==================== block 1
`config.mk`:
```
export PLATFORM = sky130hd
export DESIGN_NAME = mult_seq
export DESIGN_NICKNAME = d
export VERILOG_FILES = /design/src/rtl/mult_pkg.sv /design/src/rtl/mult_add_row.sv /design/src/rtl/mult_seq.sv
export SDC_FILE = /design/constraint.sdc
export NUM_CORES = 1
export LEC_CHECK = 0
export CORE_AREA = 4 4 94 96
export DETAILED_ROUTE_END_ITERATION = 7
export DIE_AREA = 0 0 98 100
export GPL_TIMING_DRIVEN = 0
export MAX_ROUTING_LAYER = met4
export PLACE_DENSITY_LB_ADDON = 0.25
export SLEW_MARGIN = 20
export SYNTH_ARGS = -nofsm -noshare
export SYNTH_HDL_FRONTEND = slang
export SYNTH_SLANG_ARGS = --single-unit
```
`constraint.sdc`:
```
create_clock -name clk -period 2.6 [get_ports clk]
set_clock_uncertainty 0.15 [all_clocks]
set_input_delay 0.52 -clock clk [delete_from_list [all_inputs] [get_ports clk]]
set_output_delay 0.52 -clock clk [all_outputs]
set_load 0.03 [all_outputs]
```
`src/rtl/mult_pkg.sv`:
```
// Shared types and sizing for the sequential shift-add multiplier.
package mult_pkg;

  typedef enum logic [1:0] {
    IDLE,
    CALC,
    SIGN
  } state_t;

  // Counter is sized for the widest legal operand so every instance shares one type.
  localparam int MAX_WIDTH = 32;
  localparam int CNT_W     = $clog2(MAX_WIDTH);

endpackage

```
`src/rtl/mult_add_row.sv`:
```
// One partial-product row: gates b with en and adds it to a, keeping the carry.
module mult_add_row #(
  parameter int WIDTH = 8
) (
  input  logic [WIDTH-1:0] a,
  input  logic [WIDTH-1:0] b,
  input  logic             en,
  output logic [WIDTH:0]   sum
);

  logic [WIDTH-1:0] w_pp;

  assign w_pp = b & {WIDTH{en}};
  assign sum  = {1'b0, a} + {1'b0, w_pp};

endmodule

```
`src/rtl/mult_seq.sv`:
```
// Radix-2 sequential multiplier: signed operands are reduced to magnitudes,
// multiplied unsigned one bit per clock, and the sign is restored at the end.
module mult_seq
  import mult_pkg::*;
#(
  parameter int WIDTH = 8
) (
  input  logic               clk,
  input  logic               rst,
  input  logic               start,
  input  logic               signed_mode,
  input  logic [WIDTH-1:0]   x,
  input  logic [WIDTH-1:0]   y,
  output logic               busy,
  output logic               done,
  output logic [2*WIDTH-1:0] m
);

  state_t               r_state;
  logic [WIDTH-1:0]     r_mag_x;
  logic [WIDTH-1:0]     r_mag_y;
  logic                 r_neg;
  logic [2*WIDTH-1:0]   r_acc;
  logic [2*WIDTH-1:0]   r_m;
  logic [CNT_W-1:0]     r_cnt;
  logic                 r_busy;
  logic                 r_done;
  logic [WIDTH:0]       w_hi;

  // -2^(W-1) maps onto itself, which is the correct unsigned magnitude.
  function automatic logic [WIDTH-1:0] mag_of(input logic [WIDTH-1:0] v,
                                              input logic             is_signed);
    return (is_signed && v[WIDTH-1]) ? ((~v) + WIDTH'(1)) : v;
  endfunction

  function automatic logic [2*WIDTH-1:0] apply_sign(input logic [2*WIDTH-1:0] v,
                                                    input logic               neg);
    return neg ? ((~v) + (2*WIDTH)'(1)) : v;
  endfunction

  mult_add_row #(.WIDTH(WIDTH)) u_row (
    .a   (r_acc[2*WIDTH-1:WIDTH]),
    .b   (r_mag_x),
    .en  (r_mag_y[0]),
    .sum (w_hi)
  );

  always_ff @(posedge clk or posedge rst) begin
    if (rst) begin
      r_state <= IDLE;
      r_mag_x <= '0;
      r_mag_y <= '0;
      r_neg   <= 1'b0;
      r_acc   <= '0;
      r_m     <= '0;
      r_cnt   <= '0;
      r_busy  <= 1'b0;
      r_done  <= 1'b0;
    end else begin
      r_done <= 1'b0;
      unique case (r_state)
        IDLE: begin
          if (start) begin
            r_mag_x <= mag_of(x, signed_mode);
            r_mag_y <= mag_of(y, signed_mode);
            r_neg   <= signed_mode & (x[WIDTH-1] ^ y[WIDTH-1]);
            r_acc   <= '0;
            r_cnt   <= '0;
            r_busy  <= 1'b1;
            r_state <= CALC;
          end
        end
        CALC: begin
          // Carry of the row lands in the top bit; the LSB drops off the bottom.
          r_acc   <= {w_hi, r_acc[WIDTH-1:1]};
          r_mag_y <= r_mag_y >> 1;
          r_cnt   <= r_cnt + CNT_W'(1);
          if (r_cnt == CNT_W'(WIDTH-1)) begin
            r_state <= SIGN;
          end
        end
        SIGN: begin
          r_m     <= apply_sign(r_acc, r_neg);
          r_done  <= 1'b1;
          r_busy  <= 1'b0;
          r_state <= IDLE;
        end
        default: r_state <= IDLE;
      endcase
    end
  end

  assign busy = r_busy;
  assign done = r_done;
  assign m    = r_m;

endmodule

```
==================== block 2
[src/rtl/wb_arb_pkg.sv]
// Shared types and constants for the writeback result-bus arbiter.
package wb_arb_pkg;

  localparam int unsigned N_REQ = 8;
  localparam int unsigned SEL_W = 3;
  localparam int unsigned WIDTH = 64;

  typedef enum logic [1:0] {
    IDLE,
    GRANT,
    LOCK
  } arb_state_t;

  typedef logic [N_REQ-1:0][WIDTH-1:0] req_data_t;

endpackage

[src/rtl/rr_pick8.sv]
// Combinational round-robin priority encoder: first set req bit at or after ptr, wrapping mod 8.
module rr_pick8 (
  input  logic [7:0] req,
  input  logic [2:0] ptr,
  output logic       found,
  output logic [2:0] idx
);

  logic [2:0] w_cand;

  // Scan from farthest to nearest so the nearest candidate wins the last assignment
  always_comb begin
    found  = 1'b0;
    idx    = ptr;
    w_cand = ptr;
    for (int k = 7; k >= 0; k--) begin
      w_cand = ptr + 3'(k);
      if (req[w_cand]) begin
        found = 1'b1;
        idx   = w_cand;
      end
    end
  end

endmodule

[src/rtl/wb_bus_arbiter.sv]
// Round-robin arbiter for the shared 64-bit writeback result bus, with locked bursts and
// valid/ready backpressure. Optional per-requester grant counters are enabled by defining
// WB_ARB_STATS_EN (adds the grant_cnt output).
module wb_bus_arbiter
  import wb_arb_pkg::*;
#(
  parameter int unsigned MAX_BURST = 4
) (
  input  logic                  clk,
  input  logic                  rst_n,
  input  logic [N_REQ-1:0]      req,
  input  logic [N_REQ-1:0]      lock,
  input  req_data_t             in_data,
  output logic [N_REQ-1:0]      ack,
  output logic                  out_valid,
  input  logic                  out_ready,
  output logic [WIDTH-1:0]      out_data,
  output logic [SEL_W-1:0]      out_src
`ifdef WB_ARB_STATS_EN
  ,
  output logic [N_REQ-1:0][15:0] grant_cnt
`endif
);

  localparam logic [3:0] BURST_LAST = 4'(MAX_BURST - 1);

  arb_state_t       r_state, w_state_d;
  logic [SEL_W-1:0] r_sel, w_sel_d;
  logic [SEL_W-1:0] r_rr_ptr, w_rr_ptr_d;
  logic [3:0]       r_burst_cnt, w_burst_cnt_d;
  logic [SEL_W-1:0] w_pick_ptr, w_pick_idx;
  logic             w_pick_found, w_xfer, w_extend, w_release;

  // On handoff the scan starts just past the outgoing owner so it ranks last
  assign w_pick_ptr = (r_state == IDLE) ? r_rr_ptr : r_sel + 3'd1;

  rr_pick8 u_pick (
    .req   (req),
    .ptr   (w_pick_ptr),
    .found (w_pick_found),
    .idx   (w_pick_idx)
  );

  assign out_valid = (r_state != IDLE) & req[r_sel];
  assign w_xfer    = out_valid & out_ready;
  assign w_extend  = lock[r_sel] & (r_burst_cnt < BURST_LAST);
  // Owner dropped its request, or its final beat (single or burst cap) just transferred
  assign w_release = (r_state != IDLE) & (~req[r_sel] | (w_xfer & ~w_extend));

  // Datapath: 64-bit 8:1 result mux driven by the registered select
  assign out_data = in_data[r_sel];
  assign out_src  = r_sel;
  assign ack      = w_xfer ? (N_REQ'(1) << r_sel) : '0;

  // Next-state: arbitrate from IDLE or on release, extend a burst, otherwise hold (stall)
  always_comb begin
    w_state_d     = r_state;
    w_sel_d       = r_sel;
    w_rr_ptr_d    = r_rr_ptr;
    w_burst_cnt_d = r_burst_cnt;
    if (r_state == IDLE) begin
      if (w_pick_found) begin
        w_state_d = GRANT;
        w_sel_d   = w_pick_idx;
      end
    end else if (w_release) begin
      w_rr_ptr_d    = r_sel + 3'd1;
      w_burst_cnt_d = '0;
      if (w_pick_found) begin
        w_state_d = GRANT;
        w_sel_d   = w_pick_idx;
      end else begin
        w_state_d = IDLE;
      end
    end else if (w_xfer) begin
      w_state_d     = LOCK;
      w_burst_cnt_d = r_burst_cnt + 4'd1;
    end
  end

  // Arbitration state register
  always_ff @(posedge clk or negedge rst_n) begin
    if (!rst_n) begin
      r_state     <= IDLE;
      r_sel       <= '0;
      r_rr_ptr    <= '0;
      r_burst_cnt <= '0;
    end else begin
      r_state     <= w_state_d;
      r_sel       <= w_sel_d;
      r_rr_ptr    <= w_rr_ptr_d;
      r_burst_cnt <= w_burst_cnt_d;
    end
  end

`ifdef WB_ARB_STATS_EN
  logic [N_REQ-1:0][15:0] r_grant_cnt;

  // Saturating per-requester count of accepted beats
  always_ff @(posedge clk or negedge rst_n) begin
    if (!rst_n) begin
      r_grant_cnt <= '0;
    end else begin
      for (int i = 0; i < N_REQ; i++) begin
        if (ack[i] && (r_grant_cnt[i] != 16'hFFFF)) begin
          r_grant_cnt[i] <= r_grant_cnt[i] + 16'd1;
        end
      end
    end
  end

  assign grant_cnt = r_grant_cnt;
`endif

endmodule

[config.mk]
export PLATFORM = sky130hd
export DESIGN_NAME = wb_bus_arbiter
export DESIGN_NICKNAME = d
export VERILOG_FILES = /design/src/rtl/wb_arb_pkg.sv /design/src/rtl/rr_pick8.sv /design/src/rtl/wb_bus_arbiter.sv
export SDC_FILE = /design/constraint.sdc
export NUM_CORES = 1
export LEC_CHECK = 0
export ABC_AREA = 1
export CAP_MARGIN = 20
export CORE_AREA = 3 3 236 238
export DETAILED_ROUTE_END_ITERATION = 16
export DIE_AREA = 0 0 239 241
export DONT_BUFFER_PORTS = 1
export GPL_TIMING_DRIVEN = 0
export PLACE_DENSITY = 0.35
export SYNTH_ARGS = -nofsm -noshare
export SYNTH_HDL_FRONTEND = slang
export SYNTH_HIERARCHICAL = 1
export SYNTH_SLANG_ARGS = --single-unit
[constraint.sdc]
create_clock -name clk -period 5.5 [get_ports clk]
set_clock_uncertainty 0.15 [all_clocks]
set_input_delay 0.55 -clock clk [delete_from_list [all_inputs] [get_ports clk]]
set_output_delay 0.55 -clock clk [all_outputs]
set_load 0.005 [all_outputs]
==================== block 3
`src/rtl/ifetch_line_buffer.sv`:
```
// ifetch_line_buffer: two-entry instruction line buffer in front of the L1 icache.
// CUR holds the active line; PF holds the sequential successor line.
module ifetch_line_buffer #(
  parameter bit PREFETCH_EN = 1'b1,
  parameter int OFFSET_BITS = 4
) (
  input  logic         clk,
  input  logic         rst_n,
  input  logic [15:0]  cpu_addr,
  input  logic         cpu_read,
  output logic         cpu_resp,
  output logic [127:0] cpu_rdata,
  input  logic         flush,
  output logic [15:0]  ic_addr,
  output logic         ic_read,
  input  logic         ic_resp,
  input  logic [127:0] ic_rdata
);

  localparam int TW = 16 - OFFSET_BITS;

  typedef enum logic [1:0] {
    IDLE   = 2'd0,
    DEMAND = 2'd1,
    PREF   = 2'd2
  } state_e;

  typedef struct packed {
    logic          v;
    logic [TW-1:0] tag;
    logic [127:0]  data;
  } entry_t;

  state_e        state_q, state_d;
  entry_t        cur_q, cur_d;
  entry_t        pf_q, pf_d;
  logic [15:0]   req_addr_q, req_addr_d;
  logic          req_is_pf_q, req_is_pf_d;
  logic          drop_q, drop_d;

  logic [TW-1:0] cpu_tag;
  logic [TW-1:0] nxt_tag;
  logic          hit_cur;
  logic          hit_pf;
  logic          miss;
  logic          serve_pf;
  logic          busy;
  logic          fill;
  logic          unused_offset;

  assign cpu_tag  = cpu_addr[15:OFFSET_BITS];
  assign nxt_tag  = cur_q.tag + TW'(1);
  assign unused_offset = ^cpu_addr[OFFSET_BITS-1:0];

  assign hit_cur  = cur_q.v && (cur_q.tag == cpu_tag);
  assign hit_pf   = pf_q.v && (pf_q.tag == cpu_tag) && !hit_cur;
  assign miss     = cpu_read && !hit_cur && !hit_pf;
  assign serve_pf = cpu_read && hit_pf && !flush;

  assign cpu_resp  = cpu_read && (hit_cur || hit_pf) && !flush;
  assign cpu_rdata = hit_pf ? pf_q.data : cur_q.data;

  assign busy    = (state_q != IDLE);
  assign fill    = busy && ic_resp && !drop_q && !flush;
  assign ic_read = busy;
  assign ic_addr = req_addr_q;

  // Request sequencing: demand misses first, then sequential prefetch.
  always_comb begin
    state_d     = state_q;
    req_addr_d  = req_addr_q;
    req_is_pf_d = req_is_pf_q;
    drop_d      = drop_q;
    unique case (state_q)
      IDLE: begin
        if (!flush) begin
          if (miss) begin
            req_addr_d  = {cpu_tag, {OFFSET_BITS{1'b0}}};
            req_is_pf_d = 1'b0;
            state_d     = DEMAND;
          end else if (PREFETCH_EN && cur_q.v && !pf_q.v) begin
            req_addr_d  = {nxt_tag, {OFFSET_BITS{1'b0}}};
            req_is_pf_d = 1'b1;
            state_d     = PREF;
          end
        end
      end
      DEMAND, PREF: begin
        if (ic_resp) begin
          state_d = IDLE;
          drop_d  = 1'b0;
        end else if (flush) begin
          drop_d  = 1'b1;
        end
      end
      default: state_d = IDLE;
    endcase
  end

  // Entry updates: promote, then fill, with flush overriding both.
  always_comb begin
    cur_d = cur_q;
    pf_d  = pf_q;
    if (serve_pf) begin
      cur_d   = pf_q;
      pf_d.v  = 1'b0;
    end
    if (fill && !req_is_pf_q) begin
      cur_d = {1'b1, req_addr_q[15:OFFSET_BITS], ic_rdata};
    end
    if (fill && req_is_pf_q) begin
      pf_d  = {1'b1, req_addr_q[15:OFFSET_BITS], ic_rdata};
    end
    if (flush) begin
      cur_d.v = 1'b0;
      pf_d.v  = 1'b0;
    end
  end

  // Control state registers.
  always_ff @(posedge clk or negedge rst_n) begin
    if (!rst_n) begin
      state_q     <= IDLE;
      req_addr_q  <= '0;
      req_is_pf_q <= 1'b0;
      drop_q      <= 1'b0;
    end else begin
      state_q     <= state_d;
      req_addr_q  <= req_addr_d;
      req_is_pf_q <= req_is_pf_d;
      drop_q      <= drop_d;
    end
  end

  // Line storage registers.
  always_ff @(posedge clk or negedge rst_n) begin
    if (!rst_n) begin
      cur_q <= '0;
      pf_q  <= '0;
    end else begin
      cur_q <= cur_d;
      pf_q  <= pf_d;
    end
  end

endmodule

```
`config.mk`:
```
export PLATFORM = sky130hd
export DESIGN_NAME = ifetch_line_buffer
export DESIGN_NICKNAME = d
export VERILOG_FILES = /design/src/rtl/ifetch_line_buffer.sv
export SDC_FILE = /design/constraint.sdc
export NUM_CORES = 1
export LEC_CHECK = 0
export CELL_PAD_IN_SITES_DETAIL_PLACEMENT = 1
export CELL_PAD_IN_SITES_GLOBAL_PLACEMENT = 1
export CORE_ASPECT_RATIO = 1.5
export CORE_MARGIN = 4
export CORE_UTILIZATION = 44
export CTS_CLUSTER_SIZE = 16
export DETAILED_ROUTE_END_ITERATION = 8
export HOLD_SLACK_MARGIN = 0.12
export PLACE_DENSITY = 0.9
export SLEW_MARGIN = 25
export SYNTH_ARGS = -nofsm -noshare
export SYNTH_HDL_FRONTEND = slang
export SYNTH_SLANG_ARGS = --single-unit
export TNS_END_PERCENT = 10
```
`constraint.sdc`:
```
create_clock -name clk -period 5.3 [get_ports clk]
set_input_delay 0.795 -clock clk [delete_from_list [all_inputs] [get_ports clk]]
set_output_delay 0.795 -clock clk [all_outputs]
set_load 0.03 [all_outputs]
```
==================== block 4
$ cat config.mk
export PLATFORM = sky130hd
export DESIGN_NAME = cheshire_rtc_rst_gen_flat
export DESIGN_NICKNAME = d
export VERILOG_FILES = /design/src/rtl/cheshire_fpga_pkg.sv /design/src/rtl/cheshire_rtc_rst_gen_if.sv /design/src/rtl/cheshire_rst_debounce.sv /design/src/rtl/cheshire_rtc_rst_gen.sv /design/src/flat_wrapper.sv
export SDC_FILE = /design/constraint.sdc
export NUM_CORES = 1
export LEC_CHECK = 0
export CORE_MARGIN = 5
export CORE_UTILIZATION = 40
export DETAILED_ROUTE_END_ITERATION = 16
export SLEW_MARGIN = 25
export SYNTH_ARGS = -nofsm -noshare
export SYNTH_HDL_FRONTEND = slang
export SYNTH_SLANG_ARGS = --single-unit
$ cat constraint.sdc
create_clock -name clk_i -period 1.97 [get_ports clk_i]
set_input_delay 0.394 -clock clk_i [delete_from_list [all_inputs] [get_ports clk_i]]
set_output_delay 0.394 -clock clk_i [all_outputs]
set_load 0.01 [all_outputs]
$ cat src/rtl/cheshire_fpga_pkg.sv
// Shared definitions for the Cheshire FPGA reset/RTC generator: the reset
// FSM state encoding and helpers that size counters at elaboration time.
package cheshire_fpga_pkg;

    typedef enum logic [1:0] {
        RST_RESET = 2'd0,
        RST_HOLD  = 2'd1,
        RST_RUN   = 2'd2
    } rst_state_e;

    // Half period of the RTC square wave in clk_i cycles (floor). A zero
    // RTC frequency yields 0 so the caller's sanity check rejects it.
    function automatic int unsigned calc_half_per(input int unsigned clk_hz,
                                                  input int unsigned rtc_hz);
        if (rtc_hz == 32'd0) begin
            return 32'd0;
        end else begin
            return clk_hz / (32'd2 * rtc_hz);
        end
    endfunction

    // Bits needed for a counter running 0..n-1, never less than one.
    function automatic int unsigned cnt_width(input int unsigned n);
        if (n <= 32'd2) begin
            return 32'd1;
        end else begin
            return $clog2(n);
        end
    endfunction

endpackage

$ cat src/rtl/cheshire_rtc_rst_gen_if.sv
// Board-side reset/RTC signal bundle of the Cheshire reset generator.
// master: the generator (drives resets and RTC); slave: the SoC/board side.
interface cheshire_rtc_rst_gen_if;
    logic ext_rst_req_i;
    logic soc_rst_no;
    logic rtc_o;
    logic rst_active_o;

    modport master (
        input  ext_rst_req_i,
        output soc_rst_no,
        output rtc_o,
        output rst_active_o
    );

    modport slave (
        output ext_rst_req_i,
        input  soc_rst_no,
        input  rtc_o,
        input  rst_active_o
    );
endinterface

$ cat src/rtl/cheshire_rst_debounce.sv
// Level debounce filter for the synchronized reset request. The output only
// follows the input after DebounceCycles consecutive samples disagree with
// the current output; any agreeing sample restarts the count.
module cheshire_rst_debounce #(
    parameter int unsigned DebounceCycles = 32'd1024
) (
    input  logic clk_i,
    input  logic rst_i,
    input  logic req_i,
    output logic req_o
);
    import cheshire_fpga_pkg::*;

    localparam int unsigned CntW = cnt_width(DebounceCycles);
    localparam logic [CntW-1:0] CntLast = CntW'(DebounceCycles - 32'd1);

    logic [CntW-1:0] cnt_r;
    logic            filt_r;

    // Count consecutive differing samples; accept the new level on the last one
    always_ff @(posedge clk_i or posedge rst_i) begin
        if (rst_i) begin
            cnt_r  <= '0;
            filt_r <= 1'b0;
        end else if (req_i != filt_r) begin
            if (cnt_r == CntLast) begin
                cnt_r  <= '0;
                filt_r <= req_i;
            end else begin
                cnt_r  <= cnt_r + CntW'(1'b1);
            end
        end else begin
            cnt_r <= '0;
        end
    end

    assign req_o = filt_r;

endmodule

$ cat src/rtl/cheshire_rtc_rst_gen.sv
// Cheshire FPGA reset and RTC generator.
// Produces a registered active-low SoC reset that is held for RstHoldCycles
// after every reset cause clears, plus a free-running RTC square wave.
// Optional feature: define CHESHIRE_RST_DEBOUNCE_EN to debounce the external
// reset request with cheshire_rst_debounce.
module cheshire_rtc_rst_gen #(
    parameter int unsigned ClkFreqHz      = 32'd50000000,
    parameter int unsigned RtcFreqHz      = 32'd1000000,
    parameter int unsigned RstHoldCycles  = 32'd64,
    parameter int unsigned DebounceCycles = 32'd1024
) (
    input  logic                  clk_i,
    input  logic                  rst_i,
    cheshire_rtc_rst_gen_if.master rst_if
);
    import cheshire_fpga_pkg::*;

    localparam int unsigned HalfPer = calc_half_per(ClkFreqHz, RtcFreqHz);
    localparam int unsigned RtcW    = cnt_width(HalfPer);
    localparam int unsigned HoldW   = cnt_width(RstHoldCycles);
    localparam logic [RtcW-1:0]  RtcLast  = RtcW'(HalfPer - 32'd1);
    localparam logic [HoldW-1:0] HoldLast = HoldW'(RstHoldCycles - 32'd1);

    if (HalfPer < 32'd1) begin : g_bad_half_per
        $error("cheshire_rtc_rst_gen: ClkFreqHz / (2*RtcFreqHz) must be >= 1");
    end
    if (RstHoldCycles < 32'd1) begin : g_bad_hold
        $error("cheshire_rtc_rst_gen: RstHoldCycles must be >= 1");
    end
    if (DebounceCycles < 32'd1) begin : g_bad_debounce
        $error("cheshire_rtc_rst_gen: DebounceCycles must be >= 1");
    end

    logic [RtcW-1:0]  rtc_cnt_r;
    logic             rtc_r;
    logic [1:0]       sync_r;
    logic             req_filt_s;
    rst_state_e       state_r;
    logic [HoldW-1:0] hold_cnt_r;
    logic             soc_rst_n_r;
    logic             rst_active_r;

    // RTC divider: free-running, cleared only by rst_i so the SoC time base
    // keeps ticking across SoC resets
    always_ff @(posedge clk_i or posedge rst_i) begin
        if (rst_i) begin
            rtc_cnt_r <= '0;
            rtc_r     <= 1'b0;
        end else if (rtc_cnt_r == RtcLast) begin
            rtc_cnt_r <= '0;
            rtc_r     <= ~rtc_r;
        end else begin
            rtc_cnt_r <= rtc_cnt_r + RtcW'(1'b1);
        end
    end

    // Two-flop synchronizer for the asynchronous external reset request
    always_ff @(posedge clk_i or posedge rst_i) begin
        if (rst_i) begin
            sync_r <= 2'b00;
        end else begin
            sync_r <= {sync_r[0], rst_if.ext_rst_req_i};
        end
    end

`ifdef CHESHIRE_RST_DEBOUNCE_EN
    cheshire_rst_debounce #(
        .DebounceCycles(DebounceCycles)
    ) i_rst_debounce (
        .clk_i (clk_i),
        .rst_i (rst_i),
        .req_i (sync_r[1]),
        .req_o (req_filt_s)
    );
`else
    assign req_filt_s = sync_r[1];
`endif

    // Reset sequencer: hold the SoC in reset until the request has been
    // quiet for RstHoldCycles; a request always wins over leaving HOLD
    always_ff @(posedge clk_i or posedge rst_i) begin
        if (rst_i) begin
            state_r      <= RST_RESET;
            hold_cnt_r   <= '0;
            soc_rst_n_r  <= 1'b0;
            rst_active_r <= 1'b1;
        end else begin
            case (state_r)
                RST_RESET: begin
                    state_r      <= RST_HOLD;
                    hold_cnt_r   <= '0;
                    soc_rst_n_r  <= 1'b0;
                    rst_active_r <= 1'b1;
                end
                RST_HOLD: begin
                    if (req_filt_s) begin
                        hold_cnt_r <= '0;
                    end else if (hold_cnt_r == HoldLast) begin
                        state_r      <= RST_RUN;
                        hold_cnt_r   <= '0;
                        soc_rst_n_r  <= 1'b1;
                        rst_active_r <= 1'b0;
                    end else begin
                        hold_cnt_r <= hold_cnt_r + HoldW'(1'b1);
                    end
                end
                RST_RUN: begin
                    if (req_filt_s) begin
                        state_r      <= RST_HOLD;
                        hold_cnt_r   <= '0;
                        soc_rst_n_r  <= 1'b0;
                        rst_active_r <= 1'b1;
                    end else begin
                        hold_cnt_r <= '0;
                    end
                end
                default: begin
                    state_r      <= RST_RESET;
                    hold_cnt_r   <= '0;
                    soc_rst_n_r  <= 1'b0;
                    rst_active_r <= 1'b1;
                end
            endcase
        end
    end

    assign rst_if.soc_rst_no   = soc_rst_n_r;
    assign rst_if.rst_active_o = rst_active_r;
    assign rst_if.rtc_o        = rtc_r;

endmodule

$ cat src/flat_wrapper.sv
// flat-port wrapper written by rule: the top's interface ports become plain ports
module cheshire_rtc_rst_gen_flat import cheshire_fpga_pkg::*;
#(
    parameter int unsigned ClkFreqHz      = 32'd50000000,
    parameter int unsigned RtcFreqHz      = 32'd1000000,
    parameter int unsigned RstHoldCycles  = 32'd64,
    parameter int unsigned DebounceCycles = 32'd1024
)
  (clk_i, rst_i, rst_if_ext_rst_req_i, rst_if_soc_rst_no, rst_if_rtc_o, rst_if_rst_active_o);
  cheshire_rtc_rst_gen_if rst_if_i ();
  input  logic clk_i;
  input  logic rst_i;
  input wire logic [$bits(rst_if_i.ext_rst_req_i)-1:0] rst_if_ext_rst_req_i;
  output wire logic [$bits(rst_if_i.soc_rst_no)-1:0] rst_if_soc_rst_no;
  output wire logic [$bits(rst_if_i.rtc_o)-1:0] rst_if_rtc_o;
  output wire logic [$bits(rst_if_i.rst_active_o)-1:0] rst_if_rst_active_o;
  assign rst_if_i.ext_rst_req_i = rst_if_ext_rst_req_i;
  assign rst_if_soc_rst_no = rst_if_i.soc_rst_no;
  assign rst_if_rtc_o = rst_if_i.rtc_o;
  assign rst_if_rst_active_o = rst_if_i.rst_active_o;
  cheshire_rtc_rst_gen #(.ClkFreqHz(ClkFreqHz), .RtcFreqHz(RtcFreqHz), .RstHoldCycles(RstHoldCycles), .DebounceCycles(DebounceCycles)) u_core (.clk_i(clk_i), .rst_i(rst_i), .rst_if(rst_if_i));
endmodule
Block 3, placement by cell class:
Bar = 50 um.
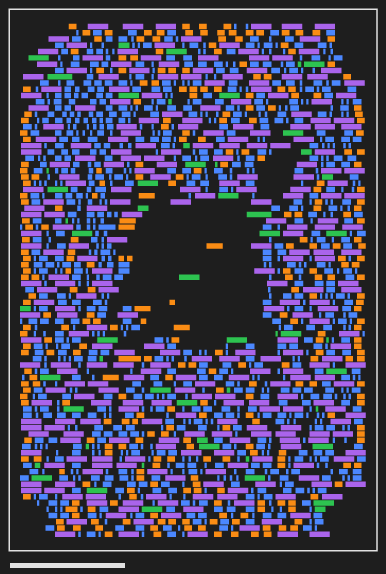
- blue: all other logic (cells 962; share of their area 38%)
- orange: other buffers and delay cells (cells 304; share of their area 17%)
- green: clock drivers and dummy loads (cells 53; share of their area 5.1%)
- purple: flip-flops (cells 298; share of their area 40%)

Block 3, supply network:
Bar = 50 um. Pins as bars on the die edge.
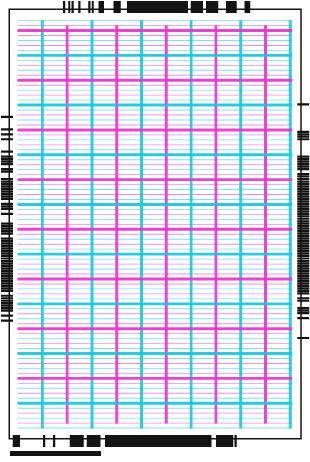
- magenta: VDD
- cyan: VSS
- met4 straps: 11
- met1 rails: 83
- met5 straps: 16
- rows: 82

==> results.sh, block 3 <==
# physical design summary
export IMPL_clkbuf_count=43
export IMPL_critPathBufInv=3
export IMPL_topCellsByArea="dfrtp_1 50%, mux2_2 23%, nand2_1 11%, mux2_1 7.5%, xnor2_1 1.6%"
export IMPL_path_class="in2out"
export IMPL_io_pins=295
export IMPL_rsz0062_at_grt="no"
export IMPL_met1_length_um=16800
export IMPL_seqPwrFrac=0.374
export IMPL_grtUsageMet1=0.254
export IMPL_internal_power_mw=6.66
export IMPL_portBuffers=286
export IMPL_clkTransAtPathRegs_ns=0.06
export IMPL_clock_power_share=0.198
export IMPL_ff_type="dfrtp_1"
export IMPL_drtAntennaViolNets=0
export IMPL_endpoint="cpu_rdata[14]"
export IMPL_crit_required_ns=4.51
export IMPL_worstHoldPathCells=1
export IMPL_cts_tree="done"
export IMPL_clock_sinks=298
export IMPL_grt_util_met2=0.455
export IMPL_grt_max_degree=121
export IMPL_top_layer="met4"
export IMPL_synthToLayoutAreaGrowth_pct=28.0
export IMPL_synth_area_leader_cell="dfrtp_1"
export IMPL_inverters=7
export IMPL_yosysCellCount=1347
export IMPL_power_top_group="combinational cells"
export IMPL_taps=420
export IMPL_finalMaxSlewViolations=0
export IMPL_status="finished clean"
[block 3: per-stage QoR]
| step | instance area (um^2) | power [mW] | worst slack, ns | utilization | cells |
|---|---|---|---|---|---|
| after floorplan | 15000 | 6.74 | 2.01 | - | 1350 |
| after global placement | 18200 | 8.22 | 0.523 | 0.543 | 1982 |
| after detailed placement | 18200 | 8.57 | 0.490 | 0.543 | 1982 |
| after CTS | 19200 | 10.8 | 0.470 | 0.571 | 2035 |
| after global routing | 19200 | 11.3 | 0.380 | 0.573 | 2044 |
| final | 19200 | 10.7 | 0.462 | 0.573 | 2044 |
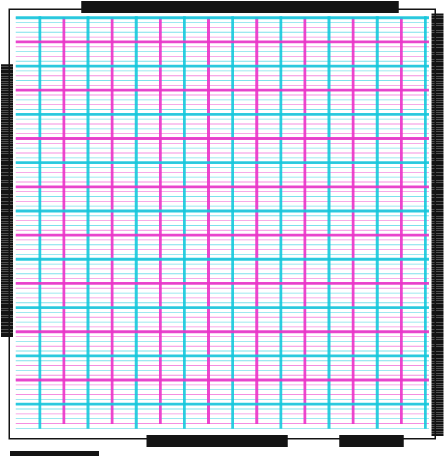
Block 2: supply network
Bar = 50 um. Pins as bars on the die edge.
- cyan: VSS
- magenta: VDD
- met1 rails: 86
- rows: 85

Block 2, clock network drawn from the DEF:
Bar = 50 um.
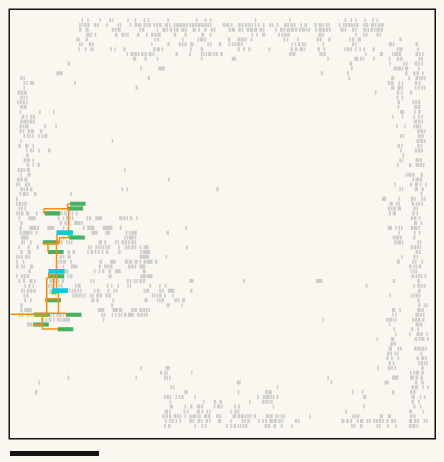
- orange: clock wires (length 228 um)
- green: flip-flops (count 12)
- cyan: cells driving clock nets (count 3)
- routed clock nets: 4
- flops lie: left middle

==> results.sh, block 2 <==
# physical design summary
export IMPL_status="finished clean"
export IMPL_grt_pass1_wl_um=65200
export IMPL_power_top_group="combinational cells"
export IMPL_hold_slack_ns=0.324
export IMPL_p_comb_mw=5.57
export IMPL_cp_top_family="buffers and inverters"
export IMPL_arrival_ns=4.83
export IMPL_htree_levels=1
export IMPL_ctsHoldBuffers=1
export IMPL_insertion_delay_ns=0.24
export IMPL_whs_endpoint="r_rr_ptr[0]"
export IMPL_gp_congestion=0.906
export IMPL_synth_nets=1729
export IMPL_crit_fanout=11
export IMPL_root_buffer="clkbuf_16"
export IMPL_ys_top_cells_by_count="453 x nor2_1, 221 x o21ai_0, 91 x nand2_1"
export IMPL_maxCapViolations=0
export IMPL_largest_reg_flops=4
export IMPL_clock_power_share=0.023
export IMPL_hpwl_um=43100
export IMPL_cts_tree="done"
export IMPL_logic_family="simple AND/OR/NAND/NOR gates"
export IMPL_placed_cells=1885
export IMPL_pwr_share_comb=0.948
export IMPL_finalWorstSetupSlack_ns=0.697
export IMPL_drtIter0Drc=1054
export IMPL_grtUsageMet3=0.0455
export IMPL_grtUsageTotal=0.159
export IMPL_final_area_um2=6800
export IMPL_p_seq_mw=0.174
export IMPL_drt_pre_antenna_iters=6
export IMPL_wl_met2_um=23700
export IMPL_edf_count=0
export IMPL_dr_wl_met3_um=5450
export IMPL_tns_ns=0
export IMPL_chipArea_um2=57600
export IMPL_xor_area_frac=0.00861
export IMPL_ys_sh_aoi=0.369
export IMPL_rows=85
export IMPL_rsz0062_at_grt="no"
export IMPL_finalCriticalPeriod_ns=4.80
export IMPL_reg2reg_to="out_src[1]"
export IMPL_internal_power_mw=1.79
export IMPL_fillCellCount=6457
export IMPL_fmax_mhz=208
export IMPL_io_pins=607
export IMPL_max_slew_worst_pin_slew_ns=0.961
export IMPL_grt_overflow=0
export IMPL_instances_no_fill=1900
export IMPL_seqPwrFrac=0.030
export IMPL_fa_ha_area_frac=0.0194
export IMPL_total_power_mw=5.88
export IMPL_cp_start_kind="flip-flop"
export IMPL_avgSynthCellArea_um2=4.89
export IMPL_final_core_util=0.126
export IMPL_syn_area_um2=5810
export IMPL_setup_viol=0
export IMPL_core_um2=53800
export IMPL_cts_max_path_buffers=2
export IMPL_grtUsageMet1=0.193
==> block 2: area by class of cell <==
type / instances / area share
Timing Repair Buffer: 1 / 0.00147
Sequential cell: 12 / 0.0442
Buffer: 104 / 0.0768
Antenna cell: 12 / 0.00442
Clock buffer: 3 / 0.0110
Tap cell: 696 / 0.128
Inverter: 38 / 0.0225
Multi-Input combinational cell: 1034 / 0.711
==> block 2: how the worst max path moves through the flow <==
stage                     slack (ns)         end
after CTS                       0.17  out_src[1]
after global placement          0.18  out_src[1]
final                           0.70  out_src[1]
after floorplan                 2.10  out_src[1]
after global routing            0.29  out_src[1]
after detailed placement        0.20  out_src[1]
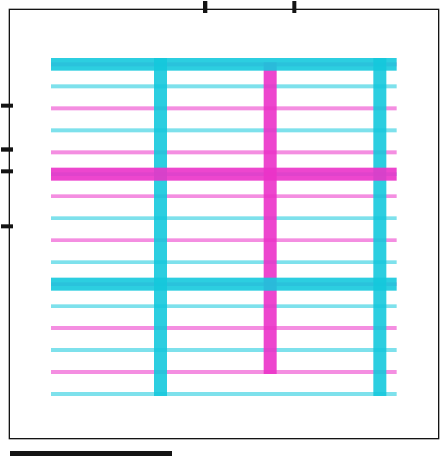
Block 4: supply network
Bar = 20 um. Pins as bars on the die edge.
- cyan: VSS
- magenta: VDD
- met1 rails: 16
- signal pins: 6

==> results.sh, block 4 <==
# physical design summary
export IMPL_synthToLayoutAreaGrowth_pct=15.3
export IMPL_hp_start="u_core.sync_r[0]"
export IMPL_pre_cts_slack_ns=0.535
export IMPL_insertion_delay_ns=0.29
export IMPL_dominant_cells="registers"
export IMPL_synth_cells=64
export IMPL_reg2reg_from="u_core.hold_cnt_r[0]"
export IMPL_lay_top_count="dfrtp_1"
export IMPL_htree_levels=1
export IMPL_grtUsageTotal=0.0999
export IMPL_worstHoldPathCells=0
export IMPL_grt_util_met2=0.157
export IMPL_vdd_ir_drop_max_mv=0.406
export IMPL_endpoint="rst_if_rst_active_o"
export IMPL_status="finished clean"
export IMPL_drt_vias_per_instance=4.87
export IMPL_total_power_mw=0.565
export IMPL_inverters=4
export IMPL_placed_cell_area_um2=823
export IMPL_grtUsageMet1=0.119
export IMPL_drtAntennaViolNets=0
export IMPL_ys_types=27
export IMPL_relSlewSlack=0.788
export IMPL_finalWorstSetupSlack_ns=0.218
export IMPL_antenna_cells=0
export IMPL_rsz0062_at_grt="no"
export IMPL_comb_multi_input_count=42
export IMPL_cp_end_kind="output pin"
export IMPL_ff_type="dfrtp_1"
export IMPL_edf_count=0
export IMPL_clockNetworkAreaShare=0.0324
-- block 4: logic make-up (layout without fill, tap and decap cells) --
| kind of cell | Yosys count | in the layout | share of synthesized area |
|---|---|---|---|
| AND/OR/NAND/NOR | 23 | 23 | 0.180 |
| flip-flops | 17 | 17 | 0.578 |
| AND-OR/OR-AND | 8 | 8 | 0.0678 |
| XOR/XNOR | 6 | 6 | 0.0712 |
| buffers and inverters | 5 | 14 | 0.0254 |
| adder cells (fa/ha/maj) | 3 | 3 | 0.0509 |
| multiplexers | 2 | 2 | 0.0271 |
Block 1, supply network:
Bar = 20 um. Pins as bars on the die edge.
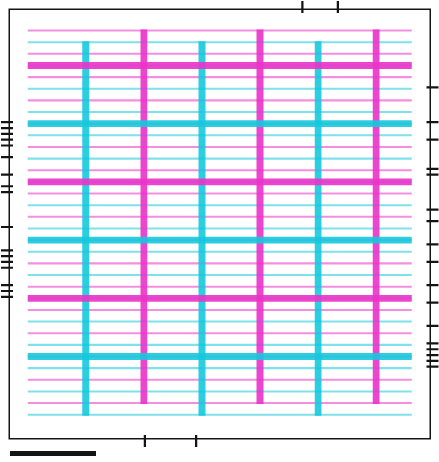
- magenta: VDD
- cyan: VSS
- met1 rails: 34
- signal pins: 38
- met4 straps: 6

Block 1, clock network drawn from the DEF:
Bar = 20 um.
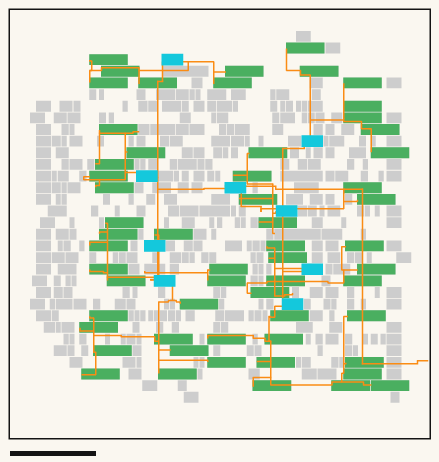
- orange: clock wires (length 775 um)
- green: flip-flops (count 58)
- cyan: cells driving clock nets (count 9)
- flops lie: spread over the die

==> results.sh, block 1 <==
# physical design summary
export IMPL_drtIter0Drc=107
export IMPL_placed_cell_area_um2=3870
export IMPL_reg2reg_depth=7
export IMPL_endpoint="r_acc[15]"
export IMPL_core_um2=8050
export IMPL_final_core_util=0.508
export IMPL_xor_area_frac=0.0599
export IMPL_vdd_ir_drop_max_mv=0.342
export IMPL_warning_count=26
export IMPL_logic_family="AND-OR/OR-AND gates"
export IMPL_cp_end_kind="flip-flop"
export IMPL_status="finished clean"
export IMPL_finalCriticalPeriod_ns=2.37
export IMPL_path_cells="and2_1, ha_1, fa_1, a211oi_1, o21bai_1, a211oi_1, a211oi_1"
export IMPL_insertion_delay_ns=0.33
export IMPL_instances_no_fill=526
export IMPL_clkTransAtPathRegs_ns=0.07
export IMPL_clock_power_share=0.195
export IMPL_ctsHoldBuffers=0
export IMPL_topCellsByArea="dfrtp_1 43%, o21ai_0 7.0%, nand2_1 6.4%, ha_1 4.5%, xnor2_1 3.6%"
export IMPL_gp_congestion=0.866
export IMPL_yosysMostFrequentCell="dfrtp_1"
export IMPL_rows=33
export IMPL_p_comb_mw=2.21
[block 1: routing by layer]
| layer | wire length, um | up-vias | track usage |
|---|---|---|---|
| li1 | - | 1420 | - |
| met1 | 3250 | 1314 | 0.185 |
| met2 | 3540 | 62 | 0.266 |
| met3 | 342 | 9 | 0.0250 |
| met4 | 101 | 0 | 0.0767 |
| met5 | 0 | - | - |
[block 1: cell type report]
class,count,area (um^2)
Buffer,21,123
Multi-Input combinational cell,275,1740
Tap cell,105,131
Clock buffer,11,141
Sequential cell,58,1450
Fill cell,790,3960
Inverter,14,55.1
Clock inverter,5,77.6
Timing Repair Buffer,37,370

==================== block 5
Block 5, routed metal, one colour a layer:
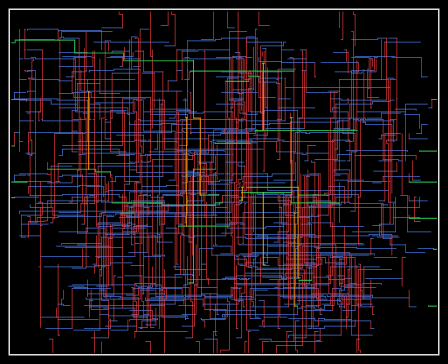

## src/rtl/norm_pkg.sv

```systemverilog
// Shared types and constants for the running-norm datapath.
// The norm sample type is also used by the upstream accumulator/sqrt stage.
package norm_pkg;

  localparam int NORM_W          = 10;
  localparam int NORM_FIFO_DEPTH = 8;

  typedef logic [NORM_W-1:0] norm_t;

endpackage

```

## src/rtl/norm_fifo_ram.sv

```systemverilog
// FIFO storage for norm_out_fifo: DEPTH x DATA_W array with one synchronous
// write port and one asynchronous (combinational) read port. No reset on
// storage; only the control state in the top module is reset.
module norm_fifo_ram #(
  parameter int DEPTH  = 8,
  parameter int DATA_W = 10
) (
  input  logic                       clk,
  input  logic                       we,
  input  logic [$clog2(DEPTH)-1:0]   waddr,
  input  logic [DATA_W-1:0]          wdata,
  input  logic [$clog2(DEPTH)-1:0]   raddr,
  output logic [DATA_W-1:0]          rdata
);

  logic [DATA_W-1:0] mem [DEPTH];

  // Capture the incoming sample at the write pointer.
  always_ff @(posedge clk) begin
    if (we) begin
      mem[waddr] <= wdata;
    end
  end

  assign rdata = mem[raddr];

endmodule

```

## src/rtl/norm_out_fifo.sv

```systemverilog
// Output buffer of the running-norm datapath. Captures each norm sample
// offered by the upstream stage, buffers it in a show-ahead FIFO and hands it
// to a consumer over valid/ready. The upstream cannot be stalled, so samples
// arriving while the FIFO is full are dropped, flagged (sticky overflow) and
// counted in a saturating drop counter.
// Optional build macro NORM_PEAK_EN adds a running peak of accepted samples
// (output peak, input clr_peak).
module norm_out_fifo
  import norm_pkg::*;
#(
  parameter int DEPTH  = NORM_FIFO_DEPTH,
  parameter int DATA_W = NORM_W,
  parameter int DROP_W = 8
) (
  input  logic                     clk,
  input  logic                     reset,
  input  logic [DATA_W-1:0]        in_data,
  input  logic                     in_valid,
  output logic [DATA_W-1:0]        out_data,
  output logic                     out_valid,
  input  logic                     out_ready,
  output logic [$clog2(DEPTH):0]   count,
  output logic                     full,
  output logic                     overflow,
  output logic [DROP_W-1:0]        drop_cnt,
`ifdef NORM_PEAK_EN
  output logic [DATA_W-1:0]        peak,
  input  logic                     clr_peak,
`endif
  input  logic                     clr_ovf
);

  localparam int PTR_W = $clog2(DEPTH);
  localparam int CNT_W = PTR_W + 1;
  localparam logic [CNT_W-1:0] FULL_CNT = CNT_W'(DEPTH);

  logic [PTR_W-1:0] rd_ptr;
  logic [PTR_W-1:0] wr_ptr;
  logic             pop;
  logic             push;
  logic             drop;

  // Saturating increment: holds at all-ones instead of wrapping.
  function automatic logic [DROP_W-1:0] sat_inc(input logic [DROP_W-1:0] v);
    return (&v) ? v : v + DROP_W'(1);
  endfunction

  assign out_valid = (count != '0);
  assign full      = (count == FULL_CNT);

  // A full FIFO still accepts a sample when the head leaves the same cycle.
  assign pop  = out_valid && out_ready;
  assign push = in_valid && (!full || pop);
  assign drop = in_valid && full && !pop;

  norm_fifo_ram #(
    .DEPTH  (DEPTH),
    .DATA_W (DATA_W)
  ) u_ram (
    .clk   (clk),
    .we    (push),
    .waddr (wr_ptr),
    .wdata (in_data),
    .raddr (rd_ptr),
    .rdata (out_data)
  );

  // Read/write pointers; DEPTH is a power of two so they wrap naturally.
  always_ff @(posedge clk or negedge reset) begin
    if (!reset) begin
      rd_ptr <= '0;
      wr_ptr <= '0;
    end else begin
      if (pop)  rd_ptr <= rd_ptr + PTR_W'(1);
      if (push) wr_ptr <= wr_ptr + PTR_W'(1);
    end
  end

  // Occupancy: unchanged when push and pop coincide.
  always_ff @(posedge clk or negedge reset) begin
    if (!reset) begin
      count <= '0;
    end else begin
      case ({push, pop})
        2'b10:   count <= count + CNT_W'(1);
        2'b01:   count <= count - CNT_W'(1);
        default: count <= count;
      endcase
    end
  end

  // Sticky overflow and drop counter; a drop in the clearing cycle counts as 1.
  always_ff @(posedge clk or negedge reset) begin
    if (!reset) begin
      overflow <= 1'b0;
      drop_cnt <= '0;
    end else if (clr_ovf) begin
      overflow <= drop;
      drop_cnt <= drop ? DROP_W'(1) : '0;
    end else if (drop) begin
      overflow <= 1'b1;
      drop_cnt <= sat_inc(drop_cnt);
    end
  end

`ifdef NORM_PEAK_EN
  function automatic logic [DATA_W-1:0] max_of(input logic [DATA_W-1:0] a,
                                               input logic [DATA_W-1:0] b);
    return (a > b) ? a : b;
  endfunction

  // Running peak over accepted samples only; a clear restarts from the push.
  always_ff @(posedge clk or negedge reset) begin
    if (!reset) begin
      peak <= '0;
    end else if (push) begin
      peak <= clr_peak ? in_data : max_of(peak, in_data);
    end else if (clr_peak) begin
      peak <= '0;
    end
  end
`endif

endmodule

```

## config.mk

```make
export PLATFORM = sky130hd
export DESIGN_NAME = norm_out_fifo
export DESIGN_NICKNAME = d
export VERILOG_FILES = /design/src/rtl/norm_pkg.sv /design/src/rtl/norm_fifo_ram.sv /design/src/rtl/norm_out_fifo.sv
export SDC_FILE = /design/constraint.sdc
export NUM_CORES = 1
export LEC_CHECK = 0
export ABC_CLOCK_PERIOD_IN_PS = 3800
export CAP_MARGIN = 20
export CELL_PAD_IN_SITES_DETAIL_PLACEMENT = 2
export CELL_PAD_IN_SITES_GLOBAL_PLACEMENT = 2
export CORE_ASPECT_RATIO = 0.8
export CORE_UTILIZATION = 42
export DETAILED_ROUTE_END_ITERATION = 8
export GPL_TIMING_DRIVEN = 1
export PLACE_DENSITY = 0.81
export RECOVER_POWER = 100
export SYNTH_ARGS = -nofsm -noshare
export SYNTH_HDL_FRONTEND = slang
export SYNTH_SLANG_ARGS = --single-unit
```

## constraint.sdc

```tcl
create_clock -name clk -period 3.8 [get_ports clk]
set_input_delay 0.38 -clock clk [delete_from_list [all_inputs] [get_ports clk]]
set_output_delay 0.38 -clock clk [all_outputs]
set_load 0.05 [all_outputs]
```

==================== block 6
File: src/rtl/icache_line_adapter_if.sv
// Line-fill (cache side) and burst-read (memory side) signal bundle for icache_line_adapter.
// The slave modport is the adapter's view; the master modport is the surrounding cache/memory view.
interface icache_line_adapter_if #(
    parameter int LINE_W = 256,
    parameter int BEAT_W = 64
);
    logic [31:0]       pmem_address;
    logic              pmem_read;
    logic [LINE_W-1:0] pmem_rdata;
    logic              pmem_resp;
    logic [31:0]       mem_address;
    logic              mem_read;
    logic              mem_gnt;
    logic [BEAT_W-1:0] mem_rdata;
    logic              mem_rvalid;

    modport slave (
        input  pmem_address, pmem_read, mem_gnt, mem_rdata, mem_rvalid,
        output pmem_rdata, pmem_resp, mem_address, mem_read
    );

    modport master (
        output pmem_address, pmem_read, mem_gnt, mem_rdata, mem_rvalid,
        input  pmem_rdata, pmem_resp, mem_address, mem_read
    );
endinterface

File: src/rtl/icache_line_adapter.sv
// Packs a line-aligned burst of BEAT_W beats into one LINE_W cache line and returns it with a one-cycle pmem_resp.
// Optional same-line replay buffer enabled by defining ICACHE_ADAPTER_LINE_BUF_EN.
module icache_line_adapter #(
    parameter int LINE_W = 256,
    parameter int BEAT_W = 64
) (
    input logic                  clk,
    input logic                  rst,
    icache_line_adapter_if.slave bus
);
    localparam int BEATS = LINE_W / BEAT_W;
    localparam int OFS   = $clog2(LINE_W / 8);
    localparam int CNT_W = $clog2(BEATS);
    localparam int TAG_W = 32 - OFS;
    localparam logic [CNT_W-1:0] LAST_BEAT = CNT_W'(BEATS - 1);

    typedef enum logic [2:0] {
        IDLE  = 3'd0,
        REQ   = 3'd1,
        BURST = 3'd2,
        RESP  = 3'd3,
        DONE  = 3'd4
    } state_t;

    state_t            state_r;
    state_t            state_nxt_s;
    logic [TAG_W-1:0]  addr_r;
    logic [LINE_W-1:0] line_r;
    logic [CNT_W-1:0]  beat_cnt_r;
    logic [TAG_W-1:0]  req_tag_s;

    assign req_tag_s = bus.pmem_address[31:OFS];

`ifdef ICACHE_ADAPTER_LINE_BUF_EN
    logic [TAG_W-1:0] last_addr_r;
    logic             last_vld_r;
    logic             buf_hit_s;

    assign buf_hit_s = last_vld_r && (req_tag_s == last_addr_r);
`endif

    // All outputs come from registers or the state decode, never from mem_* inputs.
    assign bus.mem_read    = (state_r == REQ);
    assign bus.pmem_resp   = (state_r == RESP);
    assign bus.mem_address = {addr_r, {OFS{1'b0}}};
    assign bus.pmem_rdata  = line_r;

    // State register.
    always_ff @(posedge clk or negedge rst) begin
        if (!rst) begin
            state_r <= IDLE;
        end else begin
            state_r <= state_nxt_s;
        end
    end

    // Next-state decode.
    always_comb begin
        state_nxt_s = state_r;
        case (state_r)
            IDLE: begin
                if (bus.pmem_read) begin
`ifdef ICACHE_ADAPTER_LINE_BUF_EN
                    if (buf_hit_s) begin
                        state_nxt_s = RESP;
                    end else begin
                        state_nxt_s = REQ;
                    end
`else
                    state_nxt_s = REQ;
`endif
                end else begin
                    state_nxt_s = IDLE;
                end
            end
            REQ: begin
                if (bus.mem_gnt) begin
                    state_nxt_s = BURST;
                end else begin
                    state_nxt_s = REQ;
                end
            end
            BURST: begin
                if (bus.mem_rvalid && (beat_cnt_r == LAST_BEAT)) begin
                    state_nxt_s = RESP;
                end else begin
                    state_nxt_s = BURST;
                end
            end
            RESP: begin
                state_nxt_s = DONE;
            end
            DONE: begin
                // The cache may keep asking for the same line while its tags update.
                if (!bus.pmem_read || (req_tag_s != addr_r)) begin
                    state_nxt_s = IDLE;
                end else begin
                    state_nxt_s = DONE;
                end
            end
            default: begin
                state_nxt_s = IDLE;
            end
        endcase
    end

    // Address latch, beat counter and line assembly; beats outside REQ/BURST are dropped.
    always_ff @(posedge clk or negedge rst) begin
        if (!rst) begin
            addr_r     <= '0;
            line_r     <= '0;
            beat_cnt_r <= '0;
        end else begin
            case (state_r)
                IDLE: begin
                    if (bus.pmem_read) begin
                        addr_r <= req_tag_s;
                    end
                end
                REQ: begin
                    if (bus.mem_gnt) begin
                        if (bus.mem_rvalid) begin
                            line_r[BEAT_W-1:0] <= bus.mem_rdata;
                            beat_cnt_r         <= CNT_W'(1);
                        end else begin
                            beat_cnt_r <= '0;
                        end
                    end
                end
                BURST: begin
                    if (bus.mem_rvalid) begin
                        line_r[beat_cnt_r*BEAT_W +: BEAT_W] <= bus.mem_rdata;
                        beat_cnt_r                          <= beat_cnt_r + CNT_W'(1);
                    end
                end
                default: begin
                end
            endcase
        end
    end

`ifdef ICACHE_ADAPTER_LINE_BUF_EN
    // Remember the most recently returned line address for same-line replays.
    always_ff @(posedge clk or negedge rst) begin
        if (!rst) begin
            last_addr_r <= '0;
            last_vld_r  <= 1'b0;
        end else if (state_r == RESP) begin
            last_addr_r <= addr_r;
            last_vld_r  <= 1'b1;
        end
    end
`endif

endmodule

File: src/flat_wrapper.sv
// flat-port wrapper written by rule: the top's interface ports become plain ports
module icache_line_adapter_flat 
#(
    parameter int LINE_W = 256,
    parameter int BEAT_W = 64
)
  (clk, rst, bus_pmem_address, bus_pmem_read, bus_mem_gnt, bus_mem_rdata, bus_mem_rvalid, bus_pmem_rdata, bus_pmem_resp, bus_mem_address, bus_mem_read);
  icache_line_adapter_if #(.LINE_W(LINE_W), .BEAT_W(BEAT_W)) bus_i ();
  input logic clk;
  input logic rst;
  input wire logic [$bits(bus_i.pmem_address)-1:0] bus_pmem_address;
  input wire logic [$bits(bus_i.pmem_read)-1:0] bus_pmem_read;
  input wire logic [$bits(bus_i.mem_gnt)-1:0] bus_mem_gnt;
  input wire logic [$bits(bus_i.mem_rdata)-1:0] bus_mem_rdata;
  input wire logic [$bits(bus_i.mem_rvalid)-1:0] bus_mem_rvalid;
  output wire logic [$bits(bus_i.pmem_rdata)-1:0] bus_pmem_rdata;
  output wire logic [$bits(bus_i.pmem_resp)-1:0] bus_pmem_resp;
  output wire logic [$bits(bus_i.mem_address)-1:0] bus_mem_address;
  output wire logic [$bits(bus_i.mem_read)-1:0] bus_mem_read;
  assign bus_i.pmem_address = bus_pmem_address;
  assign bus_i.pmem_read = bus_pmem_read;
  assign bus_i.mem_gnt = bus_mem_gnt;
  assign bus_i.mem_rdata = bus_mem_rdata;
  assign bus_i.mem_rvalid = bus_mem_rvalid;
  assign bus_pmem_rdata = bus_i.pmem_rdata;
  assign bus_pmem_resp = bus_i.pmem_resp;
  assign bus_mem_address = bus_i.mem_address;
  assign bus_mem_read = bus_i.mem_read;
  icache_line_adapter #(.LINE_W(LINE_W), .BEAT_W(BEAT_W)) u_core (.clk(clk), .rst(rst), .bus(bus_i));
endmodule
File: config.mk
export PLATFORM = sky130hd
export DESIGN_NAME = icache_line_adapter_flat
export DESIGN_NICKNAME = d
export VERILOG_FILES = /design/src/rtl/icache_line_adapter_if.sv /design/src/rtl/icache_line_adapter.sv /design/src/flat_wrapper.sv
export SDC_FILE = /design/constraint.sdc
export NUM_CORES = 1
export LEC_CHECK = 0
export CORE_UTILIZATION = 45
export CTS_CLUSTER_SIZE = 14
export DETAILED_ROUTE_END_ITERATION = 8
export PLACE_DENSITY_LB_ADDON = 0.05
export SYNTH_ARGS = -nofsm -noshare
export SYNTH_HDL_FRONTEND = slang
export SYNTH_SLANG_ARGS = --single-unit
File: constraint.sdc
create_clock -name clk -period 2.9 [get_ports clk]
set_input_delay 0.58 -clock clk [delete_from_list [all_inputs] [get_ports clk]]
set_output_delay 0.58 -clock clk [all_outputs]
set_load 0.01 [all_outputs]
==================== block 7
File: src/rtl/mult_operand_feeder.sv
`default_nettype none
// ============================================================================
// Module      : mult_operand_feeder
// Description : Operand feeder that sits in front of a PERIOD-stage
//               combinational multiplier. Operand pairs (a, b, tag) arrive on
//               a valid/ready interface and are queued in a small FIFO. One
//               pair per multiplier frame is loaded into a hold register and
//               presented on mul_in1/mul_in2 for the whole frame. res_due
//               flags the final phase of that frame, carrying the tag.
//
// Ports       : clk, rst_n              clock, synchronous active-low reset
//               in_valid/in_ready      operand handshake (in_ready = !full)
//               in_a, in_b, in_tag     operand pair and user tag
//               mul_in1, mul_in2       held operands for the multiplier
//               issue                  phase 0 of a frame carrying a pair
//               phase                  current frame phase 0..PERIOD-1
//               res_due, res_tag       product valid this cycle, and its tag
//               stat_issued, stat_idle (MULT_FEED_STATS_EN only) saturating
//                                      issued / idle frame counters
//
// Options     : `define MULT_FEED_STATS_EN to add the statistics counters.
//
// Revision    : 1.0 - initial release
// ============================================================================
module mult_operand_feeder #(
  parameter int DEPTH  = 4,
  parameter int PERIOD = 10,
  parameter int TAG_W  = 4
) (
  input  logic                      clk,
  input  logic                      rst_n,
  input  logic                      in_valid,
  output logic                      in_ready,
  input  logic [7:0]                in_a,
  input  logic [7:0]                in_b,
  input  logic [TAG_W-1:0]          in_tag,
  output logic [7:0]                mul_in1,
  output logic [7:0]                mul_in2,
  output logic                      issue,
  output logic [$clog2(PERIOD)-1:0] phase,
  output logic                      res_due,
  output logic [TAG_W-1:0]          res_tag
`ifdef MULT_FEED_STATS_EN
  ,
  output logic [15:0]               stat_issued,
  output logic [15:0]               stat_idle
`endif
);

  localparam int PH_W = $clog2(PERIOD);
  localparam int AW   = $clog2(DEPTH);
  localparam int CW   = AW + 1;
  localparam int EW   = 16 + TAG_W;

  localparam logic [PH_W-1:0] LAST_PH  = PH_W'(PERIOD - 1);
  localparam logic [CW-1:0]   FULL_CNT = CW'(DEPTH);

  // FIFO storage, packed as {a, b, tag}
  logic [EW-1:0] mem [DEPTH];
  logic [AW-1:0] wr_ptr;
  logic [AW-1:0] rd_ptr;
  logic [CW-1:0] count;

  logic [PH_W-1:0]  phase_cnt;
  logic [7:0]       hold_a;
  logic [7:0]       hold_b;
  logic [TAG_W-1:0] hold_tag;
  logic             hold_valid;

  logic full;
  logic empty;
  logic load;
  logic push;
  logic pop;

  assign full  = (count == FULL_CNT);
  assign empty = (count == '0);
  // The load edge is the clock edge that closes the last phase of a frame.
  assign load  = (phase_cnt == LAST_PH);

  // No pop credit: a full FIFO refuses even on a load edge. Gated by rst_n so
  // nothing is accepted while reset is being applied.
  assign in_ready = rst_n && !full;
  assign push     = in_valid && in_ready;
  assign pop      = load && !empty;

  // Storage is written without reset; occupancy is governed by count/pointers.
  always_ff @(posedge clk) begin
    if (push) begin
      mem[wr_ptr] <= {in_a, in_b, in_tag};
    end
  end

  always_ff @(posedge clk) begin
    if (!rst_n) begin
      phase_cnt  <= '0;
      wr_ptr     <= '0;
      rd_ptr     <= '0;
      count      <= '0;
      hold_a     <= '0;
      hold_b     <= '0;
      hold_tag   <= '0;
      hold_valid <= 1'b0;
    end else begin
      phase_cnt <= load ? '0 : phase_cnt + PH_W'(1);

      // DEPTH is a power of two, so the pointers wrap naturally.
      if (push) begin
        wr_ptr <= wr_ptr + AW'(1);
      end
      if (pop) begin
        rd_ptr <= rd_ptr + AW'(1);
      end

      case ({push, pop})
        2'b10:   count <= count + CW'(1);
        2'b01:   count <= count - CW'(1);
        default: count <= count;
      endcase

      // The head read here reflects the FIFO before this edge's push, so a
      // pair written into an empty FIFO on the load edge waits a full frame.
      if (load) begin
        if (!empty) begin
          {hold_a, hold_b, hold_tag} <= mem[rd_ptr];
          hold_valid                 <= 1'b1;
        end else begin
          hold_a     <= '0;
          hold_b     <= '0;
          hold_tag   <= '0;
          hold_valid <= 1'b0;
        end
      end
    end
  end

  // Hold register is zeroed whenever it is invalid, so it drives out directly.
  assign mul_in1 = hold_a;
  assign mul_in2 = hold_b;
  assign phase   = phase_cnt;
  assign issue   = hold_valid && (phase_cnt == '0);
  assign res_due = hold_valid && load;
  assign res_tag = res_due ? hold_tag : '0;

`ifdef MULT_FEED_STATS_EN
  always_ff @(posedge clk) begin
    if (!rst_n) begin
      stat_issued <= '0;
      stat_idle   <= '0;
    end else begin
      if (issue && (stat_issued != 16'hFFFF)) begin
        stat_issued <= stat_issued + 16'd1;
      end
      if ((phase_cnt == '0) && !issue && (stat_idle != 16'hFFFF)) begin
        stat_idle <= stat_idle + 16'd1;
      end
    end
  end
`endif

endmodule
`default_nettype wire

File: config.mk
export PLATFORM = sky130hd
export DESIGN_NAME = mult_operand_feeder
export DESIGN_NICKNAME = d
export VERILOG_FILES = /design/src/rtl/mult_operand_feeder.sv
export SDC_FILE = /design/constraint.sdc
export NUM_CORES = 1
export LEC_CHECK = 0
export ABC_CLOCK_PERIOD_IN_PS = 2800
export CORE_UTILIZATION = 52
export CTS_BUF_LIST = sky130_fd_sc_hd__clkbuf_8
export DETAILED_ROUTE_END_ITERATION = 12
export PLACE_DENSITY = 0.74
export REMOVE_ABC_BUFFERS = 1
export SYNTH_ARGS = -nofsm -noshare
export SYNTH_HDL_FRONTEND = slang
export SYNTH_SLANG_ARGS = --single-unit
File: constraint.sdc
create_clock -name clk -period 2.8 [get_ports clk]
set_input_delay 0.28 -clock clk [delete_from_list [all_inputs] [get_ports clk]]
set_output_delay 0.28 -clock clk [all_outputs]
set_load 0.02 [all_outputs]
==================== block 8
===== src/rtl/exu_trap_ctrl_pkg.sv =====
// exu_trap_ctrl_pkg
//   Shared definitions for the EXU M-mode trap controller:
//   - exception/interrupt cause codes (low bits of mcause)
//   - trap FSM state encoding
package exu_trap_ctrl_pkg;

  // Exception codes (mcause MSB = 0)
  localparam logic [3:0] CAUSE_ILG   = 4'd2;
  localparam logic [3:0] CAUSE_BRK   = 4'd3;
  localparam logic [3:0] CAUSE_ECALL = 4'd11;

  // Interrupt codes (mcause MSB = 1)
  localparam logic [3:0] CAUSE_MSI   = 4'd3;
  localparam logic [3:0] CAUSE_MTI   = 4'd7;
  localparam logic [3:0] CAUSE_MEI   = 4'd11;

  typedef enum logic {
    ST_IDLE = 1'b0,
    ST_REQ  = 1'b1
  } trap_state_e;

endpackage


===== src/rtl/exu_trap_ctrl_irq_sync_edge.sv =====
// irq_sync_edge
//   One external interrupt line: optional synchroniser chain followed by a
//   pending latch that is either level-following or rising-edge latched.
// Ports:
//   clk    in  core clock
//   rst_n  in  async active-low reset
//   irq_in in  raw (possibly asynchronous) interrupt line
//   clr    in  clear the edge pending bit (line was taken); ignored in level mode
//   pend   out pending indication for this line
module irq_sync_edge #(
  parameter int unsigned SYNC_STAGES = 2,
  parameter bit          EDGE        = 1'b0
) (
  input  logic clk,
  input  logic rst_n,
  input  logic irq_in,
  input  logic clr,
  output logic pend
);

  logic synced;

  generate
    if (SYNC_STAGES > 0) begin : g_sync
      logic [SYNC_STAGES-1:0] sync_q;

      always_ff @(posedge clk or negedge rst_n) begin
        if (!rst_n) begin
          sync_q <= '0;
        end else begin
          sync_q[0] <= irq_in;
          for (int unsigned i = 1; i < SYNC_STAGES; i++) begin
            sync_q[i] <= sync_q[i-1];
          end
        end
      end

      assign synced = sync_q[SYNC_STAGES-1];
    end else begin : g_bypass
      assign synced = irq_in;
    end
  endgenerate

  generate
    if (EDGE) begin : g_edge
      logic prev_q;
      logic pend_q;

      // A new rising edge in the same cycle as a clear keeps the line pending.
      always_ff @(posedge clk or negedge rst_n) begin
        if (!rst_n) begin
          prev_q <= 1'b0;
          pend_q <= 1'b0;
        end else begin
          prev_q <= synced;
          pend_q <= (synced & ~prev_q) | (pend_q & ~clr);
        end
      end

      assign pend = pend_q;
    end else begin : g_level
      logic clr_unused;
      assign clr_unused = clr;
      assign pend       = synced;
    end
  endgenerate

endmodule


===== src/rtl/exu_trap_ctrl.sv =====
// exu_trap_ctrl
//   M-mode trap controller for the EXU. Arbitrates synchronous exceptions
//   (illegal, ebreak, ecall) and interrupts (external, software, timer) at
//   instruction boundaries, captures mcause/mepc/mtval/irq id and hands the
//   trap to the CSR/fetch path over a valid/ready handshake.
// Ports:
//   clk, rst_n          clock, async active-low reset
//   hs_in4ex_vld/rdy    instruction presented at EX boundary / EX may retire
//   i_pc, i_instr       PC and raw encoding of the presented instruction
//   i_ecabr             [1]=ecall, [0]=ebreak
//   i_ilg               illegal instruction
//   i_mstatus_mie       global M interrupt enable
//   i_meie/i_mtie/i_msie class interrupt enables
//   i_irq_ext           external interrupt lines (async)
//   i_irq_tmr/i_irq_sw  timer / software interrupt (level, synchronous)
//   o_trap_vld/i_trap_rdy trap request handshake
//   o_int_ena           trap taken strobe
//   o_mcause/o_mepc/o_mtval/o_irq_id captured trap information
module exu_trap_ctrl
  import exu_trap_ctrl_pkg::*;
#(
  parameter int unsigned          XLEN        = 32,
  parameter int unsigned          NUM_EXT     = 4,
  parameter logic [NUM_EXT-1:0]   EXT_EDGE    = '0,
  parameter int unsigned          SYNC_STAGES = 2,
  localparam int unsigned         IDW         = (NUM_EXT > 1) ? $clog2(NUM_EXT) : 1
) (
  input  logic               clk,
  input  logic               rst_n,
  input  logic               hs_in4ex_vld,
  output logic               hs_in4ex_rdy,
  input  logic [XLEN-1:0]    i_pc,
  input  logic [31:0]        i_instr,
  input  logic [1:0]         i_ecabr,
  input  logic               i_ilg,
  input  logic               i_mstatus_mie,
  input  logic               i_meie,
  input  logic               i_mtie,
  input  logic               i_msie,
  input  logic [NUM_EXT-1:0] i_irq_ext,
  input  logic               i_irq_tmr,
  input  logic               i_irq_sw,
  output logic               o_trap_vld,
  input  logic               i_trap_rdy,
  output logic               o_int_ena,
  output logic [XLEN-1:0]    o_mcause,
  output logic [XLEN-1:0]    o_mepc,
  output logic [XLEN-1:0]    o_mtval,
  output logic [IDW-1:0]     o_irq_id
);

  trap_state_e        state_q;
  logic [NUM_EXT-1:0] ext_pend;
  logic [NUM_EXT-1:0] ext_clr;
  logic [NUM_EXT-1:0] ext_en;
  logic               is_ext_q;

  logic               trap_hit;
  logic               trap_acc;
  logic               is_ext_d;
  logic               is_int_d;
  logic               found;
  logic [3:0]         code_d;
  logic [IDW-1:0]     id_d;
  logic [XLEN-1:0]    cause_d;
  logic [XLEN-1:0]    tval_d;

  generate
    for (genvar g = 0; g < NUM_EXT; g++) begin : g_ext
      irq_sync_edge #(
        .SYNC_STAGES (SYNC_STAGES),
        .EDGE        (EXT_EDGE[g])
      ) u_irq_sync_edge (
        .clk    (clk),
        .rst_n  (rst_n),
        .irq_in (i_irq_ext[g]),
        .clr    (ext_clr[g]),
        .pend   (ext_pend[g])
      );
    end
  endgenerate

  assign hs_in4ex_rdy = (state_q == ST_IDLE);
  assign o_trap_vld   = (state_q == ST_REQ);
  assign trap_acc     = o_trap_vld & i_trap_rdy;
  assign o_int_ena    = trap_acc;

  // Only the external line recorded with the accepted trap is cleared.
  always_comb begin
    ext_clr = '0;
    for (int unsigned i = 0; i < NUM_EXT; i++) begin
      ext_clr[i] = trap_acc & is_ext_q & (o_irq_id == IDW'(i));
    end
  end

  // Fixed-priority cause selection; exceptions always beat interrupts.
  always_comb begin
    ext_en   = ext_pend & {NUM_EXT{i_mstatus_mie & i_meie}};
    code_d   = '0;
    id_d     = '0;
    is_int_d = 1'b0;
    is_ext_d = 1'b0;
    trap_hit = 1'b1;
    found    = 1'b0;

    if (i_ilg) begin
      code_d = CAUSE_ILG;
    end else if (i_ecabr[0]) begin
      code_d = CAUSE_BRK;
    end else if (i_ecabr[1]) begin
      code_d = CAUSE_ECALL;
    end else if (|ext_en) begin
      code_d   = CAUSE_MEI;
      is_int_d = 1'b1;
      is_ext_d = 1'b1;
      for (int unsigned i = 0; i < NUM_EXT; i++) begin
        if (ext_en[i] && !found) begin
          found = 1'b1;
          id_d  = IDW'(i);
        end
      end
    end else if (i_mstatus_mie & i_msie & i_irq_sw) begin
      code_d   = CAUSE_MSI;
      is_int_d = 1'b1;
    end else if (i_mstatus_mie & i_mtie & i_irq_tmr) begin
      code_d   = CAUSE_MTI;
      is_int_d = 1'b1;
    end else begin
      trap_hit = 1'b0;
    end

    cause_d            = '0;
    cause_d[3:0]       = code_d;
    cause_d[XLEN-1]    = is_int_d;
    tval_d             = i_ilg ? XLEN'(i_instr) : '0;
  end

  always_ff @(posedge clk or negedge rst_n) begin
    if (!rst_n) begin
      state_q  <= ST_IDLE;
      o_mcause <= '0;
      o_mepc   <= '0;
      o_mtval  <= '0;
      o_irq_id <= '0;
      is_ext_q <= 1'b0;
    end else begin
      case (state_q)
        ST_IDLE: begin
          if (hs_in4ex_vld && trap_hit) begin
            state_q  <= ST_REQ;
            o_mcause <= cause_d;
            o_mepc   <= i_pc;
            o_mtval  <= tval_d;
            o_irq_id <= id_d;
            is_ext_q <= is_ext_d;
          end
        end
        ST_REQ: begin
          if (i_trap_rdy) begin
            state_q <= ST_IDLE;
          end
        end
        default: state_q <= ST_IDLE;
      endcase
    end
  end

endmodule


===== config.mk =====
export PLATFORM = sky130hd
export DESIGN_NAME = exu_trap_ctrl
export DESIGN_NICKNAME = d
export VERILOG_FILES = /design/src/rtl/exu_trap_ctrl_pkg.sv /design/src/rtl/exu_trap_ctrl_irq_sync_edge.sv /design/src/rtl/exu_trap_ctrl.sv
export SDC_FILE = /design/constraint.sdc
export NUM_CORES = 1
export LEC_CHECK = 0
export CORE_MARGIN = 2
export CORE_UTILIZATION = 40
export CTS_CLUSTER_DIAMETER = 100
export DETAILED_ROUTE_END_ITERATION = 8
export DONT_BUFFER_PORTS = 1
export GPL_ROUTABILITY_DRIVEN = 1
export GPL_TIMING_DRIVEN = 1
export PLACE_DENSITY_LB_ADDON = 0.2
export SKIP_CTS_REPAIR_TIMING = 1
export SLEW_MARGIN = 5
export SYNTH_ARGS = -nofsm -noshare
export SYNTH_HDL_FRONTEND = slang
export SYNTH_HIERARCHICAL = 1
export SYNTH_SLANG_ARGS = --single-unit

===== constraint.sdc =====
create_clock -name clk -period 3.55 [get_ports clk]
set_clock_uncertainty 0.1 [all_clocks]
set_input_delay 0.355 -clock clk [delete_from_list [all_inputs] [get_ports clk]]
set_output_delay 0.355 -clock clk [all_outputs]
set_load 0.005 [all_outputs]

Block 5, supply network:
Bar = 20 um. Pins as bars on the die edge.
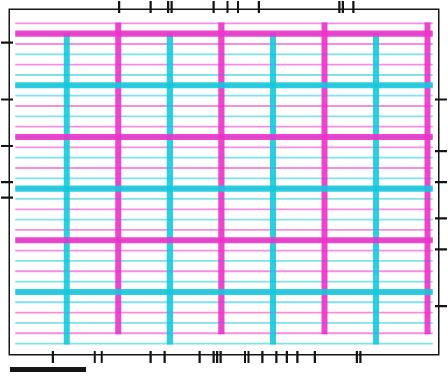
- magenta: VDD
- cyan: VSS
- met4 straps: 8
- met1 rails: 32
- signal pins: 40

Notes on 'routed metal, one colour a layer' of block 5 above:
- red: met2 (wire length 5390 um)
- green: met3 (wire length 287 um)
- blue: met1 (wire length 4450 um)
- orange: met4 (wire length 227 um)

==> results.sh, block 5 <==
# physical design summary
export IMPL_status="finished clean"
export IMPL_synthArstFlopShare=0.192
export IMPL_rows=31
export IMPL_netSwitchingFraction=0.366
export IMPL_ctsHoldBuffers=0
export IMPL_cp_slowest_stage_delay_ns=0.79
export IMPL_clock_skew_ns=0.0157
export IMPL_drt_pre_antenna_iters=4
export IMPL_cts_tree="done"
export IMPL_p_clk_mw=0.973
export IMPL_antenna_cells=0
export IMPL_root_buffer="clkbuf_16"
export IMPL_power_density_nw_per_um2=808
export IMPL_htree_levels=3
export IMPL_clkTransAtPathRegs_ns=0.08
export IMPL_syn_area_um2=4120
export IMPL_wl_um=10400
export IMPL_topCellsByArea="edfxtp_1 58%, dfrtp_1 12%, mux4_2 11%, mux2_2 3.3%, ha_1 1.8%"
export IMPL_crit_fanout=10
export IMPL_finalClockPeriodUsage=0.882
export IMPL_avgSynthCellArea_um2=18.0
export IMPL_fillCellCount=809
export IMPL_drive_above_1_share=0.175
export IMPL_ys_sh_aoi=0.0283
export IMPL_largest_reg_flops=80
export IMPL_crit_required_ns=3.42
export IMPL_ys_types=40
export IMPL_p_seq_mw=1.58
export IMPL_internal_power_mw=2.54
export IMPL_grt_pass1_wl_um=15700
export IMPL_warning_count=27
export IMPL_hp_start="count[3]"
export IMPL_hpwl_um=6720
export IMPL_chipArea_um2=10200
export IMPL_synth_chip_area_um2=4120
export IMPL_cts_max_path_buffers=2
export IMPL_setup_viol=0
export IMPL_vdd_ir_drop_max_mv=0.447
export IMPL_grt_max_degree=20
export IMPL_regToRegSetupSlack_ns=0.79
export IMPL_power_top_group="registers"
export IMPL_xor_area_frac=0.0191
export IMPL_top_layer="met4"
export IMPL_grtUsageMet3=0.0490
export IMPL_yosysTopAreaCellShare=0.584
export IMPL_instances_no_fill=400
export IMPL_grt_overflow=0
export IMPL_die_x_um=113
export IMPL_cp_startpoint="rd_ptr[0]"
export IMPL_arrival_ns=2.97
export IMPL_synth_cells=229
export IMPL_power_leakage_nw=1.71
export IMPL_yosysCellCount=229
export IMPL_final_area_um2=4960
export IMPL_ys_sh_simple=0.0757
-- block 5: final cells by class --
cell class              instances  area (um^2)  area share
inverters                       5         18.8     0.00378
clock buffers                   9          225      0.0454
repair buffers                 50          455      0.0918
flip-flops and latches         99         2880       0.580
well taps                     115          144      0.0290
clock inverters                 7         92.6      0.0187
multi-input cells             115         1150       0.232
-- block 5: worst max-delay path, delay by kind of cell (launching register included) --
family	cells	cell delay, ns
muxes	2	0.80
DFF	1	0.79
buffers and inverters	2	1.03
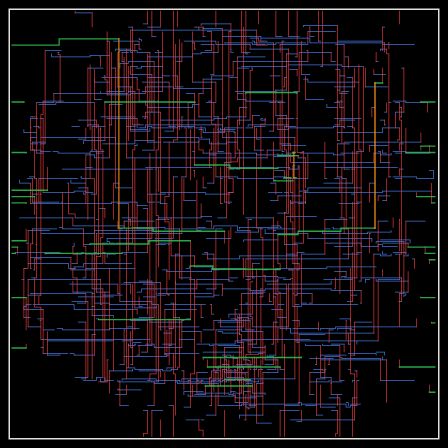
Block 7: routed metal, one colour a layer
- blue: met1 (wire length 3040 um)
- green: met3 (wire length 332 um)
- red: met2 (wire length 3840 um)
- orange: met4 (wire length 77.5 um)

==> results.sh, block 7 <==
# physical design summary
export IMPL_drt_vias_per_instance=5.35
export IMPL_avgSynthCellArea_um2=18.3
export IMPL_inverters=13
export IMPL_path_class="reg2out"
export IMPL_grtUsageMet3=0.0630
export IMPL_met1_length_um=3040
export IMPL_vdd_ir_drop_max_mv=0.413
export IMPL_crit_required_ns=2.52
export IMPL_antenna_found_initial=0
export IMPL_relSlewSlack=0.637
export IMPL_numCtsBuffers=17
export IMPL_taps=102
export IMPL_htree_levels=4
export IMPL_regMostFlops="mem"
export IMPL_post_drt_wl_per_cell_um=17.6
export IMPL_grt_pass1_vias=2230
export IMPL_placed_cells=383
export IMPL_die_y_um=92.2
export IMPL_reg2reg_to="count[2]"
export IMPL_rsz0062_at_grt="no"
export IMPL_power_leakage_nw=1.83
export IMPL_grt_overflow=0
export IMPL_synthArstFlopShare=0
export IMPL_fmax_mhz=384
export IMPL_slowest_stage="clkdlybuf4s50_1"
export IMPL_logic_area_um2=1060
export IMPL_yosysMostFrequentCell="edfxtp_1"
export IMPL_path_cells="ha_1, nand3b_4, nor2_1, and2_1, clkdlybuf4s50_1"
export IMPL_comb_multi_input_count=97
export IMPL_drive_above_1_share=0.214
export IMPL_status="finished clean"
[block 7: power by group]
group / switching (mW) / internal (mW)
Sequential: 0.0192 / 1.85
Clock: 0.764 / 0.744
Combinational: 0.0865 / 0.0804
Total: 0.870 / 2.68
[block 7: per-stage QoR]
stage / util / setup WS (ns) / hold WS (ns) / instance area, um^2
after floorplan: - / 0.597 / 0.379 / 4180
after global placement: 0.630 / 0.478 / 0.453 / 4920
after detailed placement: 0.630 / 0.375 / 0.462 / 4920
after CTS: 0.680 / 0.151 / 0.436 / 5310
after global routing: 0.680 / 0.0444 / 0.461 / 5310
final: 0.680 / 0.194 / 0.467 / 5310
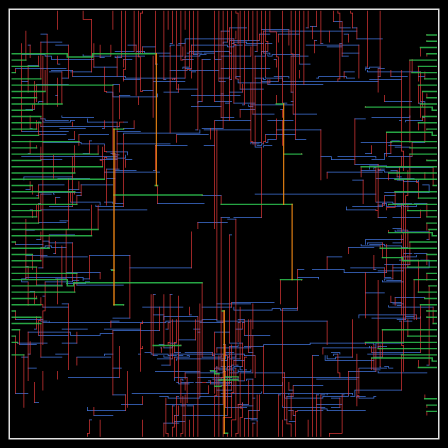
Block 8: routed metal, one colour a layer
- blue: met1 (wire length 2290 um)
- red: met2 (wire length 2780 um)
- orange: met4 (wire length 131 um)
- green: met3 (wire length 836 um)

Block 8, supply network:
Bar = 20 um. Pins as bars on the die edge.
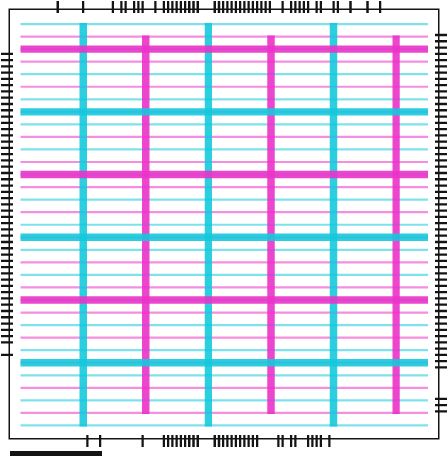
- cyan: VSS
- magenta: VDD
- signal pins: 182
- met5 straps: 6
- met4 straps: 6

==> results.sh, block 8 <==
# physical design summary
export IMPL_status="finished clean"
export IMPL_placed_cell_area_um2=3130
export IMPL_cp_slowest_stage_delay_ns=0.67
export IMPL_power_top_group="registers"
export IMPL_max_slew_worst_pin_slew_ns=0.713
export IMPL_synth_cells=219
export IMPL_drive_above_1_share=0.225
export IMPL_grt_util_met2=0.204
export IMPL_p_clk_mw=0.714
export IMPL_wl_met2_um=2780
export IMPL_buffer_area_frac=0.0329
export IMPL_worstHoldPathCells=1
export IMPL_power_leakage_nw=1.55
export IMPL_final_core_util=0.445
export IMPL_met1_length_um=2290
export IMPL_top_layer="met4"
export IMPL_drtIter0Drc=100
export IMPL_grt_pass1_wl_um=9030
export IMPL_min_path_type="in2reg"
export IMPL_rows=32
export IMPL_chipArea_um2=8610
export IMPL_internal_power_mw=1.63
export IMPL_tns_ns=0
export IMPL_antenna_cells=0
export IMPL_dr_wl_met3_um=836
export IMPL_route_detailed_drc=0
export IMPL_yosys_warnings=6
export IMPL_finalClockPeriodUsage=0.625
export IMPL_fmax_mhz=451
export IMPL_logic_area_um2=957
export IMPL_grt_overflow=0
export IMPL_inverters=2
export IMPL_total_power_mw=2.20
export IMPL_root_buffer="clkbuf_8"
export IMPL_finalMaxSlewViolations=0
export IMPL_wl_um=6040
export IMPL_reg2reg_depth=4
export IMPL_cp_startpoint="o_trap_vld"
export IMPL_portBuffers=0
export IMPL_cts_tree="done"
export IMPL_numCtsBuffers=9
export IMPL_comb_multi_input_count=124
export IMPL_pre_cts_slack_ns=1.34
export IMPL_regToRegSetupSlack_ns=1.33
export IMPL_finalWorstSetupSlack_ns=1.33
export IMPL_synthToLayoutAreaGrowth_pct=8.41
export IMPL_p_seq_mw=1.22
export IMPL_vdd_ir_drop_max_mv=0.309
export IMPL_power_density_nw_per_um2=643
export IMPL_clockNetworkAreaShare=0.0622
export IMPL_crit_fanout=19
export IMPL_clock_power_share=0.324
export IMPL_rsz0062_at_grt="no"
export IMPL_core_um2=7690
export IMPL_endpoint="o_mtval[13]"
export IMPL_die_y_um=92.8
export IMPL_whs_endpoint="o_trap_vld"
export IMPL_cts_max_path_buffers=2
export IMPL_placed_cells=311
export IMPL_path_cells="nor2b_1, and2_1, buf_4, a22o_1"
export IMPL_hold_violations=0
export IMPL_nNetsFinal=307
export IMPL_hpwl_um=4130
[block 8: layout by cell type (no fill, tap or decap), types with 3 or more instances in the layout]
cell type,instances
dfrtp_1,80
nor3_1,3
dlygate4sd3_1,5
nor2_1,4
clkbuf_8,9
a22o_1,32
mux2_2,32
a21oi_1,5
conb_1,27
[block 8: worst max-delay path, delay by kind of cell, from the launching register on]
kind | cells | cell delay (ns)
AOI/OAI and AO/OA | 1 | 0.15
buffers and inverters | 1 | 0.33
DFF | 1 | 0.43
and+or+nand+nor | 2 | 1.13
Block 6, supply network:
Bar = 50 um. Pins as bars on the die edge.
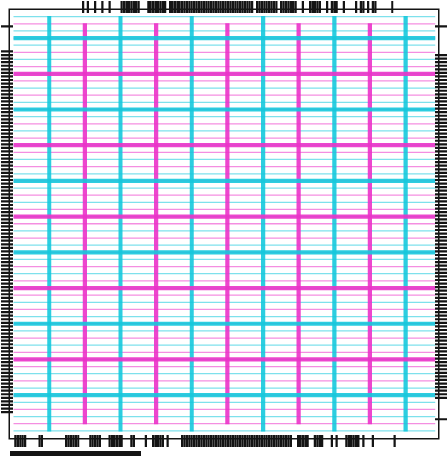
- cyan: VSS
- magenta: VDD
- signal pins: 391
- met1 rails: 59

==> results.sh, block 6 <==
# physical design summary
export IMPL_status="finished, violations left"
export IMPL_violations="negative hold slack"
export IMPL_cp_num_cells=2
export IMPL_numCtsBuffers=31
export IMPL_antenna_cells=0
export IMPL_dominant_cells="registers"
export IMPL_clkTransAtPathRegs_ns=0.06
export IMPL_finalWorstSetupSlack_ns=0.375
export IMPL_vdd_ir_drop_max_mv=0.694
export IMPL_drive_above_1_share=0.0685
export IMPL_regToRegSetupSlack_ns=0.53
export IMPL_clock_power_share=0.234
export IMPL_power_leakage_nw=7.28
export IMPL_crit_required_ns=2.32
export IMPL_pre_cts_slack_ns=0.328
export IMPL_grt_overflow=0
export IMPL_wl_met2_um=16200
export IMPL_power_top_group="combinational cells"
export IMPL_internal_power_mw=11.1
export IMPL_grtUsageMet3=0.0777
export IMPL_hold_violations=12
export IMPL_max_slew_worst_pin_slew_ns=0.636
export IMPL_pwr_share_comb=0.404
export IMPL_fmax_mhz=396
export IMPL_synth_cells=1246
export IMPL_cp_top_family="buffers and inverters"
export IMPL_yosys_warnings=0
export IMPL_syn_area_um2=11700
export IMPL_hold_slack_ns=-0.0209
export IMPL_vias=9725
export IMPL_die_x_um=163
export IMPL_p_seq_mw=6.09
export IMPL_mostFrequentLayoutCells="516 x nand2_1, 379 x clkdlybuf4s50_1, 288 x dfrtp_1"
export IMPL_ys_types=31
export IMPL_arrival_ns=1.95
export IMPL_p_comb_mw=6.80
export IMPL_hpwl_um=23800
export IMPL_taps=330
==> block 6: logic make-up after synthesis <==
family / Yosys count / synth area share
and+or+nand+nor: 540 / 0.181
other: 1 / 0.000321
DFF: 288 / 0.618
muxes: 27 / 0.0261
AOI/OAI and AO/OA: 265 / 0.115
buffers and inverters: 93 / 0.0342
xor gates and xnor gates: 27 / 0.0203
adders and majority gates: 5 / 0.00536
==> block 6: sequential cells by signal, summed over array words and instances (netlist names) <==
signal,count
u_core.addr_r,27
u_core.beat_cnt_r,2
u_core.bus.pmem_rdata,256
u_core.state_r,3

==> screenshots <==
Placement by cell class.
Plate I
Bar = 20 um.
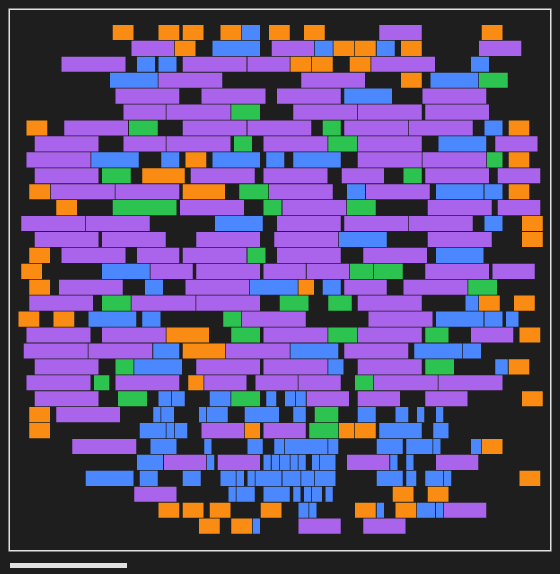
Plate II
Bar = 20 um.
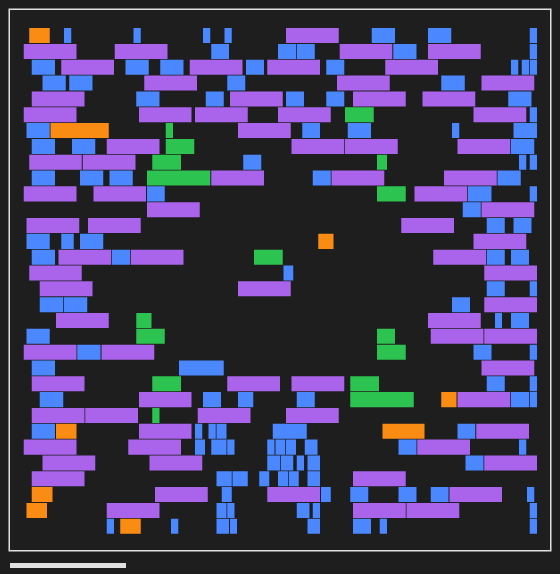
Plate III
Bar = 50 um.
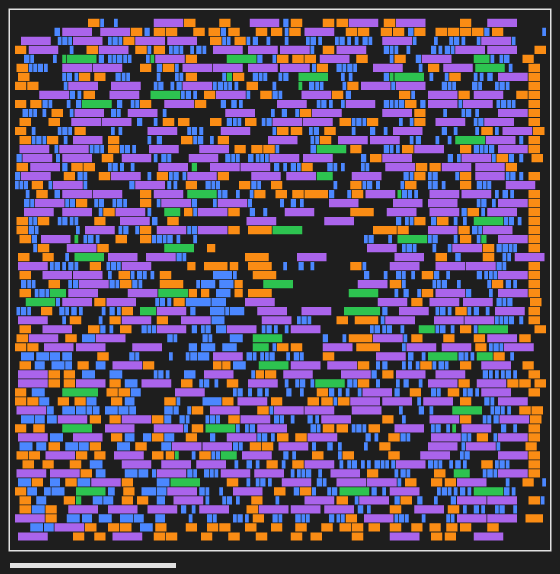
Plate IV
Bar = 20 um.
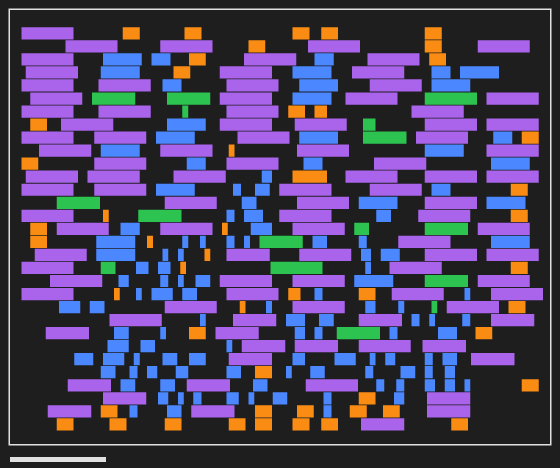
- Plate IV = block 5
- Plate II = block 8
- Plate III = block 6
- Plate I = block 7

Key to Plate I:
- green: clock drivers and dummy loads (cells 32; share of their area 7.6%)
- orange: other buffers and delay cells (cells 57; share of their area 12%)
- purple: flip-flops (cells 114; share of their area 59%)
- blue: all other logic (cells 110; share of their area 21%)



## Gallery

Routed metal, one colour a layer.
picture 1
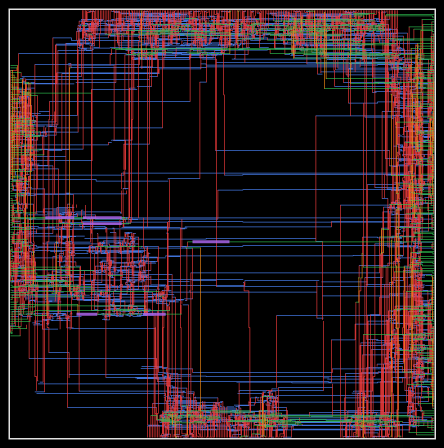
picture 2
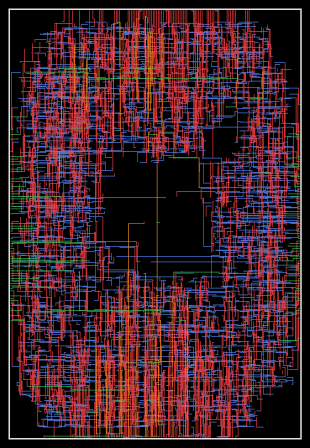
picture 3
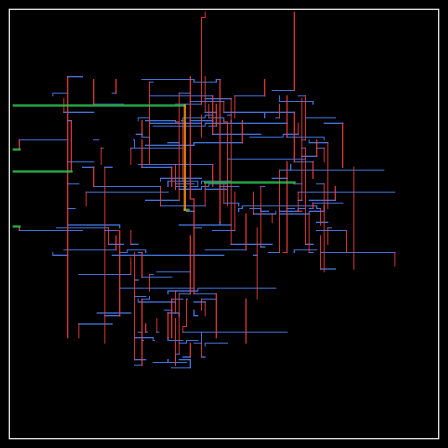
picture 4
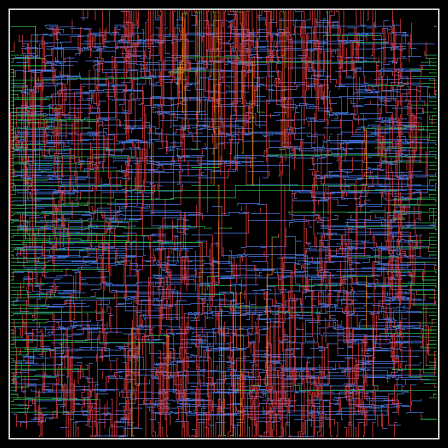
picture 5
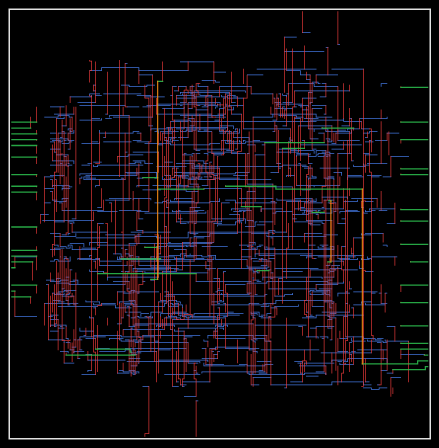
- block 4 = picture 3
- block 1 = picture 5
- block 3 = picture 2
- block 2 = picture 1
- block 6 = picture 4

Key to picture 1:
- orange: met4 (wire length 2310 um)
- purple: met5 (wire length 95.7 um)
- green: met3 (wire length 5450 um)
- blue: met1 (wire length 19600 um)
- red: met2 (wire length 23.7 mm)


==> screenshots <==
Congestion heat map.
image #1
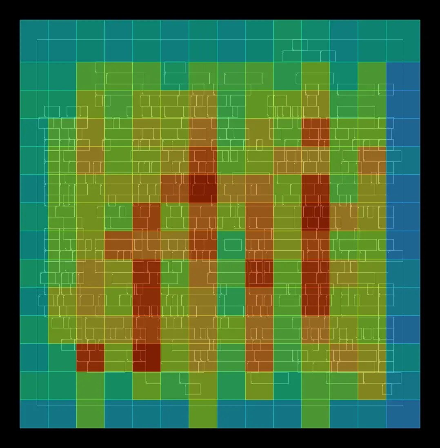
image #2
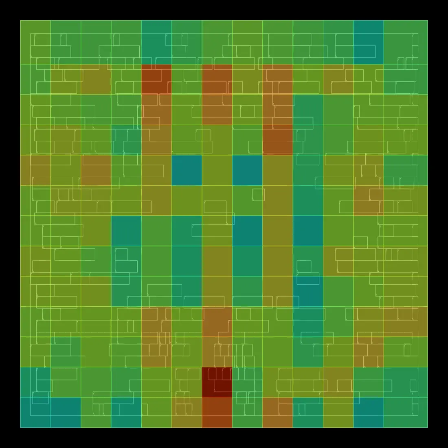
image #3
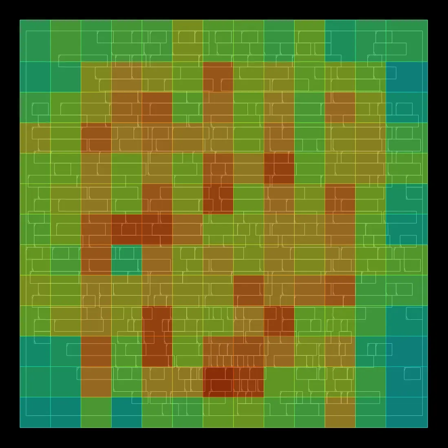
image #4
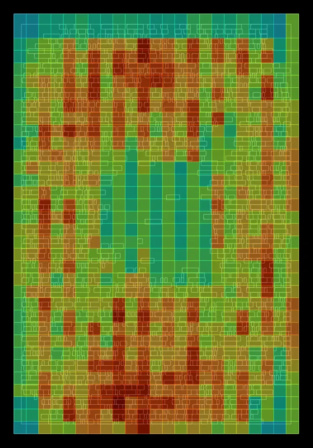
image #5
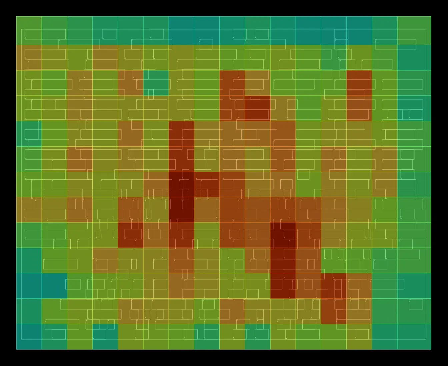
image #6
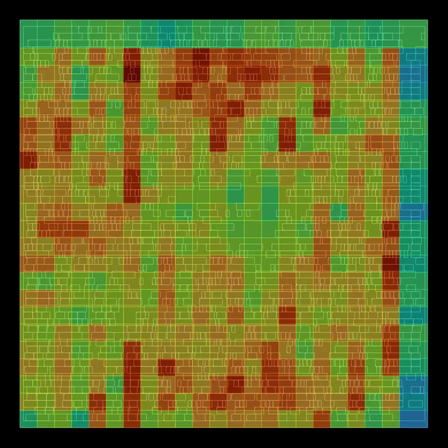
For block 8, see image #2.
For block 3, see image #4.
For block 6, see image #6.
For block 1, see image #1.
For block 5, see image #5.
For block 7, see image #3.

Power and IR drop assume default switching activity.
